# ---- block 1 ----
==> block_1/congestion_map.png <==
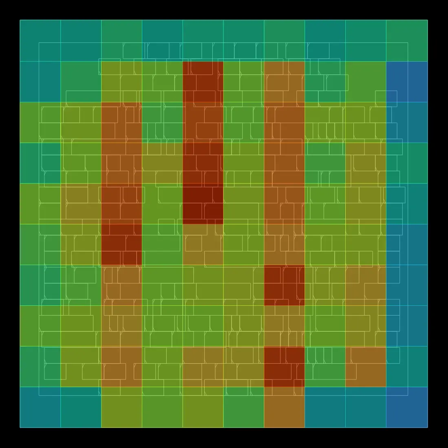

### src/rtl/relu_arbiter.sv
// relu_arbiter: NUM_CH valid/ready producers share one ReLU stage and
// one output register, granted round-robin. Negative words become zero.
// Ports: clk_i, reset_n_i (async, active-low);
//   valid_i/ready_o/data_i/last_i are the per-channel inputs;
//   valid_o/ready_i/data_r_o/ch_r_o/last_r_o are the registered output.
// Optional: define RELU_ARBITER_PKT_LOCK_EN to keep a channel granted
//   from its first beat until its last_i beat (packet locking).
module relu_arbiter #(
    parameter int WORD_SIZE = 16,
    parameter int NUM_CH    = 4
) (
    input  logic                          clk_i,
    input  logic                          reset_n_i,
    input  logic [NUM_CH-1:0]             valid_i,
    output logic [NUM_CH-1:0]             ready_o,
    input  logic [NUM_CH*WORD_SIZE-1:0]   data_i,
    input  logic [NUM_CH-1:0]             last_i,
    output logic                          valid_o,
    input  logic                          ready_i,
    output logic [WORD_SIZE-1:0]          data_r_o,
    output logic [$clog2(NUM_CH)-1:0]     ch_r_o,
    output logic                          last_r_o
);

    localparam int CW = $clog2(NUM_CH);

    typedef enum logic {
        IDLE,
        LOCKED
    } state_t;

    state_t          state;
    state_t          state_nxt;
    logic [CW-1:0]   rr_ptr;
    logic [CW-1:0]   rr_nxt;
    logic [CW-1:0]   lock_ch;
    logic [CW-1:0]   lock_ch_nxt;
    logic [CW-1:0]   gnt;
    logic [CW-1:0]   sel;
    logic [CW-1:0]   sel_inc;
    logic [CW:0]     idx;
    logic            found;
    logic            slot_free;
    logic            accept;
    logic [WORD_SIZE-1:0] word;

    // Round-robin search: first valid channel at or after rr_ptr.
    // idx is one bit wider so the wrap works for any NUM_CH.
    always_comb begin
        found = 1'b0;
        gnt   = '0;
        idx   = '0;
        for (int i = 0; i < NUM_CH; i++) begin
            idx = {1'b0, rr_ptr} + (CW+1)'(i);
            if (idx >= (CW+1)'(NUM_CH)) begin
                idx = idx - (CW+1)'(NUM_CH);
            end
            if (!found && valid_i[idx[CW-1:0]]) begin
                found = 1'b1;
                gnt   = idx[CW-1:0];
            end
        end
    end

    assign slot_free = !valid_o || ready_i;
    assign sel       = (state == LOCKED) ? lock_ch : gnt;
    assign sel_inc   = (sel == CW'(NUM_CH - 1)) ? '0 : sel + CW'(1);
    assign word      = data_i[int'(sel)*WORD_SIZE +: WORD_SIZE];

    // Next state, pointer and handshake. A locked channel is offered
    // ready without looking at its valid_i.
    always_comb begin
        state_nxt   = state;
        lock_ch_nxt = lock_ch;
        rr_nxt      = rr_ptr;
        ready_o     = '0;
        if (reset_n_i && slot_free && (state == LOCKED || found)) begin
            ready_o[sel] = 1'b1;
        end
        accept = valid_i[sel] && ready_o[sel];
`ifdef RELU_ARBITER_PKT_LOCK_EN
        if (accept) begin
            unique case (state)
                IDLE: begin
                    if (!last_i[sel]) begin
                        state_nxt   = LOCKED;
                        lock_ch_nxt = sel;
                    end
                end
                LOCKED: begin
                    if (last_i[sel]) begin
                        state_nxt = IDLE;
                    end
                end
                default: state_nxt = IDLE;
            endcase
            if (last_i[sel]) begin
                rr_nxt = sel_inc;
            end
        end
`else
        if (accept) begin
            rr_nxt = sel_inc;
        end
`endif
    end

    always_ff @(posedge clk_i or negedge reset_n_i) begin
        if (!reset_n_i) begin
            state   <= IDLE;
            lock_ch <= '0;
            rr_ptr  <= '0;
        end else begin
            state   <= state_nxt;
            lock_ch <= lock_ch_nxt;
            rr_ptr  <= rr_nxt;
        end
    end

    // Output register: drain and accept in one cycle keeps valid_o high.
    always_ff @(posedge clk_i or negedge reset_n_i) begin
        if (!reset_n_i) begin
            valid_o  <= 1'b0;
            data_r_o <= '0;
            ch_r_o   <= '0;
            last_r_o <= 1'b0;
        end else if (accept) begin
            valid_o  <= 1'b1;
            data_r_o <= word[WORD_SIZE-1] ? '0 : word;
            ch_r_o   <= sel;
            last_r_o <= last_i[sel];
        end else if (ready_i) begin
            valid_o  <= 1'b0;
        end
    end

endmodule

### config.mk
export PLATFORM = sky130hd
export DESIGN_NAME = relu_arbiter
export DESIGN_NICKNAME = d
export VERILOG_FILES = /design/src/rtl/relu_arbiter.sv
export SDC_FILE = /design/constraint.sdc
export NUM_CORES = 1
export LEC_CHECK = 0
export ABC_AREA = 0
export ABC_CLOCK_PERIOD_IN_PS = 4140
export CAP_MARGIN = 10
export CORE_MARGIN = 3
export CORE_UTILIZATION = 40
export DETAILED_ROUTE_END_ITERATION = 10
export PLACE_DENSITY = 0.86
export SLEW_MARGIN = 20
export SYNTH_ARGS = -nofsm -noshare
export SYNTH_HDL_FRONTEND = slang
export SYNTH_SLANG_ARGS = --single-unit
### constraint.sdc
create_clock -name clk_i -period 4.14 [get_ports clk_i]
set_clock_uncertainty 0.05 [all_clocks]
set_input_delay 0.414 -clock clk_i [delete_from_list [all_inputs] [get_ports clk_i]]
set_output_delay 0.414 -clock clk_i [all_outputs]
set_load 0.1 [all_outputs]
# ---- block 2 ----
==> config.mk <==
export PLATFORM = sky130hd
export DESIGN_NAME = byte_serializer_flat
export DESIGN_NICKNAME = d
export VERILOG_FILES = /design/src/rtl/byte_serializer_pkg.sv /design/src/rtl/byte_serializer_if.sv /design/src/rtl/byte_serializer_bit_tick_gen.sv /design/src/rtl/byte_serializer.sv /design/src/flat_wrapper.sv
export SDC_FILE = /design/constraint.sdc
export NUM_CORES = 1
export LEC_CHECK = 0
export CAP_MARGIN = 25
export CORE_AREA = 2 2 61 63
export CTS_BUF_LIST = sky130_fd_sc_hd__clkbuf_16
export CTS_CLUSTER_DIAMETER = 60
export DETAILED_ROUTE_END_ITERATION = 6
export DIE_AREA = 0 0 63 65
export PLACE_DENSITY = 0.8
export SLEW_MARGIN = 20
export SYNTH_ARGS = -nofsm -noshare
export SYNTH_HDL_FRONTEND = slang
export SYNTH_SLANG_ARGS = --single-unit
==> constraint.sdc <==
create_clock -name clk -period 2.7 [get_ports clk]
set_input_delay 0.27 -clock clk [delete_from_list [all_inputs] [get_ports clk]]
set_output_delay 0.27 -clock clk [all_outputs]
set_load 0.005 [all_outputs]
==> src/rtl/byte_serializer_pkg.sv <==
// Shared types and field layout for the byte serializer: frame geometry,
// FSM state encoding and bit offsets of the packed input/output buses.
package byte_serializer_pkg;

  localparam int FRAME_BITS = 11;
  localparam int DATA_BITS  = 8;

  localparam int IN_W          = 9;
  localparam int IN_VALID_BIT  = 8;
  localparam int IN_DATA_LSB   = 0;

  localparam int OUT_W         = 10;
  localparam int OUT_READY_BIT = 9;
  localparam int OUT_LINE_BIT  = 8;
  localparam int OUT_DROP_LSB  = 0;

  typedef enum logic [2:0] {
    ST_IDLE   = 3'd0,
    ST_START  = 3'd1,
    ST_DATA   = 3'd2,
    ST_PARITY = 3'd3,
    ST_STOP   = 3'd4
  } state_e;

endpackage

==> src/rtl/byte_serializer_if.sv <==
// Byte-offer / serial-status bundle between the upstream counter stage and
// the serializer. Handshake: a byte transfers on a posedge where valid and
// ready are both 1; ready depends only on registered state, never on valid.
interface byte_serializer_if;
  import byte_serializer_pkg::*;

  logic [IN_W-1:0]  __in0;
  logic [OUT_W-1:0] __out0;

  modport master (output __in0, input  __out0);
  modport slave  (input  __in0, output __out0);
endinterface

==> src/rtl/byte_serializer_bit_tick_gen.sv <==
// Bit-time divider: pulses tick_o on the last cycle of every BIT_CYCLES-long
// bit-time while enabled; the clear forces the count back to zero.
module bit_tick_gen #(
  parameter int BIT_CYCLES = 1
) (
  input  logic clk_i,
  input  logic rst_ni,
  input  logic en_i,
  input  logic clr_i,
  output logic tick_o
);

  localparam logic [7:0] LAST = 8'(BIT_CYCLES - 1);

  logic [7:0] cnt_q, cnt_d;

  always_comb begin
    cnt_d = cnt_q;
    if (clr_i) begin
      cnt_d = '0;
    end else if (en_i) begin
      cnt_d = (cnt_q == LAST) ? 8'd0 : cnt_q + 8'd1;
    end
  end

  always_ff @(posedge clk_i) begin
    if (!rst_ni) cnt_q <= '0;
    else         cnt_q <= cnt_d;
  end

  assign tick_o = en_i && (cnt_q == LAST);

endmodule

==> src/rtl/byte_serializer.sv <==
// Serializes accepted bytes as start / 8 data (LSB first) / even parity / stop
// on a registered idle-high line, counting bytes refused while busy.
module byte_serializer
  import byte_serializer_pkg::*;
#(
  parameter int BIT_CYCLES = 1
) (
  input  logic               clk,
  input  logic               rst,
  byte_serializer_if.slave   bus,
  output state_e             dbg_state_o
);

  state_e                 state_q, state_d;
  logic [DATA_BITS-1:0]   shift_q, shift_d;
  logic                   parity_q, parity_d;
  logic                   line_q, line_d;
  logic [7:0]             drop_q, drop_d;
  logic [2:0]             idx_q, idx_d;

  logic                   valid, ready, accept, tick;
  logic [DATA_BITS-1:0]   data;

  assign valid  = bus.__in0[IN_VALID_BIT];
  assign data   = bus.__in0[IN_DATA_LSB +: DATA_BITS];
  assign ready  = (state_q == ST_IDLE);
  assign accept = valid && ready;

  bit_tick_gen #(.BIT_CYCLES(BIT_CYCLES)) u_tick (
    .clk_i  (clk),
    .rst_ni (rst),
    .en_i   (state_q != ST_IDLE),
    .clr_i  (state_q == ST_IDLE),
    .tick_o (tick)
  );

  always_comb begin
    state_d  = state_q;
    shift_d  = shift_q;
    parity_d = parity_q;
    idx_d    = idx_q;
    drop_d   = drop_q;

    if (valid && !ready && (drop_q != 8'hFF)) drop_d = drop_q + 8'd1;

    case (state_q)
      ST_IDLE: if (accept) begin
        shift_d  = data;
        parity_d = ^data;
        idx_d    = '0;
        state_d  = ST_START;
      end
      ST_START:  if (tick) state_d = ST_DATA;
      ST_DATA: if (tick) begin
        shift_d = {1'b0, shift_q[DATA_BITS-1:1]};
        idx_d   = idx_q + 3'd1;
        if (idx_q == 3'(DATA_BITS - 1)) state_d = ST_PARITY;
      end
      ST_PARITY: if (tick) state_d = ST_STOP;
      ST_STOP:   if (tick) state_d = ST_IDLE;
      default:   state_d = ST_IDLE;
    endcase

    // Line is registered from the next state so it lines up with that state.
    case (state_d)
      ST_START:  line_d = 1'b0;
      ST_DATA:   line_d = shift_d[0];
      ST_PARITY: line_d = parity_d;
      default:   line_d = 1'b1;
    endcase
  end

  always_ff @(posedge clk) begin
    if (!rst) begin
      state_q  <= ST_IDLE;
      shift_q  <= '0;
      parity_q <= 1'b0;
      line_q   <= 1'b1;
      drop_q   <= '0;
      idx_q    <= '0;
    end else begin
      state_q  <= state_d;
      shift_q  <= shift_d;
      parity_q <= parity_d;
      line_q   <= line_d;
      drop_q   <= drop_d;
      idx_q    <= idx_d;
    end
  end

  always_comb begin
    bus.__out0                                = '0;
    bus.__out0[OUT_READY_BIT]                 = ready;
    bus.__out0[OUT_LINE_BIT]                  = line_q;
    bus.__out0[OUT_DROP_LSB +: 8]             = drop_q;
  end

  assign dbg_state_o = state_q;

endmodule

==> src/flat_wrapper.sv <==
// flat-port wrapper written by rule: the top's interface ports become plain ports
module byte_serializer_flat import byte_serializer_pkg::*;
#(
  parameter int BIT_CYCLES = 1
)
  (clk, rst, dbg_state_o, bus___in0, bus___out0);
  byte_serializer_if bus_i ();
  input  logic clk;
  input  logic rst;
  output state_e dbg_state_o;
  input wire logic [$bits(bus_i.__in0)-1:0] bus___in0;
  output wire logic [$bits(bus_i.__out0)-1:0] bus___out0;
  assign bus_i.__in0 = bus___in0;
  assign bus___out0 = bus_i.__out0;
  byte_serializer #(.BIT_CYCLES(BIT_CYCLES)) u_core (.clk(clk), .rst(rst), .bus(bus_i), .dbg_state_o(dbg_state_o));
endmodule

==> gallery <==
Sequential cells coloured by netlist name.
The bar under the picture is 20 um long. Other sequential cells in the stronger grey, the rest of the logic in the fainter grey.
picture 1
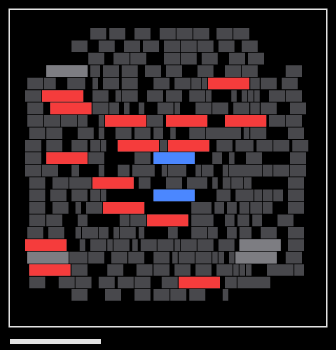
picture 2
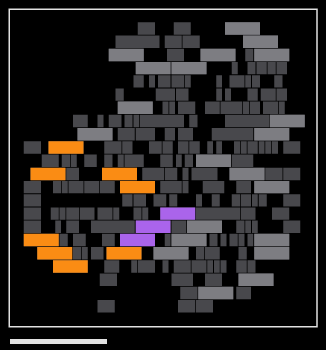
- most cells: picture 1
| from | picture |
|---|---|
| block 2 | picture 2 |
| block 1 | picture 1 |

==> block_1/m2.png <==
The bar under the picture is 20 um long.
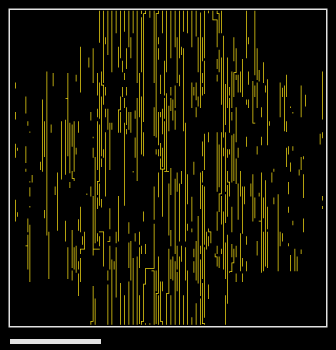
287 nets have wire on it. The longest straight run is 35.7 um. The wires run mostly vertical. The layer carries 2270 um of wire.
wire length after detailed routing: 4570 um
GRT met2 Usage: 33.8%
via count: 1586

Notes on block_1/congestion_map.png above:
met1 layer usage reported by global route: 21.6%
most crowded layer after global routing: met2
final core area utilization: 70.5%
global routing usage on met3: 5.69%
GRT Resource Usage Total: 18.6%

==> flow_summary.rst, block 1 <==
Synthesis and place-and-route
=============================

.. list-table::
   :header-rows: 1

   * - Metric
     - Value
   * - Run status
     - complete, no violations
   * - Comb area share
     - 36.8%
   * - Max FFs per register
     - 15
   * - Final setup viols
     - 0
   * - Clk pin slew, worst setup/hold paths
     - 0.09 ns
   * - Post-DP HPWL
     - 3470 um
   * - Register-to-register setup slack
     - 1.28 ns
   * - CTS buffer count
     - 3
   * - Measured slew at the worst slew-check pin
     - 1.01 ns
   * - Tap Cells
     - 48
   * - Setup repair after global routing missed its margin
     - false
   * - Post-detailed-route wirelength per cell
     - 14.9 um
   * - CTS Sinks
     - 21
   * - Yosys reg bits
     - 21
   * - Kind of critical path
     - input port to flop
   * - Setup WS pre-CTS
     - 0.764 ns
   * - Count of filler cells inserted in the layout
     - 320
   * - Worst vdd ir
     - 0.000493 V
   * - Sum of buffers and inverters on the critical path
     - 3
   * - Area after detailed placement
     - 0.00259 mm2
   * - Antenna Nets Post-Route
     - 0
   * - Core Footprint
     - 0.00374 mm2
   * - Pwr Total
     - 2.08 mW
   * - Largest Register
     - data_r_o
   * - Number of top-level pins
     - 99
   * - Data-path buffer share of cell area in the final layout
     - 38.8%
   * - Final worst path period need
     - 3.11 ns
   * - Post-synthesis instance total
     - 166
## block 1: cell usage after synthesis
master    count  area [um2]
mux2i_1      35         350
nand2_1      31         116
dfrtp_1      21         526
nor2b_1      18         113
a41o_1       15         150
buf_4         5        37.5
buf_2         4        20.0
mux2_2        4        45.0
nand2b_1      4        25.0
nor2_1        4        15.0
a21oi_1       3        15.0
buf_6         2        22.5
clkbuf_1      2        7.51
ha_1          2        25.0
inv_1         2        7.51
a21o_1        1        7.51
a31o_1        1        8.76
a31oi_4       1        21.3
and2_1        1        6.26
and3_1        1        6.26
clkinv_1      1        3.75
conb_1        1        3.75
nand4_1       1        6.26
o21a_1        1        7.51
o21ai_1       1        5.00
o311a_1       1        10.0
o311ai_2      1        16.3
o32a_1        1        10.0
or2_2         1        6.26
## block 1: cells by family (layout without fill, tap and decap cells)
kind of cell | after synthesis | in the layout | synth area share (%)
multiplexers | 39 | 39 | 24.8
AND-OR/OR-AND | 26 | 26 | 15.8
buffers and inverters | 16 | 109 | 6.20
other | 1 | 1 | 0.235
AND/OR/NAND/NOR | 61 | 61 | 18.4
adder cells (fa/ha/maj) | 2 | 2 | 1.57
flip-flops | 21 | 21 | 33.0
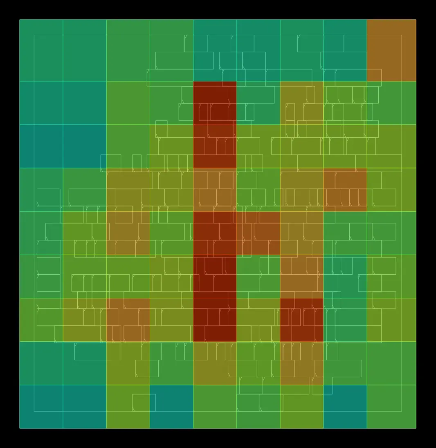
(block_2/congestion_map.png)
global routing usage on met3: 4.86%
GRT Resource Usage Total: 16.1%
post-detailed-route wirelength per cell: 12.1 um

==> flow_summary.rst, block 2 <==
Synthesis and place-and-route
=============================

.. list-table::
   :header-rows: 1

   * - Metric
     - Value
   * - Run status
     - complete, no violations
   * - Resize count post-CTS
     - 0
   * - Leading cell kind
     - multi-input combinational cells
   * - Antenna diode count
     - 0
   * - Sequential share of cell area
     - 33.4%
   * - Synth-to-layout area growth
     - 27.2%
   * - Total number of H-tree levels
     - 2
   * - Number of antenna violations at the first check in global routing
     - 0
   * - Most frequent cells in the layout
     - dfxtp_1, clkdlybuf4s50_1, nor2_1
   * - Worst vdd ir
     - 0.000345 V
   * - Average cell area after synthesis
     - 8.94 um2
   * - Logic power comb
     - 0.196 mW
   * - Fraction of synthesized cell area in xor and xnor cells
     - 9.86%
   * - Yosys reg bits
     - 32
   * - FF/Latch Area
     - 641 um2
   * - Power of the clock network
     - 0.511 mW
   * - Number of warning messages in the logs
     - 27
   * - Seq cells
     - 32
   * - Main area contributors
     - dfxtp_1, xnor2_1, nor2_1, ha_1, a21oi_1
   * - Net count after synthesis
     - 185
   * - Initial core utilization
     - 43.2%
   * - Sum of negative setup slack
     - 0 ns
   * - Final setup viols
     - 0
   * - Clock buffer depth
     - 2
   * - Worst min-delay path class
     - flop to flop
   * - Wire length after detailed routing
     - 2930 um
[block 2: through the flow]
stage	cells	hold WS, ns	area [um2]	total power, mW	utilization (%)
final	243	0.451	1920	1.23	54.9
after global placement	236	0.444	1790	0.726	51.1
after global routing	243	0.471	1920	1.29	54.9
after CTS	243	0.454	1920	1.24	54.9
after floorplan	169	0.392	1510	0.663	-
after detailed placement	236	0.447	1790	0.730	51.1
[block 2: registers in the layout, indices dropped and copies added, names as in the netlist]
register,count
u_core.idx_q,3
u_core.parity_q,1
u_core.shift_q,8
u_core.u_tick.cnt_q,8
u_core.line_q,1
u_core.dbg_state_o,3
u_core.drop_q,8
[block 2: final timing paths]
path                                       startpoint                             end  slack [ns]  cells after the start
setup / recovery  u_core.u_tick.cnt_q[5]$_SDFFE_PP0N_        u_core.line_q$_SDFF_PN1_        0.65                      6
hold / removal         u_core.shift_q[2]$_SDFFE_PN0P_  u_core.shift_q[2]$_SDFFE_PN0P_        0.45                      2
setup reg to reg  u_core.u_tick.cnt_q[5]$_SDFFE_PP0N_        u_core.line_q$_SDFF_PN1_        0.65                      6
hold reg to reg        u_core.shift_q[2]$_SDFFE_PN0P_  u_core.shift_q[2]$_SDFFE_PN0P_        0.45                      2

# ---- block 3 ----
==> block_3/m2.png <==
The bar under the picture is 20 um long.
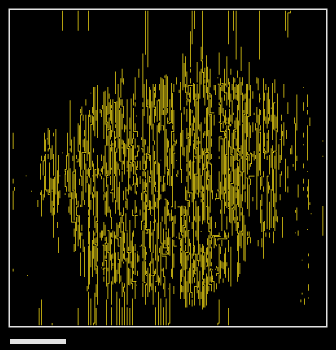

[src/rtl/sevenseg_pkg.sv]
// Shared types and constants for the seven-segment number formatter.
package sevenseg_pkg;

  // Digit code driven to the display controller, MSB first: blank, dp, dash, nibble
  typedef struct packed {
    logic       blank;
    logic       dp;
    logic       dash;
    logic [3:0] nib;
  } digit_t;

  localparam digit_t BLANK = '{blank: 1'b1, dp: 1'b0, dash: 1'b0, nib: 4'h0};
  localparam digit_t DASH  = '{blank: 1'b0, dp: 1'b0, dash: 1'b1, nib: 4'h0};

  typedef enum logic [1:0] {
    IDLE  = 2'd0,
    SHIFT = 2'd1,
    FMT   = 2'd2
  } state_t;

  // Plain visible digit showing nibble n
  function automatic digit_t DIG(input logic [3:0] n);
    return '{blank: 1'b0, dp: 1'b0, dash: 1'b0, nib: n};
  endfunction

endpackage

[src/rtl/sevenseg_fmt_dd_adjust.sv]
// Double-dabble correction step: every BCD digit of 5 or more gets +3
// so that the following left shift carries correctly into the next digit.
module dd_adjust (
  input  logic [19:0] i_bcd,
  output logic [19:0] o_bcd
);

  // Per-digit add-3 correction
  always_comb begin
    o_bcd = i_bcd;
    for (int i = 0; i < 5; i++) begin
      if (i_bcd[4*i +: 4] >= 4'd5) o_bcd[4*i +: 4] = i_bcd[4*i +: 4] + 4'd3;
    end
  end

endmodule

[src/rtl/sevenseg_fmt.sv]
// Sequential 16-bit to seven-segment digit formatter. Decimal conversion
// runs one double-dabble bit per clock; hex mode passes nibbles through
// but keeps the same latency. Digit outputs only change on the FMT edge.
//
//   state | meaning
//   IDLE  | waiting for start, digits hold last result
//   SHIFT | 16 double-dabble shifts of {bcd, mag}
//   FMT   | blanking/dash placement, digits and done registered
module sevenseg_fmt
  import sevenseg_pkg::*;
#(
  parameter bit LZ_BLANK = 1'b1
) (
  input  logic        clk,
  input  logic        rst,
  input  logic        start,
  input  logic [15:0] value,
  input  logic        is_signed,
  input  logic        hex_mode,
  output logic        busy,
  output logic        done,
  output logic [6:0]  d7,
  output logic [6:0]  d6,
  output logic [6:0]  d5,
  output logic [6:0]  d4,
  output logic [6:0]  d3,
  output logic [6:0]  d2,
  output logic [6:0]  d1,
  output logic [6:0]  d0
);

  state_t           r_state;
  logic             r_busy;
  logic             r_done;
  logic             r_neg;
  logic             r_hex;
  logic [15:0]      r_raw;
  logic [15:0]      r_mag;
  logic [19:0]      r_bcd;
  logic [3:0]       r_cnt;
  digit_t [7:0]     r_d;

  logic             w_neg;
  logic [15:0]      w_mag;
  logic [19:0]      w_adj;
  digit_t [7:0]     w_fmt;
  int               w_k;

  // Magnitude is taken modulo 2^16 so 0x8000 becomes 32768
  assign w_neg = is_signed & value[15] & ~hex_mode;
  assign w_mag = w_neg ? (~value + 16'd1) : value;

  dd_adjust u_adj (
    .i_bcd (r_bcd),
    .o_bcd (w_adj)
  );

  // Final digit layout from the finished BCD or the raw value
  always_comb begin
    w_k = 0;
    for (int i = 0; i < 5; i++) begin
      if (r_bcd[4*i +: 4] != 4'd0) w_k = i;
    end
    for (int i = 0; i < 8; i++) w_fmt[i] = BLANK;
    if (r_hex) begin
      for (int i = 0; i < 4; i++) w_fmt[i] = DIG(r_raw[4*i +: 4]);
    end else begin
      for (int i = 0; i < 5; i++) begin
        if (!LZ_BLANK || i <= w_k) w_fmt[i] = DIG(r_bcd[4*i +: 4]);
      end
      if (r_neg) begin
        for (int i = 0; i < 8; i++) begin
          if (LZ_BLANK ? (i == w_k + 1) : (i == 5)) w_fmt[i] = DASH;
        end
      end
    end
  end

  // Control FSM with registered busy/done/digits
  always_ff @(posedge clk) begin
    if (rst) begin
      r_state <= IDLE;
      r_busy  <= 1'b0;
      r_done  <= 1'b0;
      r_neg   <= 1'b0;
      r_hex   <= 1'b0;
      r_raw   <= '0;
      r_mag   <= '0;
      r_bcd   <= '0;
      r_cnt   <= '0;
      for (int i = 0; i < 8; i++) r_d[i] <= BLANK;
    end else begin
      r_done <= 1'b0;
      case (r_state)
        IDLE: begin
          if (start) begin
            r_raw   <= value;
            r_hex   <= hex_mode;
            r_neg   <= w_neg;
            r_mag   <= w_mag;
            r_bcd   <= '0;
            r_cnt   <= '0;
            r_busy  <= 1'b1;
            r_state <= SHIFT;
          end
        end
        SHIFT: begin
          r_bcd <= {w_adj[18:0], r_mag[15]};
          r_mag <= {r_mag[14:0], 1'b0};
          r_cnt <= r_cnt + 4'd1;
          if (r_cnt == 4'd15) r_state <= FMT;
        end
        FMT: begin
          r_d     <= w_fmt;
          r_done  <= 1'b1;
          r_busy  <= 1'b0;
          r_state <= IDLE;
        end
        default: r_state <= IDLE;
      endcase
    end
  end

  assign busy = r_busy;
  assign done = r_done;
  assign d7   = r_d[7];
  assign d6   = r_d[6];
  assign d5   = r_d[5];
  assign d4   = r_d[4];
  assign d3   = r_d[3];
  assign d2   = r_d[2];
  assign d1   = r_d[1];
  assign d0   = r_d[0];

endmodule

[config.mk]
export PLATFORM = sky130hd
export DESIGN_NAME = sevenseg_fmt
export DESIGN_NICKNAME = d
export VERILOG_FILES = /design/src/rtl/sevenseg_pkg.sv /design/src/rtl/sevenseg_fmt_dd_adjust.sv /design/src/rtl/sevenseg_fmt.sv
export SDC_FILE = /design/constraint.sdc
export NUM_CORES = 1
export LEC_CHECK = 0
export CORE_MARGIN = 5
export CORE_UTILIZATION = 45
export DETAILED_ROUTE_END_ITERATION = 10
export GPL_ROUTABILITY_DRIVEN = 0
export GPL_TIMING_DRIVEN = 0
export PLACE_DENSITY = 0.84
export SLEW_MARGIN = 30
export SYNTH_ARGS = -nofsm -noshare
export SYNTH_HDL_FRONTEND = slang
export SYNTH_SLANG_ARGS = --single-unit
export TNS_END_PERCENT = 20
[constraint.sdc]
create_clock -name clk -period 2.73 [get_ports clk]
set_input_delay 0.819 -clock clk [delete_from_list [all_inputs] [get_ports clk]]
set_output_delay 0.819 -clock clk [all_outputs]
set_load 0.005 [all_outputs]
# ---- block 4 ----
## config.mk

```make
export PLATFORM = sky130hd
export DESIGN_NAME = dmem_host_port_flat
export DESIGN_NICKNAME = d
export VERILOG_FILES = /design/src/rtl/dmem_host_pkg.sv /design/src/rtl/dmem_host_port_if.sv /design/src/rtl/host_wdog.sv /design/src/rtl/dmem_host_port.sv /design/src/flat_wrapper.sv
export SDC_FILE = /design/constraint.sdc
export NUM_CORES = 1
export LEC_CHECK = 0
export ABC_CLOCK_PERIOD_IN_PS = 3200
export CAP_MARGIN = 20
export CORE_UTILIZATION = 40
export DETAILED_ROUTE_END_ITERATION = 8
export GPL_TIMING_DRIVEN = 0
export PLACE_DENSITY_LB_ADDON = 0.2
export SYNTH_ARGS = -nofsm -noshare
export SYNTH_HDL_FRONTEND = slang
export SYNTH_SLANG_ARGS = --single-unit
```

## constraint.sdc

```tcl
create_clock -name clk -period 3.2 [get_ports clk]
set_input_delay 0.48 -clock clk [delete_from_list [all_inputs] [get_ports clk]]
set_output_delay 0.48 -clock clk [all_outputs]
set_load 0.01 [all_outputs]
```

## src/rtl/dmem_host_pkg.sv

```systemverilog
// Shared types and defaults for the data-memory host port.
package dmem_host_pkg;

  localparam int unsigned HOST_AW      = 8;
  localparam int unsigned HOST_DW      = 8;
  localparam int unsigned HOST_TW      = 16;
  localparam logic [15:0] HOST_TIMEOUT = 16'hFFFF;

  typedef enum logic [2:0] {
    ST_IDLE  = 3'd0,
    ST_LOAD  = 3'd1,
    ST_RUN   = 3'd2,
    ST_DUMP  = 3'd3,
    ST_DRAIN = 3'd4
  } host_state_e;

  // Transfer length: 0..2**AW inclusive needs one extra bit.
  typedef logic [HOST_AW:0] host_len_t;

endpackage

```

## src/rtl/dmem_host_port_if.sv

```systemverilog
// Host port bundle: job control, byte streams, dat_mem port and core control.
interface dmem_host_port_if
  import dmem_host_pkg::*;
#(
  parameter int unsigned AW = HOST_AW,
  parameter int unsigned DW = HOST_DW
);

  logic          start;
  logic [AW-1:0] load_base;
  logic [AW:0]   load_len;
  logic [AW-1:0] dump_base;
  logic [AW:0]   dump_len;
  logic          in_valid;
  logic [DW-1:0] in_data;
  logic          in_ready;
  logic          out_valid;
  logic [DW-1:0] out_data;
  logic          out_last;
  logic          out_ready;
  logic          core_done;
  logic          core_reset;
  logic          host_sel;
  logic          mem_wr_en;
  logic [AW-1:0] mem_addr;
  logic [DW-1:0] mem_wr_data;
  logic [DW-1:0] mem_rd_data;
  logic          busy;
  logic          timeout;

  modport master (
    output start, load_base, load_len, dump_base, dump_len,
    output in_valid, in_data, out_ready, core_done, mem_rd_data,
    input  in_ready, out_valid, out_data, out_last, core_reset, host_sel,
    input  mem_wr_en, mem_addr, mem_wr_data, busy, timeout
  );

  modport slave (
    input  start, load_base, load_len, dump_base, dump_len,
    input  in_valid, in_data, out_ready, core_done, mem_rd_data,
    output in_ready, out_valid, out_data, out_last, core_reset, host_sel,
    output mem_wr_en, mem_addr, mem_wr_data, busy, timeout
  );

endinterface

```

## src/rtl/host_wdog.sv

```systemverilog
// Run-phase watchdog: counts while enabled, holds at LIMIT, flags terminal count.
module host_wdog #(
  parameter int unsigned   TW    = 16,
  parameter logic [TW-1:0] LIMIT = '1
) (
  input  logic          clk,
  input  logic          rst_n,
  input  logic          i_clr,
  input  logic          i_en,
  output logic [TW-1:0] o_count,
  output logic          o_tc_c
);

  logic [TW-1:0] r_count;

  // Counter: clear has priority, saturates at LIMIT.
  always_ff @(posedge clk or negedge rst_n) begin
    if (!rst_n) begin
      r_count <= '0;
    end else if (i_clr) begin
      r_count <= '0;
    end else if (i_en && (r_count != LIMIT)) begin
      r_count <= r_count + TW'(1);
    end
  end

  assign o_count = r_count;
  assign o_tc_c  = (r_count == LIMIT);

endmodule

```

## src/rtl/dmem_host_port.sv

```systemverilog
// Host side of the data memory: loads a byte block, runs the core, dumps a window.
module dmem_host_port
  import dmem_host_pkg::*;
#(
  parameter int unsigned   AW      = HOST_AW,
  parameter int unsigned   DW      = HOST_DW,
  parameter int unsigned   TW      = HOST_TW,
  parameter logic [TW-1:0] TIMEOUT = TW'(HOST_TIMEOUT)
) (
  input logic             clk,
  input logic             reset,
  dmem_host_port_if.slave bus
);

  localparam logic [2:0] IDLE  = 3'(ST_IDLE);
  localparam logic [2:0] LOAD  = 3'(ST_LOAD);
  localparam logic [2:0] RUN   = 3'(ST_RUN);
  localparam logic [2:0] DUMP  = 3'(ST_DUMP);
  localparam logic [2:0] DRAIN = 3'(ST_DRAIN);

  logic [2:0]    r_state,     w_state_nxt;
  logic [AW-1:0] r_addr,      w_addr_nxt;
  logic [AW:0]   r_cnt,       w_cnt_nxt;
  logic [AW-1:0] r_dump_base, w_dump_base_nxt;
  logic [AW:0]   r_dump_len,  w_dump_len_nxt;
  logic [DW-1:0] r_out_data,  w_out_data_nxt;
  logic          r_out_valid, w_out_valid_nxt;
  logic          r_out_last,  w_out_last_nxt;
  logic          r_timeout,   w_timeout_nxt;

  logic          w_in_ready;
  logic          w_wr;
  logic          w_run;
  logic          w_done_ok;
  logic          w_wd_tc;
  logic [TW-1:0] w_wd_count;

  assign w_run      = (r_state == RUN);
  assign w_in_ready = (r_state == LOAD) && (r_cnt != '0);
  assign w_wr       = bus.in_valid && w_in_ready;
  // Count is zero only in the first RUN cycle, which masks a stale done level.
  assign w_done_ok  = bus.core_done && (w_wd_count != '0);

  host_wdog #(
    .TW    (TW),
    .LIMIT (TIMEOUT)
  ) u_wdog (
    .clk     (clk),
    .rst_n   (reset),
    .i_clr   (!w_run),
    .i_en    (w_run),
    .o_count (w_wd_count),
    .o_tc_c  (w_wd_tc)
  );

  // State and datapath registers.
  always_ff @(posedge clk or negedge reset) begin
    if (!reset) begin
      r_state     <= IDLE;
      r_addr      <= '0;
      r_cnt       <= '0;
      r_dump_base <= '0;
      r_dump_len  <= '0;
      r_out_data  <= '0;
      r_out_valid <= 1'b0;
      r_out_last  <= 1'b0;
      r_timeout   <= 1'b0;
    end else begin
      r_state     <= w_state_nxt;
      r_addr      <= w_addr_nxt;
      r_cnt       <= w_cnt_nxt;
      r_dump_base <= w_dump_base_nxt;
      r_dump_len  <= w_dump_len_nxt;
      r_out_data  <= w_out_data_nxt;
      r_out_valid <= w_out_valid_nxt;
      r_out_last  <= w_out_last_nxt;
      r_timeout   <= w_timeout_nxt;
    end
  end

  // Next-state and datapath update for load, run, dump and drain phases.
  always_comb begin
    w_state_nxt     = r_state;
    w_addr_nxt      = r_addr;
    w_cnt_nxt       = r_cnt;
    w_dump_base_nxt = r_dump_base;
    w_dump_len_nxt  = r_dump_len;
    w_out_data_nxt  = r_out_data;
    w_out_valid_nxt = r_out_valid;
    w_out_last_nxt  = r_out_last;
    w_timeout_nxt   = r_timeout;

    case (r_state)
      IDLE: begin
        if (bus.start) begin
          w_dump_base_nxt = bus.dump_base;
          w_dump_len_nxt  = bus.dump_len;
          w_timeout_nxt   = 1'b0;
          w_addr_nxt      = bus.load_base;
          w_cnt_nxt       = bus.load_len;
          w_state_nxt     = (bus.load_len != '0) ? LOAD : RUN;
        end
      end
      LOAD: begin
        if (w_wr) begin
          w_addr_nxt = r_addr + AW'(1);
          w_cnt_nxt  = r_cnt - (AW+1)'(1);
          if (r_cnt == (AW+1)'(1)) begin
            w_state_nxt = RUN;
          end
        end
      end
      RUN: begin
        if (w_done_ok || w_wd_tc) begin
          w_timeout_nxt = !w_done_ok;
          w_addr_nxt    = r_dump_base;
          w_cnt_nxt     = r_dump_len;
          w_state_nxt   = (r_dump_len != '0) ? DUMP : IDLE;
        end
      end
      DUMP: begin
        if ((r_cnt != '0) && (!r_out_valid || bus.out_ready)) begin
          w_out_data_nxt  = bus.mem_rd_data;
          w_out_valid_nxt = 1'b1;
          w_out_last_nxt  = (r_cnt == (AW+1)'(1));
          w_addr_nxt      = r_addr + AW'(1);
          w_cnt_nxt       = r_cnt - (AW+1)'(1);
          if (r_cnt == (AW+1)'(1)) begin
            w_state_nxt = DRAIN;
          end
        end else if (bus.out_ready) begin
          w_out_valid_nxt = 1'b0;
          w_out_last_nxt  = 1'b0;
        end
      end
      DRAIN: begin
        if (bus.out_ready) begin
          w_out_valid_nxt = 1'b0;
          w_out_last_nxt  = 1'b0;
          w_state_nxt     = IDLE;
        end
      end
      default: begin
        w_state_nxt = IDLE;
      end
    endcase
  end

  assign bus.in_ready    = w_in_ready;
  assign bus.mem_wr_en   = w_wr;
  assign bus.mem_wr_data = bus.in_data;
  assign bus.mem_addr    = r_addr;
  assign bus.out_valid   = r_out_valid;
  assign bus.out_data    = r_out_data;
  assign bus.out_last    = r_out_last;
  assign bus.core_reset  = !w_run;
  assign bus.host_sel    = !w_run;
  assign bus.busy        = (r_state != IDLE);
  assign bus.timeout     = r_timeout;

endmodule

```

## src/flat_wrapper.sv

```systemverilog
// flat-port wrapper written by rule: the top's interface ports become plain ports
module dmem_host_port_flat import dmem_host_pkg::*;
#(
  parameter int unsigned   AW      = HOST_AW,
  parameter int unsigned   DW      = HOST_DW,
  parameter int unsigned   TW      = HOST_TW,
  parameter logic [TW-1:0] TIMEOUT = TW'(HOST_TIMEOUT)
)
  (clk, reset, bus_start, bus_load_base, bus_load_len, bus_dump_base, bus_dump_len, bus_in_valid, bus_in_data, bus_out_ready, bus_core_done, bus_mem_rd_data, bus_in_ready, bus_out_valid, bus_out_data, bus_out_last, bus_core_reset, bus_host_sel, bus_mem_wr_en, bus_mem_addr, bus_mem_wr_data, bus_busy, bus_timeout);
  dmem_host_port_if #(.AW(AW), .DW(DW)) bus_i ();
  input logic clk;
  input logic reset;
  input wire logic [$bits(bus_i.start)-1:0] bus_start;
  input wire logic [$bits(bus_i.load_base)-1:0] bus_load_base;
  input wire logic [$bits(bus_i.load_len)-1:0] bus_load_len;
  input wire logic [$bits(bus_i.dump_base)-1:0] bus_dump_base;
  input wire logic [$bits(bus_i.dump_len)-1:0] bus_dump_len;
  input wire logic [$bits(bus_i.in_valid)-1:0] bus_in_valid;
  input wire logic [$bits(bus_i.in_data)-1:0] bus_in_data;
  input wire logic [$bits(bus_i.out_ready)-1:0] bus_out_ready;
  input wire logic [$bits(bus_i.core_done)-1:0] bus_core_done;
  input wire logic [$bits(bus_i.mem_rd_data)-1:0] bus_mem_rd_data;
  output wire logic [$bits(bus_i.in_ready)-1:0] bus_in_ready;
  output wire logic [$bits(bus_i.out_valid)-1:0] bus_out_valid;
  output wire logic [$bits(bus_i.out_data)-1:0] bus_out_data;
  output wire logic [$bits(bus_i.out_last)-1:0] bus_out_last;
  output wire logic [$bits(bus_i.core_reset)-1:0] bus_core_reset;
  output wire logic [$bits(bus_i.host_sel)-1:0] bus_host_sel;
  output wire logic [$bits(bus_i.mem_wr_en)-1:0] bus_mem_wr_en;
  output wire logic [$bits(bus_i.mem_addr)-1:0] bus_mem_addr;
  output wire logic [$bits(bus_i.mem_wr_data)-1:0] bus_mem_wr_data;
  output wire logic [$bits(bus_i.busy)-1:0] bus_busy;
  output wire logic [$bits(bus_i.timeout)-1:0] bus_timeout;
  assign bus_i.start = bus_start;
  assign bus_i.load_base = bus_load_base;
  assign bus_i.load_len = bus_load_len;
  assign bus_i.dump_base = bus_dump_base;
  assign bus_i.dump_len = bus_dump_len;
  assign bus_i.in_valid = bus_in_valid;
  assign bus_i.in_data = bus_in_data;
  assign bus_i.out_ready = bus_out_ready;
  assign bus_i.core_done = bus_core_done;
  assign bus_i.mem_rd_data = bus_mem_rd_data;
  assign bus_in_ready = bus_i.in_ready;
  assign bus_out_valid = bus_i.out_valid;
  assign bus_out_data = bus_i.out_data;
  assign bus_out_last = bus_i.out_last;
  assign bus_core_reset = bus_i.core_reset;
  assign bus_host_sel = bus_i.host_sel;
  assign bus_mem_wr_en = bus_i.mem_wr_en;
  assign bus_mem_addr = bus_i.mem_addr;
  assign bus_mem_wr_data = bus_i.mem_wr_data;
  assign bus_busy = bus_i.busy;
  assign bus_timeout = bus_i.timeout;
  dmem_host_port #(.AW(AW), .DW(DW), .TW(TW), .TIMEOUT(TIMEOUT)) u_core (.clk(clk), .reset(reset), .bus(bus_i));
endmodule
```

# ---- block 5 ----
## src/rtl/cdm_err_monitor_if.sv

```systemverilog
// Sample stream from the multiplier under test: operands, approximate product, valid/ready.
interface cdm_err_monitor_if #(
  parameter int WIDTH = 8
);
  logic                   in_valid;
  logic                   in_ready;
  logic [WIDTH-1:0]       A;
  logic [WIDTH-1:0]       B;
  logic [2*WIDTH-1:0]     R;

  modport master (output in_valid, A, B, R, input in_ready);
  modport slave  (input in_valid, A, B, R, output in_ready);
endinterface

```

## src/rtl/cdm_err_monitor.sv

```systemverilog
// Error-metric collector for carry-disregard approximate multipliers.
// Optional err_max/argmax tracking is enabled by defining CDM_ERR_MAX_TRACK_EN.
//
// state    | meaning
// ST_IDLE  | no sweep since reset; waiting for start
// ST_RUN   | accepting samples until NUM_SAMPLES handshakes
// ST_DRAIN | last sample accepted; pipeline still emptying
// ST_DONE  | statistics final and held; start begins a new sweep
module cdm_err_monitor #(
  parameter int WIDTH       = 8,
  parameter int NUM_SAMPLES = 65536,
  parameter int SUM_W       = 32
) (
  input  logic                 clk,
  input  logic                 rst,
  input  logic                 start,
  cdm_err_monitor_if.slave     smp,
  output logic                 busy,
  output logic                 done,
  output logic [2*WIDTH:0]     sample_cnt,
  output logic [2*WIDTH:0]     err_cnt,
  output logic [SUM_W-1:0]     err_sum,
  output logic [2*WIDTH-1:0]   err_max,
  output logic [WIDTH-1:0]     max_a,
  output logic [WIDTH-1:0]     max_b
);
  localparam int PW = 2*WIDTH;
  localparam int CW = 2*WIDTH + 1;
  localparam int AW = ((SUM_W > PW) ? SUM_W : PW) + 1;
  localparam logic [CW-1:0]    LAST    = CW'(NUM_SAMPLES - 1);
  localparam logic [SUM_W-1:0] SUM_MAX = '1;

  typedef enum logic [1:0] {ST_IDLE, ST_RUN, ST_DRAIN, ST_DONE} state_t;

  state_t           state, state_nxt;
  logic [CW-1:0]    remain;
  logic             accept, start_go;

  logic             v1, v2;
  logic [PW-1:0]    p1, r1, ed2;
  logic signed [PW:0] diff;
  logic [PW-1:0]    ed_c;
  logic [AW-1:0]    sum_ext;
  logic [SUM_W-1:0] sum_sat;

  assign smp.in_ready = (state == ST_RUN);
  assign busy         = (state == ST_RUN) || (state == ST_DRAIN);
  assign done         = (state == ST_DONE);
  assign accept       = smp.in_valid && smp.in_ready;
  assign start_go     = start && ((state == ST_IDLE) || (state == ST_DONE));

  always_comb begin
    state_nxt = state;
    case (state)
      ST_IDLE:  if (start) state_nxt = ST_RUN;
      ST_RUN:   if (accept && (remain == '0)) state_nxt = ST_DRAIN;
      // once stage 1 is empty, the edge that retires stage 2 also enters DONE
      ST_DRAIN: if (!v1) state_nxt = ST_DONE;
      ST_DONE:  if (start) state_nxt = ST_RUN;
      default:  state_nxt = ST_IDLE;
    endcase
  end

  // remain counts down the samples still to accept after the current one
  always_ff @(posedge clk) begin
    if (rst) begin
      state  <= ST_IDLE;
      remain <= '0;
    end else begin
      state <= state_nxt;
      if (start_go)
        remain <= LAST;
      else if (accept && (remain != '0))
        remain <= remain - 1'b1;
    end
  end

  assign diff = $signed({1'b0, p1}) - $signed({1'b0, r1});
  assign ed_c = diff[PW] ? PW'(-diff) : PW'(diff);

  always_ff @(posedge clk) begin
    if (rst || start_go) begin
      v1  <= 1'b0;
      v2  <= 1'b0;
      p1  <= '0;
      r1  <= '0;
      ed2 <= '0;
    end else begin
      v1 <= accept;
      v2 <= v1;
      if (accept) begin
        p1 <= PW'(smp.A) * PW'(smp.B);
        r1 <= smp.R;
      end
      if (v1)
        ed2 <= ed_c;
    end
  end

  assign sum_ext = AW'(err_sum) + AW'(ed2);
  assign sum_sat = (sum_ext > AW'(SUM_MAX)) ? SUM_MAX : SUM_W'(sum_ext);

  always_ff @(posedge clk) begin
    if (rst || start_go) begin
      sample_cnt <= '0;
      err_cnt    <= '0;
      err_sum    <= '0;
    end else if (v2) begin
      sample_cnt <= sample_cnt + 1'b1;
      if (ed2 != '0)
        err_cnt <= err_cnt + 1'b1;
      err_sum <= sum_sat;
    end
  end

`ifdef CDM_ERR_MAX_TRACK_EN
  logic [WIDTH-1:0] a1, b1, a2, b2;

  // strict compare keeps the earliest sample on ties
  always_ff @(posedge clk) begin
    if (rst || start_go) begin
      a1      <= '0;
      b1      <= '0;
      a2      <= '0;
      b2      <= '0;
      err_max <= '0;
      max_a   <= '0;
      max_b   <= '0;
    end else begin
      if (accept) begin
        a1 <= smp.A;
        b1 <= smp.B;
      end
      if (v1) begin
        a2 <= a1;
        b2 <= b1;
      end
      if (v2 && (ed2 > err_max)) begin
        err_max <= ed2;
        max_a   <= a2;
        max_b   <= b2;
      end
    end
  end
`else
  assign err_max = '0;
  assign max_a   = '0;
  assign max_b   = '0;
`endif

endmodule

```

## src/flat_wrapper.sv

```systemverilog
// flat-port wrapper written by rule: the top's interface ports become plain ports
module cdm_err_monitor_flat 
#(
  parameter int WIDTH       = 8,
  parameter int NUM_SAMPLES = 65536,
  parameter int SUM_W       = 32
)
  (clk, rst, start, busy, done, sample_cnt, err_cnt, err_sum, err_max, max_a, max_b, smp_in_valid, smp_A, smp_B, smp_R, smp_in_ready);
  cdm_err_monitor_if #(.WIDTH(WIDTH)) smp_i ();
  input  logic clk;
  input  logic rst;
  input  logic start;
  output logic busy;
  output logic done;
  output logic [2*WIDTH:0] sample_cnt;
  output logic [2*WIDTH:0] err_cnt;
  output logic [SUM_W-1:0] err_sum;
  output logic [2*WIDTH-1:0] err_max;
  output logic [WIDTH-1:0] max_a;
  output logic [WIDTH-1:0] max_b;
  input wire logic [$bits(smp_i.in_valid)-1:0] smp_in_valid;
  input wire logic [$bits(smp_i.A)-1:0] smp_A;
  input wire logic [$bits(smp_i.B)-1:0] smp_B;
  input wire logic [$bits(smp_i.R)-1:0] smp_R;
  output wire logic [$bits(smp_i.in_ready)-1:0] smp_in_ready;
  assign smp_i.in_valid = smp_in_valid;
  assign smp_i.A = smp_A;
  assign smp_i.B = smp_B;
  assign smp_i.R = smp_R;
  assign smp_in_ready = smp_i.in_ready;
  cdm_err_monitor #(.WIDTH(WIDTH), .NUM_SAMPLES(NUM_SAMPLES), .SUM_W(SUM_W)) u_core (.clk(clk), .rst(rst), .start(start), .smp(smp_i), .busy(busy), .done(done), .sample_cnt(sample_cnt), .err_cnt(err_cnt), .err_sum(err_sum), .err_max(err_max), .max_a(max_a), .max_b(max_b));
endmodule
```

## config.mk

```make
export PLATFORM = sky130hd
export DESIGN_NAME = cdm_err_monitor_flat
export DESIGN_NICKNAME = d
export VERILOG_FILES = /design/src/rtl/cdm_err_monitor_if.sv /design/src/rtl/cdm_err_monitor.sv /design/src/flat_wrapper.sv
export SDC_FILE = /design/constraint.sdc
export NUM_CORES = 1
export LEC_CHECK = 0
export ABC_AREA = 1
export CAP_MARGIN = 0
export CORE_MARGIN = 2
export CORE_UTILIZATION = 40
export DETAILED_ROUTE_END_ITERATION = 8
export MAX_ROUTING_LAYER = met4
export SETUP_SLACK_MARGIN = 0.02
export SLEW_MARGIN = 20
export SYNTH_ARGS = -nofsm -noshare
export SYNTH_HDL_FRONTEND = slang
export SYNTH_SLANG_ARGS = --single-unit
```

## constraint.sdc

```tcl
create_clock -name clk -period 9 [get_ports clk]
set_clock_uncertainty 0.1 [all_clocks]
set_input_delay 1.8 -clock clk [delete_from_list [all_inputs] [get_ports clk]]
set_output_delay 1.8 -clock clk [all_outputs]
set_load 0.02 [all_outputs]
```

# ---- block 6 ----
===== src/rtl/fdse_arb_pkg.sv =====
// fdse_arb_pkg
// Shared definitions for the FDSE bank arbiter:
//   - arb_state_t : arbiter FSM encoding (ST_IDLE, ST_OWN)
//   - LOCK_CNT_W  : width of the lock ownership counter (covers MAX_LOCK up to 255)
//   - clog2()     : index width helper, never smaller than 1 bit
package fdse_arb_pkg;

    typedef enum logic {
        ST_IDLE = 1'b0,
        ST_OWN  = 1'b1
    } arb_state_t;

    localparam int LOCK_CNT_W = 8;

    // Width needed to hold an index in 0..value-1; at least one bit so that
    // a two-requester arbiter still gets a usable owner/pointer field.
    function automatic int clog2(input int value);
        int result;
        int v;
        result = 0;
        v      = value - 1;
        while (v > 0) begin
            result = result + 1;
            v      = v >> 1;
        end
        return (result < 1) ? 1 : result;
    endfunction

endpackage


===== src/rtl/fdse_bank_arb_rr_pick.sv =====
// rr_pick
// Combinational round-robin priority encoder.
// Ports:
//   req   [NREQ-1:0] : request vector
//   ptr   [IW-1:0]   : index that has highest priority this cycle (0..NREQ-1)
//   valid            : at least one request present
//   idx   [IW-1:0]   : first requesting index at or after ptr, wrapping past NREQ-1 to 0
module rr_pick
    import fdse_arb_pkg::*;
#(
    parameter int NREQ = 4
) (
    input  logic [NREQ-1:0]        req,
    input  logic [clog2(NREQ)-1:0] ptr,
    output logic                   valid,
    output logic [clog2(NREQ)-1:0] idx
);

    localparam int IW = clog2(NREQ);

    int cand;

    // Scan from the farthest offset back toward ptr so the closest request
    // (smallest offset) is the last one written and therefore wins.
    always_comb begin
        valid = 1'b0;
        idx   = '0;
        cand  = 0;
        for (int k = NREQ - 1; k >= 0; k--) begin
            cand = int'(ptr) + k;
            if (cand >= NREQ) begin
                cand = cand - NREQ;
            end
            if (req[IW'(cand)]) begin
                valid = 1'b1;
                idx   = IW'(cand);
            end
        end
    end

endmodule


===== src/rtl/fdse_bank_arb.sv =====
// fdse_bank_arb
// Round-robin arbiter/sequencer driving the shared CE, S and D pins of a bank
// of FDSE flip-flops, with a bounded exclusive lock for multi-cycle ownership.
// Ports:
//   C        : clock, rising edge
//   R        : synchronous active-high reset (drives reg_s=1 so the bank loads all ones)
//   req      : per-requester access request, level
//   set_req  : per-requester qualifier, 1 = set bank to all ones, 0 = write wdata
//   lock     : per-requester request to keep ownership after grant
//   wdata    : requester i data at [i*WIDTH +: WIDTH]
//   gnt      : one-hot grant pulse, one per served access
//   reg_ce   : bank clock enable
//   reg_s    : bank synchronous set
//   reg_d    : bank data
//   owner    : current/last granted index
//   locked   : arbiter is in the exclusive ownership state
//   lock_err : one-cycle pulse when ownership is forcibly released
// All outputs are registered; req sampled at one edge shows up on gnt/reg_*
// after the next edge.
module fdse_bank_arb
    import fdse_arb_pkg::*;
#(
    parameter int NREQ     = 4,
    parameter int WIDTH    = 8,
    parameter int MAX_LOCK = 16
) (
    input  logic                     C,
    input  logic                     R,
    input  logic [NREQ-1:0]          req,
    input  logic [NREQ-1:0]          set_req,
    input  logic [NREQ-1:0]          lock,
    input  logic [NREQ*WIDTH-1:0]    wdata,
    output logic [NREQ-1:0]          gnt,
    output logic                     reg_ce,
    output logic                     reg_s,
    output logic [WIDTH-1:0]         reg_d,
    output logic [clog2(NREQ)-1:0]   owner,
    output logic                     locked,
    output logic                     lock_err
);

    localparam int IW = clog2(NREQ);

    arb_state_t            state, state_nx;
    logic [IW-1:0]         rr_ptr, rr_ptr_nx;
    logic [LOCK_CNT_W-1:0] lock_cnt, lock_cnt_nx;
    logic [NREQ-1:0]       lock_block, lock_block_nx;

    logic [NREQ-1:0]       gnt_nx;
    logic                  reg_ce_nx;
    logic                  reg_s_nx;
    logic [WIDTH-1:0]      reg_d_nx;
    logic [IW-1:0]         owner_nx;
    logic                  lock_err_nx;

    logic                  pick_valid;
    logic [IW-1:0]         pick_idx;
    logic                  serve;
    logic [IW-1:0]         serve_idx;

    rr_pick #(
        .NREQ (NREQ)
    ) u_rr_pick (
        .req   (req),
        .ptr   (rr_ptr),
        .valid (pick_valid),
        .idx   (pick_idx)
    );

    // State and output registers. Reset holds reg_s high on every reset
    // cycle so the FDSE bank captures its all-ones INIT value.
    always_ff @(posedge C) begin
        if (R) begin
            state      <= ST_IDLE;
            rr_ptr     <= '0;
            lock_cnt   <= '0;
            lock_block <= '0;
            gnt        <= '0;
            reg_ce     <= 1'b0;
            reg_s      <= 1'b1;
            reg_d      <= '0;
            owner      <= '0;
            locked     <= 1'b0;
            lock_err   <= 1'b0;
        end else begin
            state      <= state_nx;
            rr_ptr     <= rr_ptr_nx;
            lock_cnt   <= lock_cnt_nx;
            lock_block <= lock_block_nx;
            gnt        <= gnt_nx;
            reg_ce     <= reg_ce_nx;
            reg_s      <= reg_s_nx;
            reg_d      <= reg_d_nx;
            owner      <= owner_nx;
            locked     <= (state_nx == ST_OWN);
            lock_err   <= lock_err_nx;
        end
    end

    // Next-state and next-output logic. A requester that was forcibly
    // released stays in lock_block until it is seen with lock low, so a
    // re-request with lock still held is served as a plain access.
    always_comb begin
        state_nx      = state;
        rr_ptr_nx     = rr_ptr;
        lock_cnt_nx   = lock_cnt;
        lock_block_nx = lock_block & lock;
        gnt_nx        = '0;
        reg_ce_nx     = 1'b0;
        reg_s_nx      = 1'b0;
        reg_d_nx      = reg_d;
        owner_nx      = owner;
        lock_err_nx   = 1'b0;
        serve         = 1'b0;
        serve_idx     = owner;

        case (state)
            ST_IDLE: begin
                if (pick_valid) begin
                    serve     = 1'b1;
                    serve_idx = pick_idx;
                    owner_nx  = pick_idx;
                    rr_ptr_nx = (pick_idx == IW'(NREQ - 1)) ? '0 : pick_idx + IW'(1);
                    if (lock[pick_idx] && !lock_block[pick_idx]) begin
                        state_nx    = ST_OWN;
                        lock_cnt_nx = '0;
                    end
                end
            end
            ST_OWN: begin
                if (!lock[owner]) begin
                    // The cycle lock falls is still served.
                    state_nx = ST_IDLE;
                    serve    = req[owner];
                end else if (lock_cnt == LOCK_CNT_W'(MAX_LOCK - 1)) begin
                    state_nx             = ST_IDLE;
                    lock_err_nx          = 1'b1;
                    lock_block_nx[owner] = 1'b1;
                end else begin
                    serve = req[owner];
                    if (lock_cnt != '1) begin
                        lock_cnt_nx = lock_cnt + LOCK_CNT_W'(1);
                    end
                end
            end
            default: begin
                state_nx = ST_IDLE;
            end
        endcase

        // Set takes precedence over write, mirroring S over CE in the FDSE.
        if (serve) begin
            gnt_nx[serve_idx] = 1'b1;
            if (set_req[serve_idx]) begin
                reg_s_nx = 1'b1;
                reg_d_nx = '0;
            end else begin
                reg_ce_nx = 1'b1;
                reg_d_nx  = wdata[int'(serve_idx) * WIDTH +: WIDTH];
            end
        end
    end

endmodule


===== config.mk =====
export PLATFORM = sky130hd
export DESIGN_NAME = fdse_bank_arb
export DESIGN_NICKNAME = d
export VERILOG_FILES = /design/src/rtl/fdse_arb_pkg.sv /design/src/rtl/fdse_bank_arb_rr_pick.sv /design/src/rtl/fdse_bank_arb.sv
export SDC_FILE = /design/constraint.sdc
export NUM_CORES = 1
export LEC_CHECK = 0
export CAP_MARGIN = 20
export CORE_AREA = 4 4 71 73
export CTS_CLUSTER_SIZE = 30
export DETAILED_ROUTE_END_ITERATION = 8
export DIE_AREA = 0 0 75 77
export PLACE_DENSITY = 0.77
export SLEW_MARGIN = 20
export SYNTH_ARGS = -nofsm -noshare
export SYNTH_HDL_FRONTEND = slang
export SYNTH_SLANG_ARGS = --single-unit

===== constraint.sdc =====
create_clock -name C -period 2.2 [get_ports C]
set_clock_uncertainty 0.15 [all_clocks]
set_input_delay 0.33 -clock C [delete_from_list [all_inputs] [get_ports C]]
set_output_delay 0.33 -clock C [all_outputs]
set_load 0.005 [all_outputs]

==> block_4/m3.png <==
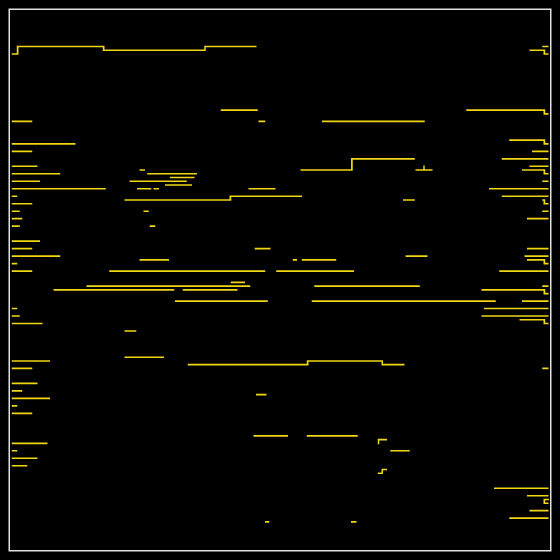
94 nets have wire on it. The layer holds 7.5% of the routed length.
wire length after detailed routing: 9730 um
global routing usage on met3: 5.87%
via count: 3308

==> flow_summary.rst, block 4 <==
Synthesis and place-and-route
=============================

.. list-table::
   :header-rows: 1

   * - Metric
     - Value
   * - Proportion of layout cells with a drive suffix above 1
     - 13.7%
   * - Maximum net fanout on the critical path
     - 10
   * - Number of warning messages in the logs
     - 29
   * - Number of remaining DRC errors
     - 10
   * - Total number of H-tree levels
     - 3
   * - Initial core utilization
     - 41.7%
   * - PnR worst setup slack
     - 0.221 ns
   * - Run status
     - finished with violations
   * - Ratio of final minimum period to clock period
     - 93.1%
   * - Required time at the worst-slack endpoint
     - 2.72 ns
   * - Power per unit of standard cell area
     - 876 mW/mm2
   * - Number of standard cells reported by yosys
     - 372
   * - Max cap viols
     - 0
   * - Depth of the critical timing path with buffers and inverters included
     - 6
   * - Invs w/o clock
     - 10
   * - Violations in the final reports
     - DRC
block 4: what timing repair did:
| item | 4_1_cts | 5_1_grt |
|---|---|---|
| gates resized | 0 | 4 |
| endpoints found under the setup margin | 0 | 3 |
| setup buffers | 0 | 0 |
| hold buffers | 0 | 0 |
block 4: path summary, 6_finish.rpt:
path | to | slack (ns)
setup / recovery | bus_mem_wr_en | 0.22
hold / removal | u_core.u_wdog.o_count[15]$_DFFE_PN0P_ | 0.23
setup reg to reg | u_core.bus.mem_addr[1]$_DFFE_PN0P_ | 0.58
hold reg to reg | u_core.r_dump_base[7]$_DFFE_PN0P_ | 0.51
max in group asynchronous | u_core.r_state[1]$_DFFE_PN0P_ | 2.45
min in group clk | u_core.r_dump_base[7]$_DFFE_PN0P_ | 0.51
block 4: state kept, by name, summed over array words and instances (netlist names), 3 cells and up:
register,flops
u_core.bus.mem_addr,8
u_core.r_cnt,9
u_core.r_dump_base,8
u_core.u_wdog.o_count,16
u_core.r_dump_len,9
u_core.bus.out_data,8
u_core.r_state,3
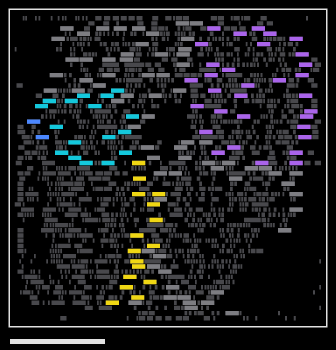
(block_5/ff_map.png)
The bar under the picture is 50 um long. Other sequential cells in the stronger grey, the rest of the logic in the fainter grey.
Key: u_core.err_sum = purple [placed flops 32]; u_core.remain = cyan [placed flops 17]; u_core.state = blue [placed flops 2]; u_core.p1 = yellow [placed flops 16]
Another 68 sequential cells are not coloured.
sequential power: 0.736 mW
final core area utilization: 47.5%
sequential share of cell area: 21.9%
FF/Latch Area: 0.00270 mm2

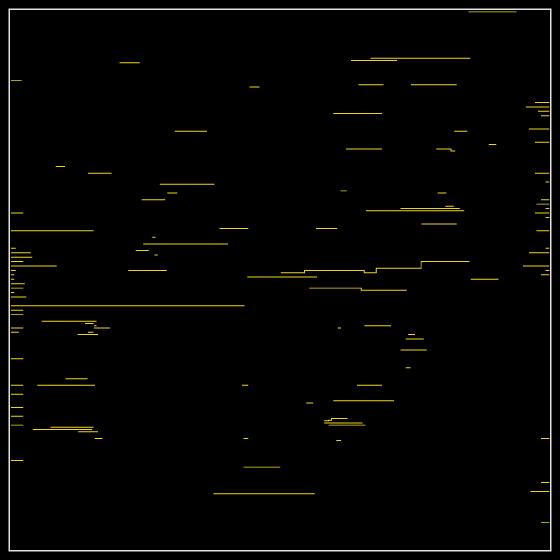
(block_5/m3.png)
The longest straight run is 71.5 um. The layer carries 898 um of wire. The layer holds 3.5% of the routed length. 92 nets have wire on it. The wires run mostly horizontal.
global routing usage on met3: 2.72%
via count: 9593

==> flow_summary.rst, block 5 <==
Synthesis and place-and-route
=============================

.. list-table::
   :header-rows: 1

   * - Metric
     - Value
   * - Number of cells after detailed placement
     - 1949
   * - Clk pin slew, worst setup/hold paths
     - 0.06 ns
   * - Iteration-0 DRC count of the detailed router
     - 521
   * - Yosys reg bits
     - 135
   * - First-pass GRT wire length
     - 43000 um
   * - Number of global-route vias before repair
     - 8912
   * - Maximum number of pins on one net before global-route repair
     - 80
   * - Cell Rows
     - 59
   * - Largest area contributor in the synthesized netlist
     - dfxtp_1
   * - Plain + repair buffers
     - 109
   * - Fraction of synthesized cell area in xor and xnor cells
     - 3.33%
   * - Dominant kind of combinational cell
     - simple AND/OR/NAND/NOR gates
   * - Die footprint
     - 0.0276 mm2
   * - Number of clock buffers in the layout
     - 17
   * - Area after detailed placement
     - 0.0117 mm2
   * - Maximum net fanout on the critical path
     - 8
   * - Leading cell kind
     - multi-input combinational cells
   * - Reported net switching power
     - 1.54 mW
   * - Remaining global-route overflow
     - 0
   * - Main area contributors
     - dfxtp_1, nand2_1, inv_1, ha_1, fa_1
   * - Worst vdd ir
     - 0.000160 V
   * - Run status
     - complete, no violations
   * - Average cell area after synthesis
     - 6.77 um2
   * - Synth-to-layout area growth
     - 17.1%
==> block 5: routing by layer <==
layer,share of wire (%),track usage [%],up-vias
met4,1.5,5.44,0
met1,49,25.0,4374
li1,-,-,5023
met2,46,31.0,170
met5,0,-,-
met3,3.5,2.72,26
==> block 5: worst max-delay path, delay by kind of cell <==
| kind | cells | cell delay [ns] |
|---|---|---|
| compound gates | 5 | 0.72 |
| fa+ha+maj | 5 | 2.50 |
| buf+inv | 5 | 0.82 |
| simple gates | 6 | 0.69 |
==> block 5: worst paths after layout <==
check | to | slack [ns] | cells after the start
max | u_core.p1[14]$_SDFFE_PP0P_ | 2.74 | 21
min | u_core.r1[9]$_SDFFE_PP0P_ | 0.36 | 2
max reg2reg | u_core.remain[9]$_SDFFE_PP0P_ | 5.98 | 13
min reg2reg | u_core.r1[9]$_SDFFE_PP0P_ | 0.36 | 2
==> block 5: sequential cells by signal, indices dropped and copies added, names as in the netlist <==
signal             flops
u_core.err_cnt        17
u_core.v1              1
u_core.state           2
u_core.v2              1
u_core.p1             16
u_core.remain         17
u_core.ed2            16
u_core.sample_cnt     17
u_core.r1             16
u_core.err_sum        32
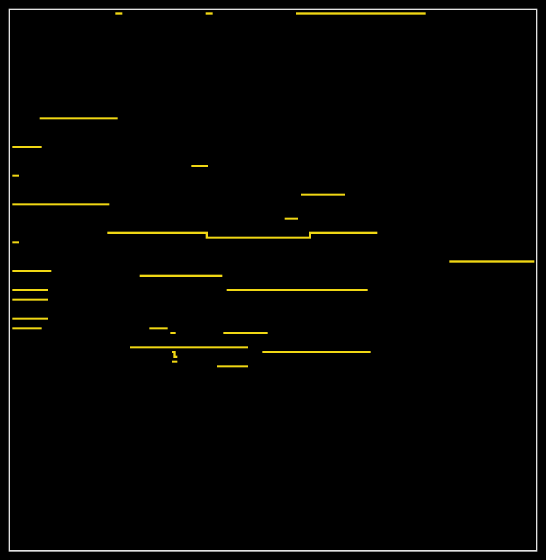
(block_6/m3.png)
The layer holds 3.9% of the routed length. The layer carries 211 um of wire. The longest straight run is 19.8 um. 24 nets have wire on it.
via count: 1703
global routing usage on met3: 4.18%
wire length after detailed routing: 5450 um

==> flow_summary.rst, block 6 <==
Synthesis and place-and-route
=============================

.. list-table::
   :header-rows: 1

   * - Metric
     - Value
   * - Most used flip-flop cell after synthesis
     - dfxtp_1
   * - PnR worst setup slack
     - -0.140 ns
   * - Register-to-register setup slack
     - -0.13 ns
   * - Type of element capturing the critical path
     - flop
   * - Yosys cell types
     - 48
   * - Final setup viols
     - 17
   * - Hold Startpoint
     - lock_block[2]$_SDFF_PP0_
   * - Die footprint
     - 0.00578 mm2
   * - CTS tree
     - built
   * - Core Footprint
     - 0.00435 mm2
   * - Clk pin slew, worst setup/hold paths
     - 0.06 ns
   * - Violations in the final reports
     - setup timing
   * - Number of hold violations in the final report
     - 0
   * - Critical Path End
     - reg_d[3]$_SDFFE_PP0P_
   * - Hold Buf Count CTS
     - 0
   * - Run status
     - finished with violations
   * - Uppermost routed layer
     - met4
   * - Simple-Gate Fraction of Synth Area
     - 18.1%
   * - Antenna diode count
     - 0
   * - Portion of total power attributed to sequential cells
     - 32.4%
==> block 6: power groups by stage <==
stage	logic (mW)	registers, mW	clock network, mW
floorplan	0.505	0.733	0
global placement	0.927	0.730	0
detailed placement	0.947	0.731	0
CTS	1.02	0.723	0.462
global route	1.13	0.740	0.489
finish	1.07	0.729	0.458
==> block 6: cell type report <==
type / instances / area share [%]
Clock buffer: 8 / 3.17
Inverter: 4 / 0.528
Multi-Input combinational cell: 117 / 38.1
Sequential cell: 32 / 22.7
Tap cell: 52 / 2.29
Timing Repair Buffer: 101 / 33.2
==> block 6: worst max-delay path, cell delays in order <==
cell and delay [ns]:
dlygate4sd2_1 0.28, buf_4 0.17, nor3b_4 0.37, nor3_4 0.10, a21oi_2 0.22, buf_6 0.17
mux4_2 0.50, a22o_1 0.21
==> block 6: metal layers <==
layer | vias up | track usage [%]
met2 | 39 | 33.1
met1 | 842 | 22.4
li1 | 814 | -
met4 | 0 | 3.74
met5 | - | 0
met3 | 8 | 4.18
==> block 6: flip-flops by register name (all words and copies together) (netlist names) <==
register / count
lock_err: 1
reg_ce: 1
lock_block: 4
reg_s: 1
gnt: 4
reg_d: 8
state: 1
owner: 2
rr_ptr: 2
lock_cnt: 8
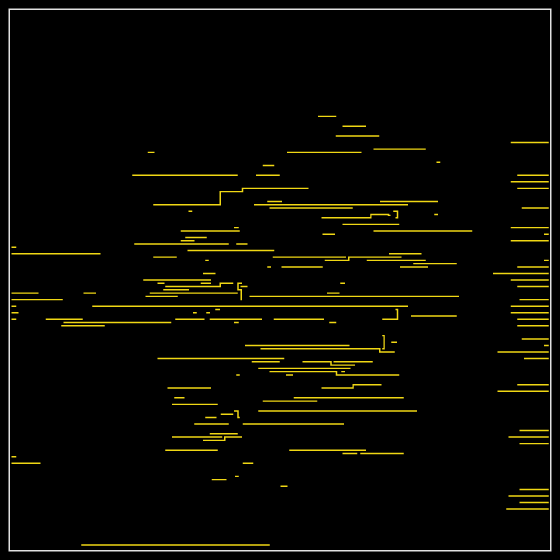
(block_3/m3.png)
107 nets have wire on it. The wires run mostly horizontal. The layer holds 9.3% of the routed length. The layer carries 1260 um of wire.

## Picture notes: block_3/m2.png
The wires run mostly vertical. 598 nets have wire on it.
wire length after detailed routing: 13500 um
GRT met2 Usage: 35.2%
via count: 4622

==> flow_summary.rst, block 3 <==
Synthesis and place-and-route
=============================

.. list-table::
   :header-rows: 1

   * - Metric
     - Value
   * - Yosys cell types
     - 50
   * - Critical Path End
     - r_mag[6]$_SDFFE_PP0P_
   * - Number of cells after detailed placement
     - 781
   * - Number of global-route vias before repair
     - 4409
   * - CTS tree
     - built
   * - CTS buffer count
     - 9
   * - Largest area contributor in the synthesized netlist
     - dfxtp_1
   * - Leading cell kind
     - multi-input combinational cells
   * - Area after detailed placement
     - 0.00551 mm2
   * - Cell Rows
     - 37
   * - Invs w/o clock
     - 13
   * - Seq cells
     - 98
   * - Max cap viols
     - 0
   * - FF-to-FF Start
     - r_bcd[17]$_SDFFE_PP0P_
   * - Worst min-delay path class
     - flop to flop
   * - Run status
     - complete, no violations
   * - FF/Latch Area
     - 0.00196 mm2
   * - FFs w/ async S/R, synth
     - 0%
   * - Number of top-level pins
     - 79
   * - Kind of critical path
     - input port to flop
   * - Post-synthesis instance total
     - 569
   * - Count of filler cells inserted in the layout
     - 930
   * - Die footprint
     - 0.0126 mm2
   * - Initial core utilization
     - 45.7%
[block 3: metal layers]
metal / track usage [%] / up-vias
met5: 0 / -
met2: 35.2 / 231
li1: - / 2150
met4: 8.89 / 0
met1: 25.7 / 2199
met3: 4.64 / 42
[block 3: cell usage in the layout, fill, tap and decap left out, types with 4 or more instances in the layout]
master            n
nand2_1          60
nor2_1           64
nand3_1          14
mux2i_1           7
a21oi_1          51
a222oi_1          7
o21ai_0          21
o22ai_1           4
buf_4            22
nor3_1           20
conb_1           20
a22oi_1          23
clkbuf_8         10
o21a_1            5
a221oi_1          7
inv_1            12
clkdlybuf4s50_1  55
nand2b_1         13
and3_1            4
ha_1             14
a31oi_1           4
a211oi_1          5
dfxtp_1          97
xnor2_1          13
nor2b_1           7
clkbuf_1         32
[block 3: per-stage QoR]
step / worst slack, ns / hold slack, ns / util, %
6_report: 0.0602 / 0.456 / 56.5
4_1_cts: 0.0289 / 0.456 / 56.1
3_5_place_dp: -0.438 / 0.442 / 53.6
3_3_place_gp: -0.340 / 0.429 / 53.6
5_1_grt: -0.0550 / 0.473 / 56.5
2_1_floorplan: 0.0255 / 0.432 / -

# ---- block 7 ----
==> block_7/ff_map.png <==
The bar under the picture is 100 um long. Other sequential cells in the stronger grey, the rest of the logic in the fainter grey.
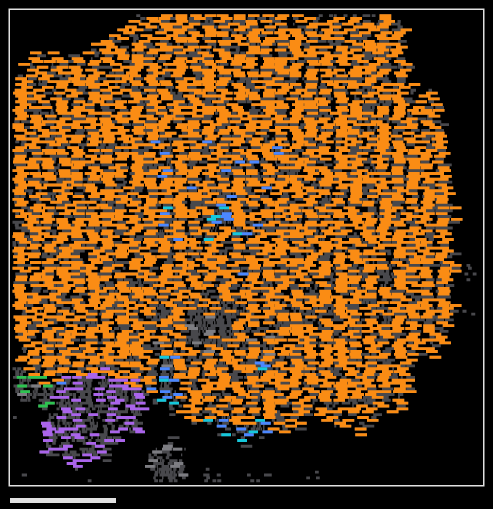

[config.mk]
export PLATFORM = sky130hd
export DESIGN_NAME = prach_obuf
export DESIGN_NICKNAME = d
export VERILOG_FILES = /design/src/rtl/prach_obuf.sv
export SDC_FILE = /design/constraint.sdc
export NUM_CORES = 2
export LEC_CHECK = 0
export CORE_AREA = 2 2 446 448
export CTS_BUF_LIST = sky130_fd_sc_hd__clkbuf_2 sky130_fd_sc_hd__clkbuf_4 sky130_fd_sc_hd__clkbuf_8
export CTS_CLUSTER_DIAMETER = 30
export DETAILED_ROUTE_END_ITERATION = 10
export DIE_AREA = 0 0 448 450
export PLACE_DENSITY = 0.74
export SYNTH_ARGS = -nofsm -noshare
export SYNTH_HDL_FRONTEND = slang
export SYNTH_SLANG_ARGS = --single-unit
[constraint.sdc]
create_clock -name clk -period 10.7 [get_ports clk]
set_input_delay 2.14 -clock clk [delete_from_list [all_inputs] [get_ports clk]]
set_output_delay 2.14 -clock clk [all_outputs]
set_load 0.02 [all_outputs]
[src/rtl/prach_obuf.sv]
// PRACH DDC output buffer: pairs hb5 I/Q beats into tagged 32-bit words, frames each channel, FWFT FIFO out.
// Optional PRACH_OBUF_STAT_EN adds stat_words / stat_maxlvl counters.
module prach_obuf #(
    parameter int NUM_CHN    = 8,
    parameter int FRAME_LEN  = 1024,
    parameter int FIFO_DEPTH = 64
) (
    input  logic                          clk,
    input  logic                          rst_n,
    input  logic [15:0]                   din_dq,
    input  logic                          din_dv,
    input  logic [7:0]                    din_chn,
    input  logic                          sync_in,
    output logic [31:0]                   m_tdata,
    output logic [7:0]                    m_tuser,
    output logic                          m_tlast,
    output logic                          m_tvalid,
    input  logic                          m_tready,
    input  logic                          clr_stat,
    output logic                          stat_ovf,
    output logic                          stat_iqerr,
    output logic [$clog2(FIFO_DEPTH):0]   fifo_level
`ifdef PRACH_OBUF_STAT_EN
    ,
    output logic [31:0]                   stat_words,
    output logic [$clog2(FIFO_DEPTH):0]   stat_maxlvl
`endif
);

    localparam int AW  = $clog2(FIFO_DEPTH);
    localparam int CW  = $clog2(FRAME_LEN);
    localparam int CHW = (NUM_CHN > 1) ? $clog2(NUM_CHN) : 1;
    localparam logic [7:0]    NCHN     = 8'(NUM_CHN);
    localparam logic [CW-1:0] LAST_CNT = CW'(FRAME_LEN - 1);
    localparam logic [AW:0]   DEPTH    = (AW + 1)'(FIFO_DEPTH);

    typedef enum logic {PH_I = 1'b0, PH_Q = 1'b1} phase_t;

    phase_t          phase, phase_eff, phase_nxt;
    logic [15:0]     lat_i;
    logic [7:0]      lat_chn;
    logic [CW-1:0]   cnt [NUM_CHN];
    logic [CHW-1:0]  cidx;
    logic [CW-1:0]   cur_cnt;
    logic            q_beat, lat_ok, req, iq_set;

    logic            wr_req;
    logic [40:0]     wr_ent;
    logic [40:0]     mem [FIFO_DEPTH];
    logic [AW-1:0]   wr_ptr, rd_ptr;
    logic            full, do_wr, do_rd;

    // sync_in acts before the beat in the same cycle, so that beat is always an I beat
    always_comb begin
        phase_eff = sync_in ? PH_I : phase;
        phase_nxt = phase_eff;
        if (din_dv)
            phase_nxt = (phase_eff == PH_I) ? PH_Q : PH_I;
        q_beat  = din_dv && (phase_eff == PH_Q);
        lat_ok  = lat_chn < NCHN;
        req     = q_beat && lat_ok;
        cidx    = lat_chn[CHW-1:0];
        cur_cnt = cnt[cidx];
        iq_set  = (din_dv && (din_chn >= NCHN)) ||
                  (q_beat && ((din_chn != lat_chn) || !lat_ok));
    end

    always_ff @(posedge clk or negedge rst_n) begin
        if (!rst_n)
            phase <= PH_I;
        else
            phase <= phase_nxt;
    end

    always_ff @(posedge clk or negedge rst_n) begin
        if (!rst_n) begin
            lat_i   <= '0;
            lat_chn <= '0;
            wr_req  <= 1'b0;
            wr_ent  <= '0;
            for (int unsigned i = 0; i < NUM_CHN; i++)
                cnt[i] <= '0;
        end else begin
            if (din_dv && (phase_eff == PH_I)) begin
                lat_i   <= din_dq;
                lat_chn <= din_chn;
            end
            // request is registered so full is judged one cycle later against the stored level
            wr_req <= req;
            if (req)
                wr_ent <= {(cur_cnt == LAST_CNT), lat_chn, din_dq, lat_i};
            if (sync_in) begin
                for (int unsigned i = 0; i < NUM_CHN; i++)
                    cnt[i] <= '0;
            end else if (req) begin
                cnt[cidx] <= (cur_cnt == LAST_CNT) ? '0 : cur_cnt + 1'b1;
            end
        end
    end

    always_comb begin
        full     = (fifo_level == DEPTH);
        do_wr    = wr_req && !full;
        m_tvalid = (fifo_level != '0);
        do_rd    = m_tvalid && m_tready;
        {m_tlast, m_tuser, m_tdata} = m_tvalid ? mem[rd_ptr] : '0;
    end

    always_ff @(posedge clk) begin
        if (do_wr)
            mem[wr_ptr] <= wr_ent;
    end

    always_ff @(posedge clk or negedge rst_n) begin
        if (!rst_n) begin
            wr_ptr     <= '0;
            rd_ptr     <= '0;
            fifo_level <= '0;
        end else begin
            if (do_wr)
                wr_ptr <= wr_ptr + 1'b1;
            if (do_rd)
                rd_ptr <= rd_ptr + 1'b1;
            case ({do_wr, do_rd})
                2'b10:   fifo_level <= fifo_level + 1'b1;
                2'b01:   fifo_level <= fifo_level - 1'b1;
                default: fifo_level <= fifo_level;
            endcase
        end
    end

    // set events take priority over clr_stat
    always_ff @(posedge clk or negedge rst_n) begin
        if (!rst_n) begin
            stat_ovf   <= 1'b0;
            stat_iqerr <= 1'b0;
        end else begin
            if (wr_req && full)
                stat_ovf <= 1'b1;
            else if (clr_stat)
                stat_ovf <= 1'b0;
            if (iq_set)
                stat_iqerr <= 1'b1;
            else if (clr_stat)
                stat_iqerr <= 1'b0;
        end
    end

`ifdef PRACH_OBUF_STAT_EN
    always_ff @(posedge clk or negedge rst_n) begin
        if (!rst_n) begin
            stat_words  <= '0;
            stat_maxlvl <= '0;
        end else if (clr_stat) begin
            stat_words  <= '0;
            stat_maxlvl <= '0;
        end else begin
            if (do_wr)
                stat_words <= stat_words + 1'b1;
            if (fifo_level > stat_maxlvl)
                stat_maxlvl <= fifo_level;
        end
    end
`endif

endmodule

# ---- block 8 ----
## src/rtl/led_pkg.sv

```systemverilog
// Shared types for the LED scan path: array geometry, index/row types and the scan FSM encoding.
package led_pkg;

    localparam int LED_COLS = 8;
    localparam int LED_ROWS = 8;

    typedef logic [2:0]          col_idx_t;
    typedef logic [LED_ROWS-1:0] row_bits_t;
    typedef logic [LED_COLS-1:0] col_bits_t;

    typedef enum logic {
        S_BLANK = 1'b0,
        S_ON    = 1'b1
    } scan_state_t;

    function automatic col_bits_t col_onehot(input col_idx_t c);
        return col_bits_t'(1) << c;
    endfunction

endpackage

```

## src/rtl/led_frame_buf.sv

```systemverilog
// Double-buffered 8x8 frame store: writes always go to the back bank, reads always come from the
// front bank, and i_toggle exchanges the two roles on the next clock edge.
module led_frame_buf
    import led_pkg::*;
(
    input  logic      i_clk,
    input  logic      i_rst,
    input  logic      i_wr_en,
    input  col_idx_t  i_wr_col,
    input  row_bits_t i_wr_data,
    input  logic      i_toggle,
    input  col_idx_t  i_rd_col,
    output row_bits_t o_rd_data
);

    row_bits_t r_bank [2][LED_COLS];
    logic      r_sel;
    logic      w_back;

    assign w_back = ~r_sel;

    // The write uses the select from before the edge, so a write on the toggle cycle lands in
    // the bank that is about to become the front.
    always_ff @(posedge i_clk or posedge i_rst) begin
        if (i_rst) begin
            for (int b = 0; b < 2; b++) begin
                for (int c = 0; c < LED_COLS; c++) begin
                    r_bank[b][c] <= '0;
                end
            end
            r_sel <= 1'b0;
        end else begin
            if (i_wr_en) begin
                r_bank[w_back][i_wr_col] <= i_wr_data;
            end
            if (i_toggle) begin
                r_sel <= ~r_sel;
            end
        end
    end

    assign o_rd_data = r_bank[r_sel][i_rd_col];

endmodule

```

## src/rtl/led_scan_driver.sv

```systemverilog
// Column-scanning driver for an 8x8 LED array: dwell counter, blank/on FSM, swap handshake and
// registered pin outputs in front of a double-buffered frame store.
module led_scan_driver
    import led_pkg::*;
#(
    parameter int DWELL     = 1000,
    parameter int BLANK_CYC = 16
) (
    input  logic        CLK,
    input  logic        RESET,
    input  logic        WR_EN,
    input  col_idx_t    WR_COL,
    input  row_bits_t   WR_DATA,
    input  logic        SWAP_REQ,
    output logic        SWAP_ACK,
    output col_idx_t    COL_SEL,
    output col_bits_t   COL_EN,
    output row_bits_t   ROW_DATA,
    output logic        BLANK,
    output scan_state_t DBG_STATE
);

    localparam int             CW            = $clog2(DWELL);
    localparam logic [CW-1:0]  CNT_LAST      = CW'(DWELL - 1);
    localparam logic [CW-1:0]  CNT_BLANK_END = CW'(BLANK_CYC - 1);

    generate
        if (!(DWELL > BLANK_CYC && BLANK_CYC >= 1)) begin : g_param_check
            $error("led_scan_driver: need DWELL > BLANK_CYC >= 1");
        end
    endgenerate

    logic [CW-1:0] r_cnt;
    logic [CW-1:0] w_cnt_nxt;
    col_idx_t      r_col;
    col_idx_t      w_col_nxt;
    scan_state_t   r_state;
    scan_state_t   w_state_nxt;
    logic          r_pend;
    logic          w_wrap;
    logic          w_boundary;
    logic          w_swap;
    row_bits_t     w_front_row;

    logic          r_swap_ack;
    col_idx_t      r_col_sel;
    col_bits_t     r_col_en;
    row_bits_t     r_row_data;
    logic          r_blank;

    // Swap handshake: SWAP_REQ is a level/pulse request with no ready; it is latched into r_pend
    // and consumed at the next frame boundary (cnt at its last value on column 7). A request seen
    // on the boundary cycle itself is consumed there. SWAP_ACK pulses for the one cycle where the
    // new front bank and column 0 become current.
    assign w_wrap     = (r_cnt == CNT_LAST);
    assign w_boundary = w_wrap && (r_col == col_idx_t'(LED_COLS - 1));
    assign w_swap     = w_boundary && (r_pend || SWAP_REQ);

    always_comb begin
        w_state_nxt = r_state;
        w_cnt_nxt   = w_wrap ? '0 : r_cnt + CW'(1);
        w_col_nxt   = w_wrap ? r_col + 3'd1 : r_col;
        case (r_state)
            S_BLANK: if (r_cnt == CNT_BLANK_END) w_state_nxt = S_ON;
            S_ON:    if (w_wrap)                 w_state_nxt = S_BLANK;
            default: w_state_nxt = S_BLANK;
        endcase
    end

    led_frame_buf u_frame_buf (
        .i_clk     (CLK),
        .i_rst     (RESET),
        .i_wr_en   (WR_EN),
        .i_wr_col  (WR_COL),
        .i_wr_data (WR_DATA),
        .i_toggle  (w_swap),
        .i_rd_col  (w_col_nxt),
        .o_rd_data (w_front_row)
    );

    // Pins are registered from next-state values so they line up with r_state/r_col exactly.
    always_ff @(posedge CLK or posedge RESET) begin
        if (RESET) begin
            r_cnt      <= '0;
            r_col      <= '0;
            r_state    <= S_BLANK;
            r_pend     <= 1'b0;
            r_swap_ack <= 1'b0;
            r_col_sel  <= '0;
            r_col_en   <= '0;
            r_row_data <= '0;
            r_blank    <= 1'b1;
        end else begin
            r_cnt      <= w_cnt_nxt;
            r_col      <= w_col_nxt;
            r_state    <= w_state_nxt;
            r_pend     <= w_boundary ? 1'b0 : (r_pend || SWAP_REQ);
            r_swap_ack <= w_swap;
            r_col_sel  <= w_col_nxt;
            r_col_en   <= (w_state_nxt == S_ON) ? col_onehot(w_col_nxt) : '0;
            r_row_data <= (w_state_nxt == S_ON) ? w_front_row : '0;
            r_blank    <= (w_state_nxt == S_BLANK);
        end
    end

    assign SWAP_ACK  = r_swap_ack;
    assign COL_SEL   = r_col_sel;
    assign COL_EN    = r_col_en;
    assign ROW_DATA  = r_row_data;
    assign BLANK     = r_blank;
    assign DBG_STATE = r_state;

endmodule

```

## config.mk

```make
export PLATFORM = sky130hd
export DESIGN_NAME = led_scan_driver
export DESIGN_NICKNAME = d
export VERILOG_FILES = /design/src/rtl/led_pkg.sv /design/src/rtl/led_frame_buf.sv /design/src/rtl/led_scan_driver.sv
export SDC_FILE = /design/constraint.sdc
export NUM_CORES = 1
export LEC_CHECK = 0
export CORE_ASPECT_RATIO = 1.25
export CORE_MARGIN = 10
export CORE_UTILIZATION = 35
export DETAILED_ROUTE_END_ITERATION = 7
export PLACE_DENSITY = 0.5
export SLEW_MARGIN = 20
export SYNTH_ARGS = -nofsm -noshare
export SYNTH_HDL_FRONTEND = slang
export SYNTH_HIERARCHICAL = 1
export SYNTH_SLANG_ARGS = --single-unit
export TNS_END_PERCENT = 100
```

## constraint.sdc

```tcl
create_clock -name CLK -period 8.1 [get_ports CLK]
set_clock_uncertainty 0.15 [all_clocks]
set_input_delay 1.62 -clock CLK [delete_from_list [all_inputs] [get_ports CLK]]
set_output_delay 1.62 -clock CLK [all_outputs]
set_load 0.05 [all_outputs]
```

# ---- block 9 ----
<file path="src/rtl/pipeline_stall_ctrl_pkg.sv">
// Shared definitions for the pipeline stall/flush controller and the flushed pipeline registers.
package pipeline_stall_ctrl_pkg;

  typedef enum logic [1:0] {
    ST_RUN         = 2'd0,
    ST_MISS_WAIT   = 2'd1,
    ST_MISS_RESUME = 2'd2
  } state_t;

  // Instruction loaded by a flushed pipeline register (addi x0, x0, 0).
  localparam logic [31:0] NOP_INSTR = 32'h0000_0013;

endpackage

</file>
<file path="src/rtl/perf_counter.sv">
// Free-running event counter with synchronous active-low clear; wraps on overflow.
module perf_counter #(
  parameter int unsigned CNT_W = 32
) (
  input  logic             clk,
  input  logic             rst_n,
  input  logic             inc,
  output logic [CNT_W-1:0] count
);

  always_ff @(posedge clk) begin
    if (!rst_n) begin
      count <= '0;
    end else if (inc) begin
      count <= count + CNT_W'(1);
    end
  end

endmodule

</file>
<file path="src/rtl/pipeline_stall_ctrl.sv">
// Per-stage enable/flush sequencing for load-use bubbles, D-cache miss stalls and
// branch flushes, with stall and flush performance counters.
module pipeline_stall_ctrl
  import pipeline_stall_ctrl_pkg::*;
#(
  parameter int unsigned MISS_TIMEOUT = 64,
  parameter int unsigned CNT_W        = 32
) (
  input  logic             clk,
  input  logic             rst_n,
  input  logic             hazard,
  input  logic             hazard_ld,
  input  logic             mem_ready,
  input  logic             branch_taken,
  output logic             pc_en,
  output logic             if_id_en,
  output logic             id_ex_en,
  output logic             ex_mem_en,
  output logic             mem_wb_en,
  output logic             if_id_flush,
  output logic             id_ex_flush,
  output logic             mem_wb_flush,
  output logic             miss_err,
  output logic [CNT_W-1:0] stall_cnt,
  output logic [CNT_W-1:0] flush_cnt
);

  localparam int unsigned WAIT_W = $clog2(MISS_TIMEOUT + 1);
  localparam logic [WAIT_W-1:0] WAIT_LAST = WAIT_W'(MISS_TIMEOUT - 1);

  state_t            state;
  logic [WAIT_W-1:0] wait_cnt;
  logic              pend_flush;
  logic              br_flush;

  always_comb begin
    pc_en        = 1'b1;
    if_id_en     = 1'b1;
    id_ex_en     = 1'b1;
    ex_mem_en    = 1'b1;
    mem_wb_en    = 1'b1;
    if_id_flush  = 1'b0;
    id_ex_flush  = 1'b0;
    mem_wb_flush = 1'b0;
    br_flush     = 1'b0;
    case (state)
      ST_RUN: begin
        if (hazard_ld) begin
          {pc_en, if_id_en, id_ex_en, ex_mem_en, mem_wb_en} = '0;
          mem_wb_flush = 1'b1;
        end else if (hazard) begin
          pc_en       = 1'b0;
          if_id_en    = 1'b0;
          id_ex_flush = 1'b1;
        end else if (branch_taken) begin
          if_id_flush = 1'b1;
          id_ex_flush = 1'b1;
          br_flush    = 1'b1;
        end
      end
      ST_MISS_WAIT: begin
        {pc_en, if_id_en, id_ex_en, ex_mem_en, mem_wb_en} = '0;
        mem_wb_flush = 1'b1;
      end
      ST_MISS_RESUME: begin
        // Deferred branch flush and a fresh load-use bubble may coincide here.
        if (pend_flush) begin
          if_id_flush = 1'b1;
          id_ex_flush = 1'b1;
          br_flush    = 1'b1;
        end
        if (hazard) begin
          pc_en       = 1'b0;
          if_id_en    = 1'b0;
          id_ex_flush = 1'b1;
        end
      end
      default: ;
    endcase
    if (!rst_n) begin
      {pc_en, if_id_en, id_ex_en, ex_mem_en, mem_wb_en} = '0;
      {if_id_flush, id_ex_flush, mem_wb_flush}          = '1;
      br_flush = 1'b0;
    end
  end

  always_ff @(posedge clk) begin
    if (!rst_n) begin
      state      <= ST_RUN;
      wait_cnt   <= '0;
      pend_flush <= 1'b0;
      miss_err   <= 1'b0;
    end else begin
      case (state)
        ST_RUN: begin
          if (hazard_ld) begin
            state      <= ST_MISS_WAIT;
            wait_cnt   <= '0;
            pend_flush <= branch_taken;
          end
        end
        ST_MISS_WAIT: begin
          wait_cnt <= wait_cnt + WAIT_W'(1);
          if (mem_ready) begin
            state <= ST_MISS_RESUME;
          end else if (wait_cnt == WAIT_LAST) begin
            // The miss is abandoned, so any deferred branch flush goes with it.
            miss_err   <= 1'b1;
            pend_flush <= 1'b0;
            state      <= ST_RUN;
          end
        end
        ST_MISS_RESUME: begin
          pend_flush <= 1'b0;
          state      <= ST_RUN;
        end
        default: state <= ST_RUN;
      endcase
    end
  end

  perf_counter #(.CNT_W(CNT_W)) u_stall_cnt (
    .clk   (clk),
    .rst_n (rst_n),
    .inc   (~pc_en),
    .count (stall_cnt)
  );

  perf_counter #(.CNT_W(CNT_W)) u_flush_cnt (
    .clk   (clk),
    .rst_n (rst_n),
    .inc   (br_flush),
    .count (flush_cnt)
  );

endmodule

</file>
<file path="config.mk">
export PLATFORM = sky130hd
export DESIGN_NAME = pipeline_stall_ctrl
export DESIGN_NICKNAME = d
export VERILOG_FILES = /design/src/rtl/pipeline_stall_ctrl_pkg.sv /design/src/rtl/perf_counter.sv /design/src/rtl/pipeline_stall_ctrl.sv
export SDC_FILE = /design/constraint.sdc
export NUM_CORES = 1
export LEC_CHECK = 0
export CORE_ASPECT_RATIO = 0.7
export CORE_MARGIN = 2
export CORE_UTILIZATION = 50
export DETAILED_ROUTE_END_ITERATION = 10
export GPL_TIMING_DRIVEN = 0
export PLACE_DENSITY_LB_ADDON = 0.05
export RECOVER_POWER = 50
export REMOVE_ABC_BUFFERS = 1
export SYNTH_ARGS = -nofsm -noshare
export SYNTH_HDL_FRONTEND = slang
export SYNTH_SLANG_ARGS = --single-unit
</file>
<file path="constraint.sdc">
create_clock -name clk -period 5.85 [get_ports clk]
set_input_delay 1.17 -clock clk [delete_from_list [all_inputs] [get_ports clk]]
set_output_delay 1.17 -clock clk [all_outputs]
set_load 0.005 [all_outputs]
</file>
# ---- block 10 ----
[config.mk]
export PLATFORM = sky130hd
export DESIGN_NAME = farm_sensor_conditioner_flat
export DESIGN_NICKNAME = d
export VERILOG_FILES = /design/src/rtl/farm_sensor_conditioner_if.sv /design/src/rtl/farm_sensor_conditioner.sv /design/src/flat_wrapper.sv
export SDC_FILE = /design/constraint.sdc
export NUM_CORES = 1
export LEC_CHECK = 0
export CELL_PAD_IN_SITES_DETAIL_PLACEMENT = 1
export CELL_PAD_IN_SITES_GLOBAL_PLACEMENT = 1
export CORE_MARGIN = 5
export CORE_UTILIZATION = 40
export CTS_BUF_LIST = sky130_fd_sc_hd__clkbuf_16
export DETAILED_ROUTE_END_ITERATION = 8
export HOLD_SLACK_MARGIN = 0.15
export PLACE_DENSITY = 0.71
export SYNTH_ARGS = -nofsm -noshare
export SYNTH_HDL_FRONTEND = slang
export SYNTH_SLANG_ARGS = --single-unit
[constraint.sdc]
create_clock -name clk -period 2.8 [get_ports clk]
set_clock_uncertainty 0.2 [all_clocks]
set_input_delay 0.42 -clock clk [delete_from_list [all_inputs] [get_ports clk]]
set_output_delay 0.42 -clock clk [all_outputs]
set_load 0.01 [all_outputs]
[src/rtl/farm_sensor_conditioner_if.sv]
// rtl/farm_sensor_conditioner_if.sv - farm-road sensor conditioner signal bundle
interface farm_sensor_conditioner_if #(
    parameter int CNT_W = 4
);
    logic             sensor_raw;
    logic [2:0]       light_farm;
    logic             C;
    logic             sensor_clean;
    logic [CNT_W-1:0] vehicle_count;
    logic             overflow;

    modport master (
        output sensor_raw,
        output light_farm,
        input  C,
        input  sensor_clean,
        input  vehicle_count,
        input  overflow
    );

    modport slave (
        input  sensor_raw,
        input  light_farm,
        output C,
        output sensor_clean,
        output vehicle_count,
        output overflow
    );
endinterface

[src/rtl/farm_sensor_conditioner.sv]
// rtl/farm_sensor_conditioner.sv - farm-road loop sensor sync, debounce, queue count and request FSM
module farm_sensor_conditioner #(
    parameter int DEBOUNCE_CYCLES = 4,
    parameter int CNT_W           = 4,
    parameter int THRESH          = 2,
    parameter int MAX_WAIT        = 20
) (
    input  logic                          clk,
    input  logic                          rst,
    farm_sensor_conditioner_if.slave      bus
);
    localparam int DB_W = $clog2(DEBOUNCE_CYCLES);
    localparam int TM_W = $clog2(MAX_WAIT + 1);
    localparam logic [DB_W-1:0]  DB_LAST = DB_W'(DEBOUNCE_CYCLES - 1);
    localparam logic [TM_W-1:0]  TM_MAX  = TM_W'(MAX_WAIT);
    localparam logic [CNT_W-1:0] CNT_MAX = {CNT_W{1'b1}};
    localparam logic [CNT_W-1:0] CNT_THR = CNT_W'(THRESH);

    typedef enum logic [1:0] {
        S_IDLE,
        S_WAITING,
        S_REQUEST,
        S_SERVED
    } state_t;

    state_t           r_state;
    state_t           w_state_next;
    logic             r_sync1;
    logic             r_sync2;
    logic [DB_W-1:0]  r_db_cnt;
    logic             r_clean;
    logic             r_clean_d;
    logic [CNT_W-1:0] r_count;
    logic [CNT_W-1:0] w_count_next;
    logic             r_ovf;
    logic             w_ovf_next;
    logic [TM_W-1:0]  r_timer;
    logic [TM_W-1:0]  w_timer_inc;
    logic             r_c;
    logic             w_green;
    logic             w_red;
    logic             w_arrival;

    // Non-one-hot lamp codes match neither compare, so they count as "not green" and "not red".
    assign w_green   = (bus.light_farm == 3'b001);
    assign w_red     = (bus.light_farm == 3'b100);
    assign w_arrival = r_clean & ~r_clean_d;

    always_ff @(posedge clk or posedge rst) begin
        if (rst) begin
            r_sync1   <= 1'b0;
            r_sync2   <= 1'b0;
            r_db_cnt  <= '0;
            r_clean   <= 1'b0;
            r_clean_d <= 1'b0;
        end else begin
            r_sync1   <= bus.sensor_raw;
            r_sync2   <= r_sync1;
            r_clean_d <= r_clean;
            if (r_sync2 != r_clean) begin
                if (r_db_cnt == DB_LAST) begin
                    r_clean  <= ~r_clean;
                    r_db_cnt <= '0;
                end else begin
                    r_db_cnt <= r_db_cnt + 1'b1;
                end
            end else begin
                r_db_cnt <= '0;
            end
        end
    end

    always_comb begin
        w_count_next = r_count;
        w_ovf_next   = r_ovf;
        if (w_green) begin
            w_count_next = '0;
        end else if (w_arrival) begin
            if (r_count == CNT_MAX) begin
                w_ovf_next = 1'b1;
            end else begin
                w_count_next = r_count + 1'b1;
            end
        end
    end

    assign w_timer_inc = (r_timer == TM_MAX) ? TM_MAX : r_timer + 1'b1;

    always_comb begin
        w_state_next = r_state;
        case (r_state)
            S_IDLE: begin
                if (w_count_next != '0) begin
                    w_state_next = S_WAITING;
                end
            end
            S_WAITING: begin
                if ((r_count >= CNT_THR) || (w_timer_inc == TM_MAX)) begin
                    w_state_next = S_REQUEST;
                end
            end
            S_REQUEST: begin
                if (w_green) begin
                    w_state_next = S_SERVED;
                end
            end
            S_SERVED: begin
                // Vehicles that arrived during yellow keep the queue alive.
                if (w_red) begin
                    w_state_next = (r_count != '0) ? S_WAITING : S_IDLE;
                end
            end
            default: w_state_next = S_IDLE;
        endcase
    end

    // Timer sits at zero outside WAITING, so every entry starts a fresh wait.
    always_ff @(posedge clk or posedge rst) begin
        if (rst) begin
            r_state <= S_IDLE;
            r_count <= '0;
            r_ovf   <= 1'b0;
            r_timer <= '0;
            r_c     <= 1'b0;
        end else begin
            r_state <= w_state_next;
            r_count <= w_count_next;
            r_ovf   <= w_ovf_next;
            r_timer <= (r_state == S_WAITING) ? w_timer_inc : '0;
            r_c     <= (w_state_next == S_REQUEST);
        end
    end

    assign bus.C             = r_c;
    assign bus.sensor_clean  = r_clean;
    assign bus.vehicle_count = r_count;
    assign bus.overflow      = r_ovf;
endmodule

[src/flat_wrapper.sv]
// flat-port wrapper written by rule: the top's interface ports become plain ports
module farm_sensor_conditioner_flat 
#(
    parameter int DEBOUNCE_CYCLES = 4,
    parameter int CNT_W           = 4,
    parameter int THRESH          = 2,
    parameter int MAX_WAIT        = 20
)
  (clk, rst, bus_sensor_raw, bus_light_farm, bus_C, bus_sensor_clean, bus_vehicle_count, bus_overflow);
  farm_sensor_conditioner_if #(.CNT_W(CNT_W)) bus_i ();
  input  logic clk;
  input  logic rst;
  input wire logic [$bits(bus_i.sensor_raw)-1:0] bus_sensor_raw;
  input wire logic [$bits(bus_i.light_farm)-1:0] bus_light_farm;
  output wire logic [$bits(bus_i.C)-1:0] bus_C;
  output wire logic [$bits(bus_i.sensor_clean)-1:0] bus_sensor_clean;
  output wire logic [$bits(bus_i.vehicle_count)-1:0] bus_vehicle_count;
  output wire logic [$bits(bus_i.overflow)-1:0] bus_overflow;
  assign bus_i.sensor_raw = bus_sensor_raw;
  assign bus_i.light_farm = bus_light_farm;
  assign bus_C = bus_i.C;
  assign bus_sensor_clean = bus_i.sensor_clean;
  assign bus_vehicle_count = bus_i.vehicle_count;
  assign bus_overflow = bus_i.overflow;
  farm_sensor_conditioner #(.DEBOUNCE_CYCLES(DEBOUNCE_CYCLES), .CNT_W(CNT_W), .THRESH(THRESH), .MAX_WAIT(MAX_WAIT)) u_core (.clk(clk), .rst(rst), .bus(bus_i));
endmodule
==> block_9/ff_map.png <==
The bar under the picture is 20 um long. Other sequential cells in the stronger grey, the rest of the logic in the fainter grey.
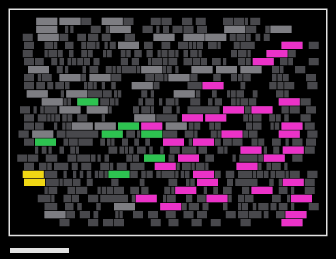
Key: wait_cnt = green [placed flops 7]; state = yellow [placed flops 2]; u_stall_cnt.count = magenta [placed flops 32]
Another 34 sequential cells are not coloured.

==> flow_summary.rst, block 9 <==
Synthesis and place-and-route
=============================

.. list-table::
   :header-rows: 1

   * - Metric
     - Value
   * - Wire length after detailed routing
     - 8800 um
   * - Number of standard cells reported by yosys
     - 436
   * - Run status
     - complete, no violations
   * - Multiplexer share of the synthesized area
     - 1.12%
   * - Registers with the most flip-flops
     - u_flush_cnt.count (32), u_stall_cnt.count (32), wait_cnt (7)
   * - Leakage power of the design
     - 1.79 nW
   * - CTS Root Cell
     - clkbuf_8
   * - Commonest cells in the netlist
     - dfxtp_1, nor2_1, nand2_1
   * - Hold Buf Count CTS
     - 0
   * - Chip Height
     - 75.9 um
   * - Horizontal die dimension
     - 107 um
   * - Number of warning messages in the logs
     - 28
   * - Ratio of final minimum period to clock period
     - 77.4%
   * - Synth-to-layout area growth
     - 28.3%
   * - Number of antenna violations at the first check in global routing
     - 0
   * - Maximum net fanout on the critical path
     - 16
   * - DR pass1 iterations
     - 4
   * - Total number of H-tree levels
     - 3
   * - Sum of negative setup slack
     - 0 ns
   * - Final setup viols
     - 0
[block 9: metrics by stage]
stage / total power, mW / utilization, % / worst slack (ns)
floorplan: 0.576 / - / 2.86
global placement: 0.608 / 62.3 / 1.40
detailed placement: 0.612 / 62.6 / 1.36
CTS: 1.05 / 65.6 / 1.37
global route: 1.08 / 65.6 / 1.16
finish: 1.04 / 65.6 / 1.32
[block 9: critical path: stages]
cell and delay [ns]:
dlygate4sd3_1 0.97, o311ai_4 0.36, inv_2 0.30, clkdlybuf4s50_1 0.55
[block 9: cell type report]
class                      instances  area [um2]  share of cell area, %
sequential                        75        1500                   31.7
clock inverter                     7        92.6                   1.95
multi-input combinational        331        2060                   43.5
clock buffer                       9         124                   2.61
timing repair buffer              79         801                   16.9
tap                               98         123                   2.59
inverter                          10        37.5                  0.792
[block 9: power by group through the flow]
stage / Clock, mW / Sequential [mW] / Combinational, mW
4_1_cts: 0.446 / 0.525 / 0.0759
3_5_place_dp: 0 / 0.537 / 0.0753
3_3_place_gp: 0 / 0.536 / 0.0724
6_report: 0.436 / 0.525 / 0.0749
5_1_grt: 0.466 / 0.526 / 0.0825
2_1_floorplan: 0 / 0.535 / 0.0409
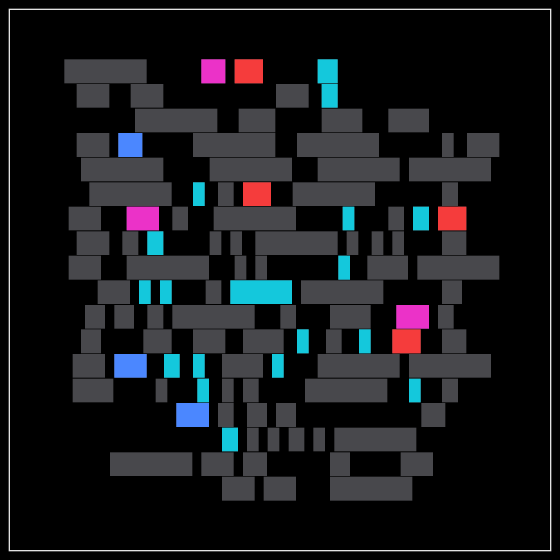
(block_10/gates.png)
Key: non-inverting ao/oa cells = blue [cells 3]; nor cells = cyan [cells 18, where middle]; and/or cells = magenta [cells 3]; xor and xnor cells = red [cells 4]
most frequent logic cell in the layout: dfrtp_1
Comb area share: 39.1%
final standard cell count with taps included and fillers excluded: 142

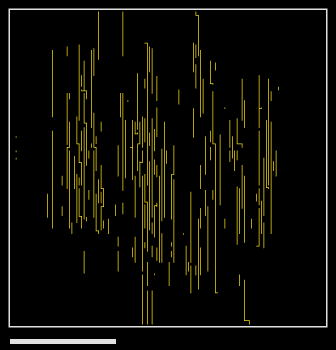
(block_10/m2.png)
The bar under the picture is 20 um long.
The layer carries 1060 um of wire. The layer holds 49% of the routed length. 110 nets have wire on it. The longest straight run is 28.2 um. The wires run mostly vertical.

==> flow_summary.rst, block 10 <==
Synthesis and place-and-route
=============================

.. list-table::
   :header-rows: 1

   * - Metric
     - Value
   * - Count of filler cells inserted in the layout
     - 284
   * - Max Clock Freq
     - 501 MHz
   * - CTS Root Cell
     - clkbuf_16
   * - Chip Height
     - 59.8 um
   * - Invs w/o clock
     - 8
   * - Number of top-level pins
     - 13
   * - Pwr Total
     - 1.20 mW
   * - Clock buffer depth
     - 2
   * - Longest individual stage delay on the worst path
     - 0.60 ns
   * - Net count after synthesis
     - 109
   * - # port buffers
     - 12
   * - Measured slew at the worst slew-check pin
     - 0.735 ns
   * - Depth of the critical timing path with buffers and inverters included
     - 1
   * - Number of standard cells reported by yosys
     - 97
   * - Critical path, cell by cell
     - clkdlybuf4s50_1
   * - FF-to-FF Start
     - u_core.bus.vehicle_count[1]$_DFF_PP0_
   * - Length in cells of the worst reg-to-reg path
     - 6
   * - Sequential share of cell area
     - 39.0%
   * - Maximum net fanout on the critical path
     - 8
   * - Reg-to-Reg End
     - u_core.r_state[0]$_DFF_PP0_
   * - Via count
     - 766
   * - Final setup viols
     - 0
   * - Register-to-register setup slack
     - 0.84 ns
   * - Run status
     - complete, no violations
   * - Final-layout worst hold slack
     - 0.153 ns
   * - Met1 layer usage reported by global route
     - 18.2%
## block 10: power by group
group	switching (mW)	total [mW]	internal [mW]	leakage, nW
combinational	0.223	0.438	0.214	0.288
sequential	0.106	0.464	0.358	0.243
clock	0.104	0.296	0.192	0.0409
total	0.433	1.20	0.764	0.571
## block 10: cell families (layout without fill, tap and decap cells)
logic type | count (synthesis) | count (layout) | share of synthesized area (%)
and+or+nand+nor | 37 | 37 | 20.3
xor gates and xnor gates | 4 | 4 | 3.53
AOI/OAI and AO/OA | 18 | 18 | 12.5
DFF | 19 | 19 | 47.9
adders and majority gates | 6 | 6 | 7.56
buffers and inverters | 9 | 24 | 4.16
muxes | 4 | 4 | 4.16
## block 10: registers in the layout, indices dropped and copies added (netlist names)
register                  flops
u_core.bus.sensor_clean       1
u_core.bus.C                  1
u_core.r_timer                5
u_core.r_db_cnt               2
u_core.r_sync2                1
u_core.r_sync1                1
u_core.bus.vehicle_count      4
u_core.r_clean_d              1
u_core.r_state                2
u_core.bus.overflow           1
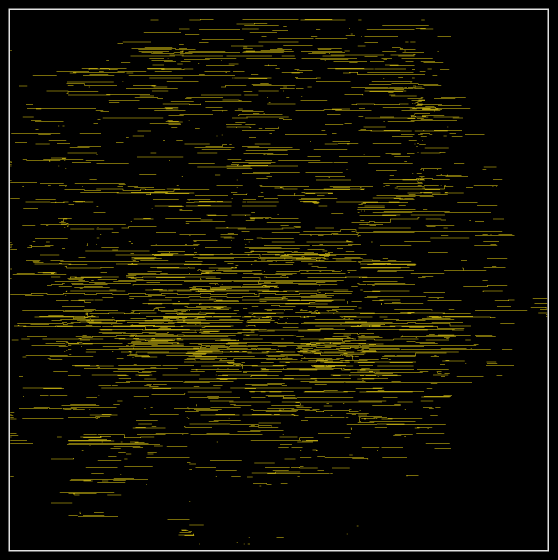
(block_7/m3.png)
The longest straight run is 142 um. The wires run mostly horizontal.
via count: 53021
wire length after detailed routing: 273000 um
global routing usage on met3: 6.44%

Notes on block_7/ff_map.png above:
Key: mem = orange [placed flops 2624, where all over the die]; wr_ent = blue [placed flops 41]; lat_i = cyan [placed flops 16]; cnt = purple [placed flops 80, where bottom left]; lat_chn = green [placed flops 8, where bottom left]
Another 23 sequential cells are not coloured.
sequential power: 13.1 mW
FF/Latch Area: 0.0830 mm2

==> flow_summary.rst, block 7 <==
Synthesis and place-and-route
=============================

.. list-table::
   :header-rows: 1

   * - Metric
     - Value
   * - Net count after synthesis
     - 4669
   * - CTS buffer count
     - 487
   * - Data arrival time of the worst path
     - 5.70 ns
   * - Fraction of synthesized cell area in xor and xnor cells
     - 0.250%
   * - Required time at the worst-slack endpoint
     - 8.56 ns
   * - GRT met2 Usage
     - 42.9%
   * - Synth-to-layout area growth
     - 14.1%
   * - WL met3
     - 30700 um
   * - Antenna diode count
     - 1
   * - PnR worst setup slack
     - 2.86 ns
   * - Most popular library cell in the synthesized design by count
     - edfxtp_1
   * - Dominant kind of combinational cell
     - multiplexers
   * - CTS Root Cell
     - clkbuf_8
   * - Antenna Nets Post-Route
     - 0
   * - CTS tree
     - built
   * - Number of slew-limit violations in the final report
     - 0
   * - Largest area contributor in the synthesized netlist
     - edfxtp_1
   * - Initial core utilization
     - 54.7%
   * - Yosys cell types
     - 65
   * - Clock-cell share
     - 8.53%
   * - Slowest cell on crit path
     - dfrtp_4
   * - Clk pin slew, worst setup/hold paths
     - 0.06 ns
   * - Run status
     - complete, no violations
   * - Number of warning messages in the logs
     - 39
   * - First-pass GRT wire length
     - 388000 um
   * - Data-path buffer share of cell area in the final layout
     - 1.61%
   * - Uppermost routed layer
     - met5
   * - Area share of and-or/or-and cells after synthesis
     - 1.46%
   * - Dominant cell type by count on the critical path
     - mux4_2
   * - Synth top area share
     - 73.3%
-- block 7: cell usage in the layout (no fill, tap or decap), types with 28 or more instances in the layout --
| cell | n |
|---|---|
| buf_4 | 130 |
| a22o_1 | 48 |
| nand2_1 | 175 |
| mux2_2 | 29 |
| dfrtp_1 | 146 |
| nor2_1 | 46 |
| o21ai_0 | 43 |
| clkinv_2 | 70 |
| clkinvlp_4 | 28 |
| mux4_2 | 810 |
| nor2_4 | 64 |
| mux2i_1 | 94 |
| clkbuf_4 | 129 |
| clkinv_1 | 78 |
| clkbuf_8 | 504 |
| clkdlybuf4s50_1 | 79 |
| edfxtp_1 | 2624 |
| bufinv_16 | 52 |
| a22oi_1 | 30 |
-- block 7: registers in the layout, summed over array words and instances, names as in the netlist --
signal      count
stat_ovf        1
wr_ent         41
phase           1
lat_i          16
stat_iqerr      1
wr_req          1
wr_ptr          6
rd_ptr          6
mem          2624
cnt            80
fifo_level      7
lat_chn         8
-- block 7: where the power goes --
| part | internal, mW | switching, mW | total (mW) |
|---|---|---|---|
| Clock | 6.08 | 4.32 | 10.4 |
| Combinational | 3.69 | 4.09 | 7.78 |
| Sequential | 12.6 | 0.534 | 13.1 |
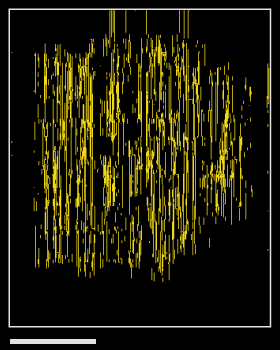
(block_8/m2.png)
The bar under the picture is 50 um long.
494 nets have wire on it. The layer carries 8450 um of wire.
GRT met2 Usage: 20.5%
via count: 4154
wire length after detailed routing: 16800 um

==> flow_summary.rst, block 8 <==
Synthesis and place-and-route
=============================

.. list-table::
   :header-rows: 1

   * - Metric
     - Value
   * - Longest individual stage delay on the worst path
     - 0.84 ns
   * - Antenna Nets Post-Route
     - 0
   * - Number of cells after detailed placement
     - 765
   * - Global routing usage on met3
     - 2.71%
   * - DR pass1 iterations
     - 4
   * - Measured slew at the worst slew-check pin
     - 1.05 ns
   * - Tap Cells
     - 274
   * - Antenna diode count
     - 0
   * - Final standard cell count with taps included and fillers excluded
     - 796
   * - Clock buffer depth
     - 2
   * - Final setup viols
     - 0
   * - Sequential share of the synthesized area
     - 53.9%
   * - First-pass GRT wire length
     - 26300 um
   * - Buffers inserted by post-CTS timing repair
     - 0
   * - Run status
     - complete, no violations
   * - Yosys cell types
     - 58
   * - Number of nets in the layout
     - 528
   * - Post-detailed-route wirelength per cell
     - 21.2 um
   * - Clk pin slew, worst setup/hold paths
     - 0.06 ns
   * - Max cap viols
     - 0
   * - FF-to-FF Start
     - r_cnt[0]$_DFF_PP0_
   * - Pwr Total
     - 2.22 mW
   * - Crit. Startpoint
     - r_cnt[0]$_DFF_PP0_
   * - Cell family with the largest share of critical-path delay
     - simple AND/OR/NAND/NOR gates
   * - Power of the clock network
     - 0.811 mW
block 8: cell families (layout without fill, tap and decap cells):
| logic type | count (synthesis) | in the layout |
|---|---|---|
| multiplexers | 165 | 165 |
| flip-flops | 162 | 162 |
| AND/OR/NAND/NOR | 82 | 82 |
| buffers and inverters | 39 | 77 |
| AND-OR/OR-AND | 25 | 25 |
| XOR/XNOR | 8 | 8 |
| adder cells (fa/ha/maj) | 3 | 3 |
block 8: metrics by stage:
step                utilization, %  instance area [um2]
floorplan                        -                 7530
global placement              38.4                 8050
detailed placement            38.4                 8050
CTS                           41.3                 8650
global route                  41.3                 8650
finish                        41.3                 8650
block 8: sequential cells by signal, summed over array words and instances, names as in the netlist:
name	count
BLANK	1
COL_EN	8
COL_SEL	3
DBG_STATE	1
ROW_DATA	8
SWAP_ACK	1
r_cnt	10
r_pend	1
u_frame_buf/r_bank	128
u_frame_buf/r_sel	1
block 8: synthesized netlist by cell type, types with 5 or more instances:
library cell and instances:
a22oi_1 16, and2_1 9, buf_2 6, buf_4 5, buf_6 7, clkbuf_1 9
dfrtp_1 161, inv_1 5, mux2_2 112, mux2_4 16, mux4_2 32, nand2_1 13
nor2_1 9

## Gallery

Track usage over the die.
shot_01.png
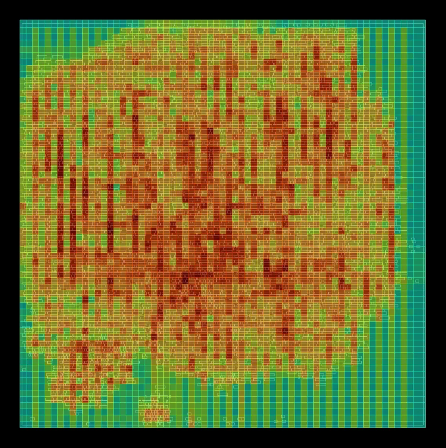
shot_02.png
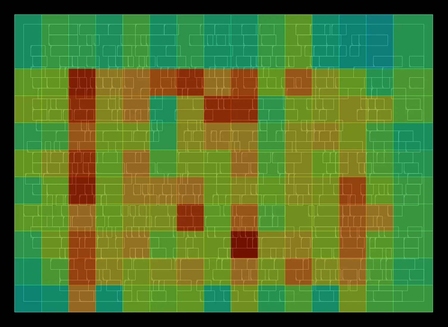
shot_03.png
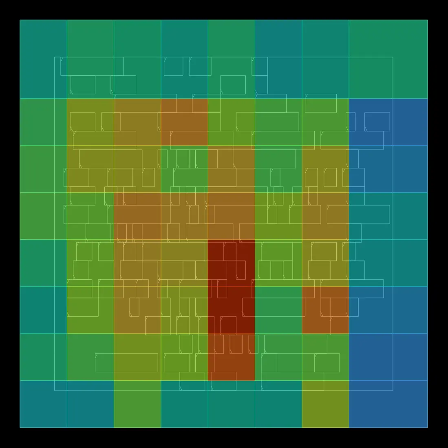
shot_02.png: block 9
shot_01.png: block 7
shot_03.png: block 10
Of these, lowest track usage: shot_03.png
Of these, lowest utilization: shot_03.png


# ---- block 11 ----
===== src/rtl/rf_wr_arbiter.sv =====
// Two-requester round-robin write-port arbiter for a 32-entry register file.
// Optionally zeroes registers 1..31 after reset before serving requesters.
module rf_wr_arbiter #(
  parameter int unsigned INIT_EN = 1
) (
  input  logic        clk_i,
  input  logic        rst_i,

  input  logic        req0_valid_i,
  input  logic [4:0]  req0_addr_i5,
  input  logic [31:0] req0_data_i32,
  output logic        req0_ready_o,

  input  logic        req1_valid_i,
  input  logic [4:0]  req1_addr_i5,
  input  logic [31:0] req1_data_i32,
  output logic        req1_ready_o,

  output logic        we3_o,
  output logic [4:0]  wa3_o5,
  output logic [31:0] wd3_o32,
  output logic        init_done_o,
  output logic [7:0]  drop_cnt_o8
);

  localparam logic StInit = 1'b0;
  localparam logic StRun  = 1'b1;

  localparam logic ResetState = (INIT_EN != 0) ? StInit : StRun;

  logic        state_q, state_d;
  logic [4:0]  init_cnt_q, init_cnt_d;
  // 0: requester 0 wins a tie, 1: requester 1 wins a tie
  logic        prio_q, prio_d;
  logic        we3_q, we3_d;
  logic [4:0]  wa3_q, wa3_d;
  logic [31:0] wd3_q, wd3_d;
  logic        init_done_q, init_done_d;
  logic [7:0]  drop_cnt_q, drop_cnt_d;

  logic        run_active;
  logic        grant0, grant1;
  logic        xfer;
  logic [4:0]  sel_addr;
  logic [31:0] sel_data;

  // init_done_q gates the grants so ready stays low while reset is held,
  // even when the block resets straight into RUN.
  assign run_active = (state_q == StRun) && init_done_q;

  always_comb begin
    grant0 = 1'b0;
    grant1 = 1'b0;
    if (run_active) begin
      if (req0_valid_i && (!req1_valid_i || !prio_q)) begin
        grant0 = 1'b1;
      end else if (req1_valid_i) begin
        grant1 = 1'b1;
      end
    end
  end

  assign xfer     = grant0 || grant1;
  assign sel_addr = grant0 ? req0_addr_i5  : req1_addr_i5;
  assign sel_data = grant0 ? req0_data_i32 : req1_data_i32;

  always_comb begin
    state_d    = state_q;
    init_cnt_d = init_cnt_q;
    prio_d     = prio_q;
    we3_d      = we3_q;
    wa3_d      = wa3_q;
    wd3_d      = wd3_q;
    drop_cnt_d = drop_cnt_q;

    unique case (state_q)
      StInit: begin
        // Counter wraps 31 -> 0 after the last zeroing write.
        if (init_cnt_q == 5'd0) begin
          state_d = StRun;
          we3_d   = 1'b0;
        end else begin
          we3_d      = 1'b1;
          wa3_d      = init_cnt_q;
          wd3_d      = 32'd0;
          init_cnt_d = init_cnt_q + 5'd1;
        end
      end
      StRun: begin
        we3_d = 1'b0;
        if (xfer) begin
          prio_d = grant0;
          if (sel_addr == 5'd0) begin
            if (drop_cnt_q != 8'hFF) begin
              drop_cnt_d = drop_cnt_q + 8'd1;
            end
          end else begin
            we3_d = 1'b1;
            wa3_d = sel_addr;
            wd3_d = sel_data;
          end
        end
      end
    endcase

    init_done_d = (state_d == StRun);
  end

  always_ff @(posedge clk_i or posedge rst_i) begin
    if (rst_i) begin
      state_q     <= ResetState;
      init_cnt_q  <= 5'd1;
      prio_q      <= 1'b0;
      we3_q       <= 1'b0;
      wa3_q       <= 5'd0;
      wd3_q       <= 32'd0;
      init_done_q <= 1'b0;
      drop_cnt_q  <= 8'd0;
    end else begin
      state_q     <= state_d;
      init_cnt_q  <= init_cnt_d;
      prio_q      <= prio_d;
      we3_q       <= we3_d;
      wa3_q       <= wa3_d;
      wd3_q       <= wd3_d;
      init_done_q <= init_done_d;
      drop_cnt_q  <= drop_cnt_d;
    end
  end

  assign req0_ready_o = grant0;
  assign req1_ready_o = grant1;
  assign we3_o        = we3_q;
  assign wa3_o5       = wa3_q;
  assign wd3_o32      = wd3_q;
  assign init_done_o  = init_done_q;
  assign drop_cnt_o8  = drop_cnt_q;

endmodule

===== config.mk =====
export PLATFORM = sky130hd
export DESIGN_NAME = rf_wr_arbiter
export DESIGN_NICKNAME = d
export VERILOG_FILES = /design/src/rtl/rf_wr_arbiter.sv
export SDC_FILE = /design/constraint.sdc
export NUM_CORES = 1
export LEC_CHECK = 0
export CAP_MARGIN = 10
export CORE_ASPECT_RATIO = 0.7
export CORE_UTILIZATION = 40
export DETAILED_ROUTE_END_ITERATION = 16
export PLACE_DENSITY = 0.8
export SLEW_MARGIN = 20
export SYNTH_ARGS = -nofsm -noshare
export SYNTH_HDL_FRONTEND = slang
export SYNTH_SLANG_ARGS = --single-unit

===== constraint.sdc =====
create_clock -name clk_i -period 3 [get_ports clk_i]
set_input_delay 0.9 -clock clk_i [delete_from_list [all_inputs] [get_ports clk_i]]
set_output_delay 0.9 -clock clk_i [all_outputs]
set_load 0.01 [all_outputs]

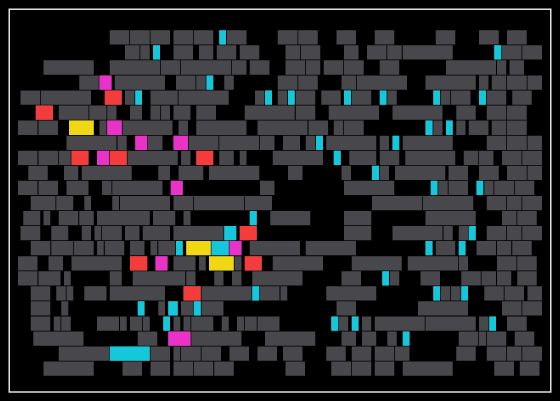
(block_11/gates.png)
Key: fa/ha/maj cells = yellow [cells 3]; nor cells = cyan [cells 39]; and/or cells = magenta [cells 9]; xor and xnor cells = red [cells 9]
final standard cell count with taps included and fillers excluded: 455
Comb area share: 28.3%
most frequent logic cell in the layout: clkdlybuf4s50_1

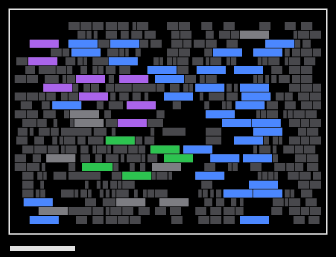
(block_11/ff_map.png)
The bar under the picture is 20 um long. Other sequential cells in the stronger grey, the rest of the logic in the fainter grey.
Key: drop_cnt_o8 = purple [placed flops 8]; wd3_o32 = blue [placed flops 32]; init_cnt_q = green [placed flops 5]

## synthesized netlist by cell type, types with 2 or more instances
cell type,count
clkbuf_1,10
a31oi_1,4
o21ai_2,2
a21oi_1,31
xnor2_1,8
a22oi_1,29
o21ai_0,3
and3_1,4
nand3_1,8
mux2_2,9
buf_2,5
mux2_4,2
nor2_1,35
ha_1,3
dfrtp_1,52
nand2_1,18
inv_1,7
## power groups by stage
stage	combinational, mW	sequential [mW]	clock, mW
after floorplan	0.205	0.934	0
after global placement	0.618	0.888	0
after detailed placement	0.631	0.894	0
after CTS	0.633	0.879	0.433
after global routing	0.677	0.894	0.460
final	0.625	0.878	0.417
## registers in the layout, summed over array words and instances, names as in the netlist
signal,count
wd3_o32,32
drop_cnt_o8,8
init_cnt_q,5
wa3_o5,5
init_done_o,1
prio_q,1
we3_o,1
## worst reg2reg max path: stages (launching register included)
cell and delay, ns:
dfstp_2 0.59, inv_1 0.05, ha_1 0.18, nor4b_1 0.13
or2_2 0.38, o221ai_4 0.17, buf_4 0.33, nor2_1 0.08
a21oi_1 0.13
## cell families after synthesis
kind of cell	Yosys count
mux	12
xor+xnor	9
simple gates	76
buf+inv	23
flops	53
fa+ha+maj	3
compound gates	75
==> flow_summary.rst <==
Synthesis and place-and-route
=============================

.. list-table::
   :header-rows: 1

   * - Metric
     - Value
   * - Run status
     - complete, no violations
   * - Chip Height
     - 68.9 um
   * - Longest individual stage delay on the worst path
     - 0.51 ns
   * - Post-synthesis instance total
     - 251
   * - Final Cell Area
     - 0.00406 mm2
   * - Count of library flops with an enable pin
     - 0
   * - Power per unit of standard cell area
     - 474 mW/mm2
   * - Wire length after detailed routing
     - 7020 um
   * - Sequential share of the synthesized area
     - 52.0%
   * - Number of nets in the layout
     - 460
   * - CTS tree
     - built
   * - Maximum number of pins on one net before global-route repair
     - 36
   * - Drt via density
     - 5.15
   * - Hold Startpoint
     - init_cnt_q[2]$_DFFE_PP0P_
   * - Data-path buffer share of cell area in the final layout
     - 33.6%
   * - Number of remaining DRC errors
     - 0
   * - Gp weighted congestion
     - 0.803
   * - Synth-to-layout area growth
     - 58.7%
   * - Yosys cell types
     - 38
   * - Relative contribution of the clock network to total power
     - 21.7%
   * - Number of global-route vias before repair
     - 2257
   * - Post-detailed-route wirelength per cell
     - 15.4 um
   * - Fin Clk Skew
     - 0.00663 ns
   * - Multi-input logic cell count
     - 175


==> gallery <==
The metal 3 layer.
(a)
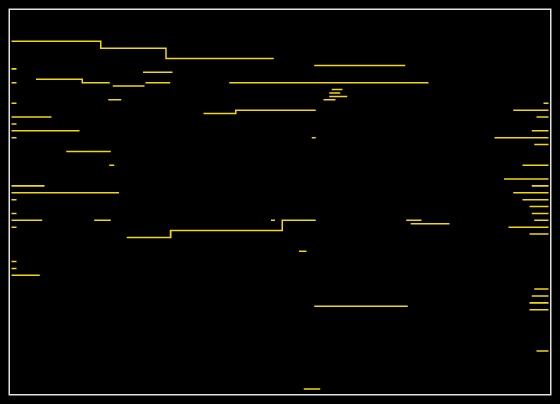
(b)
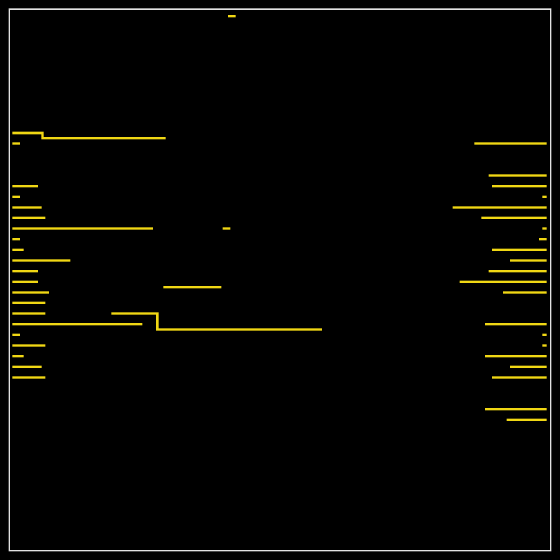
(c)
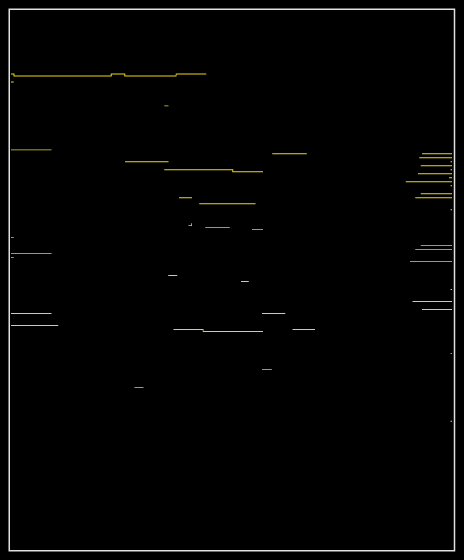
(d)
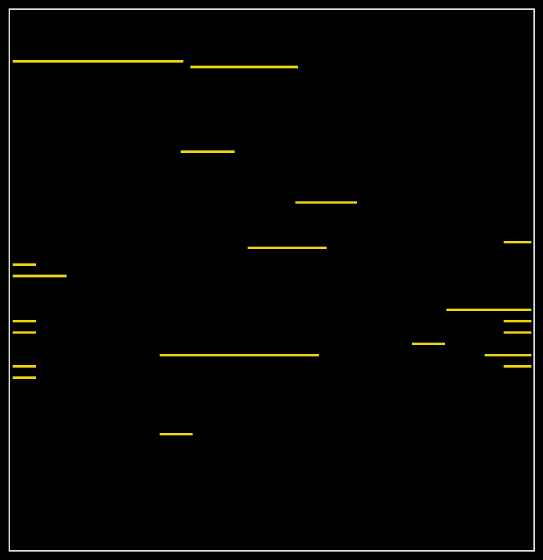
(e)
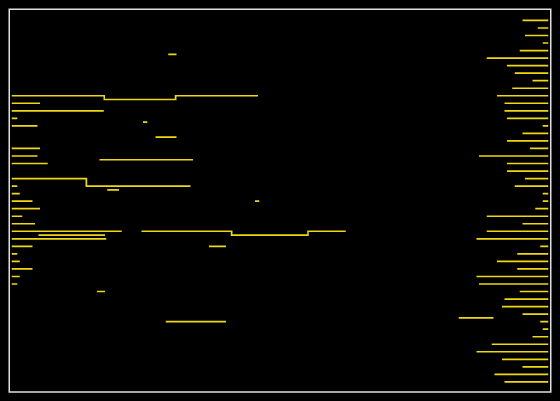
(f)
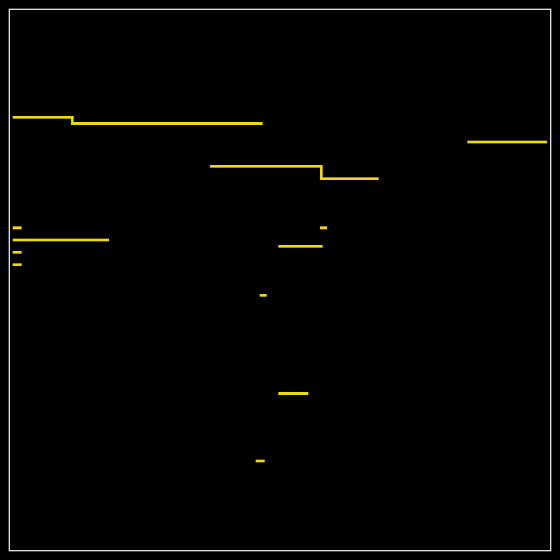
For block 1, see (b).
For block 10, see (f).
For block 8, see (c).
For block 11, see (e).
For block 2, see (d).
For block 9, see (a).

Key to (d):
17 nets have wire on it. The longest straight run is 20.2 um. The layer carries 128 um of wire.


==> screenshots <==
Gate-type map.
panel A
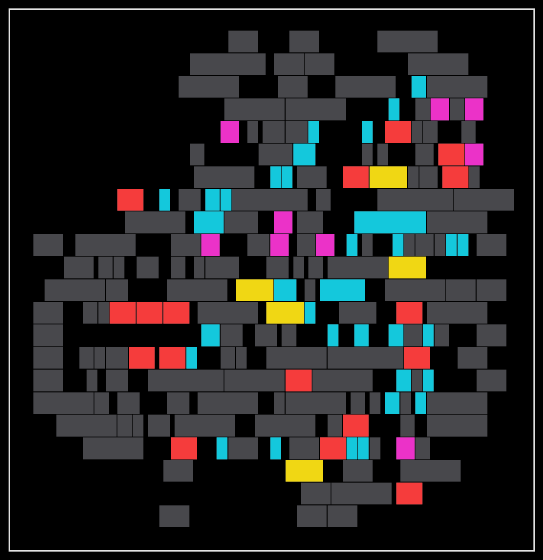
panel B
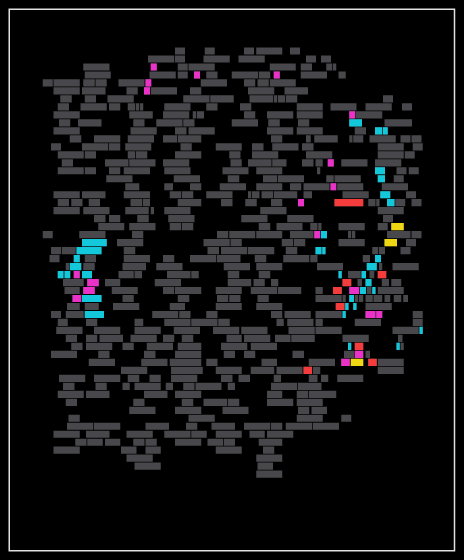
panel C
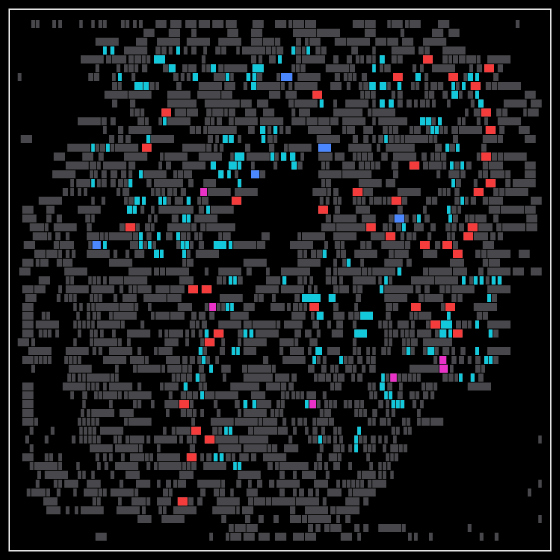
panel D
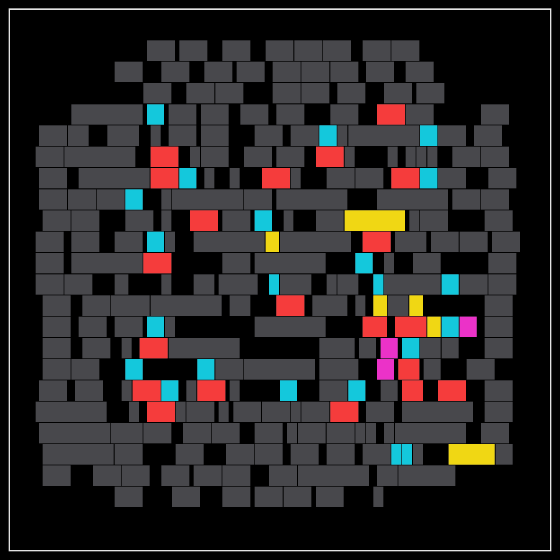
panel E
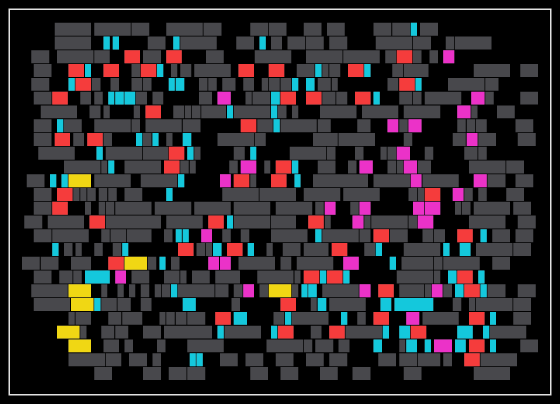
panel F
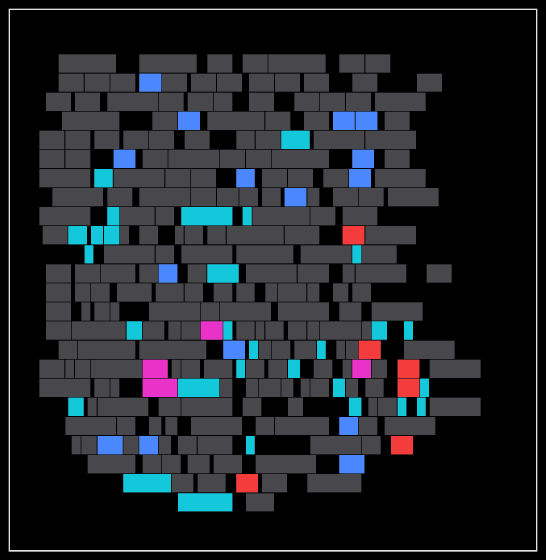
| picture | from |
|---|---|
| panel E | block 9 |
| panel D | block 1 |
| panel C | block 5 |
| panel B | block 8 |
| panel A | block 2 |
| panel F | block 6 |
The one with the fewest cells is panel A.
The one with the most cells is panel C.

Power is estimated from default activity; no workload was simulated.
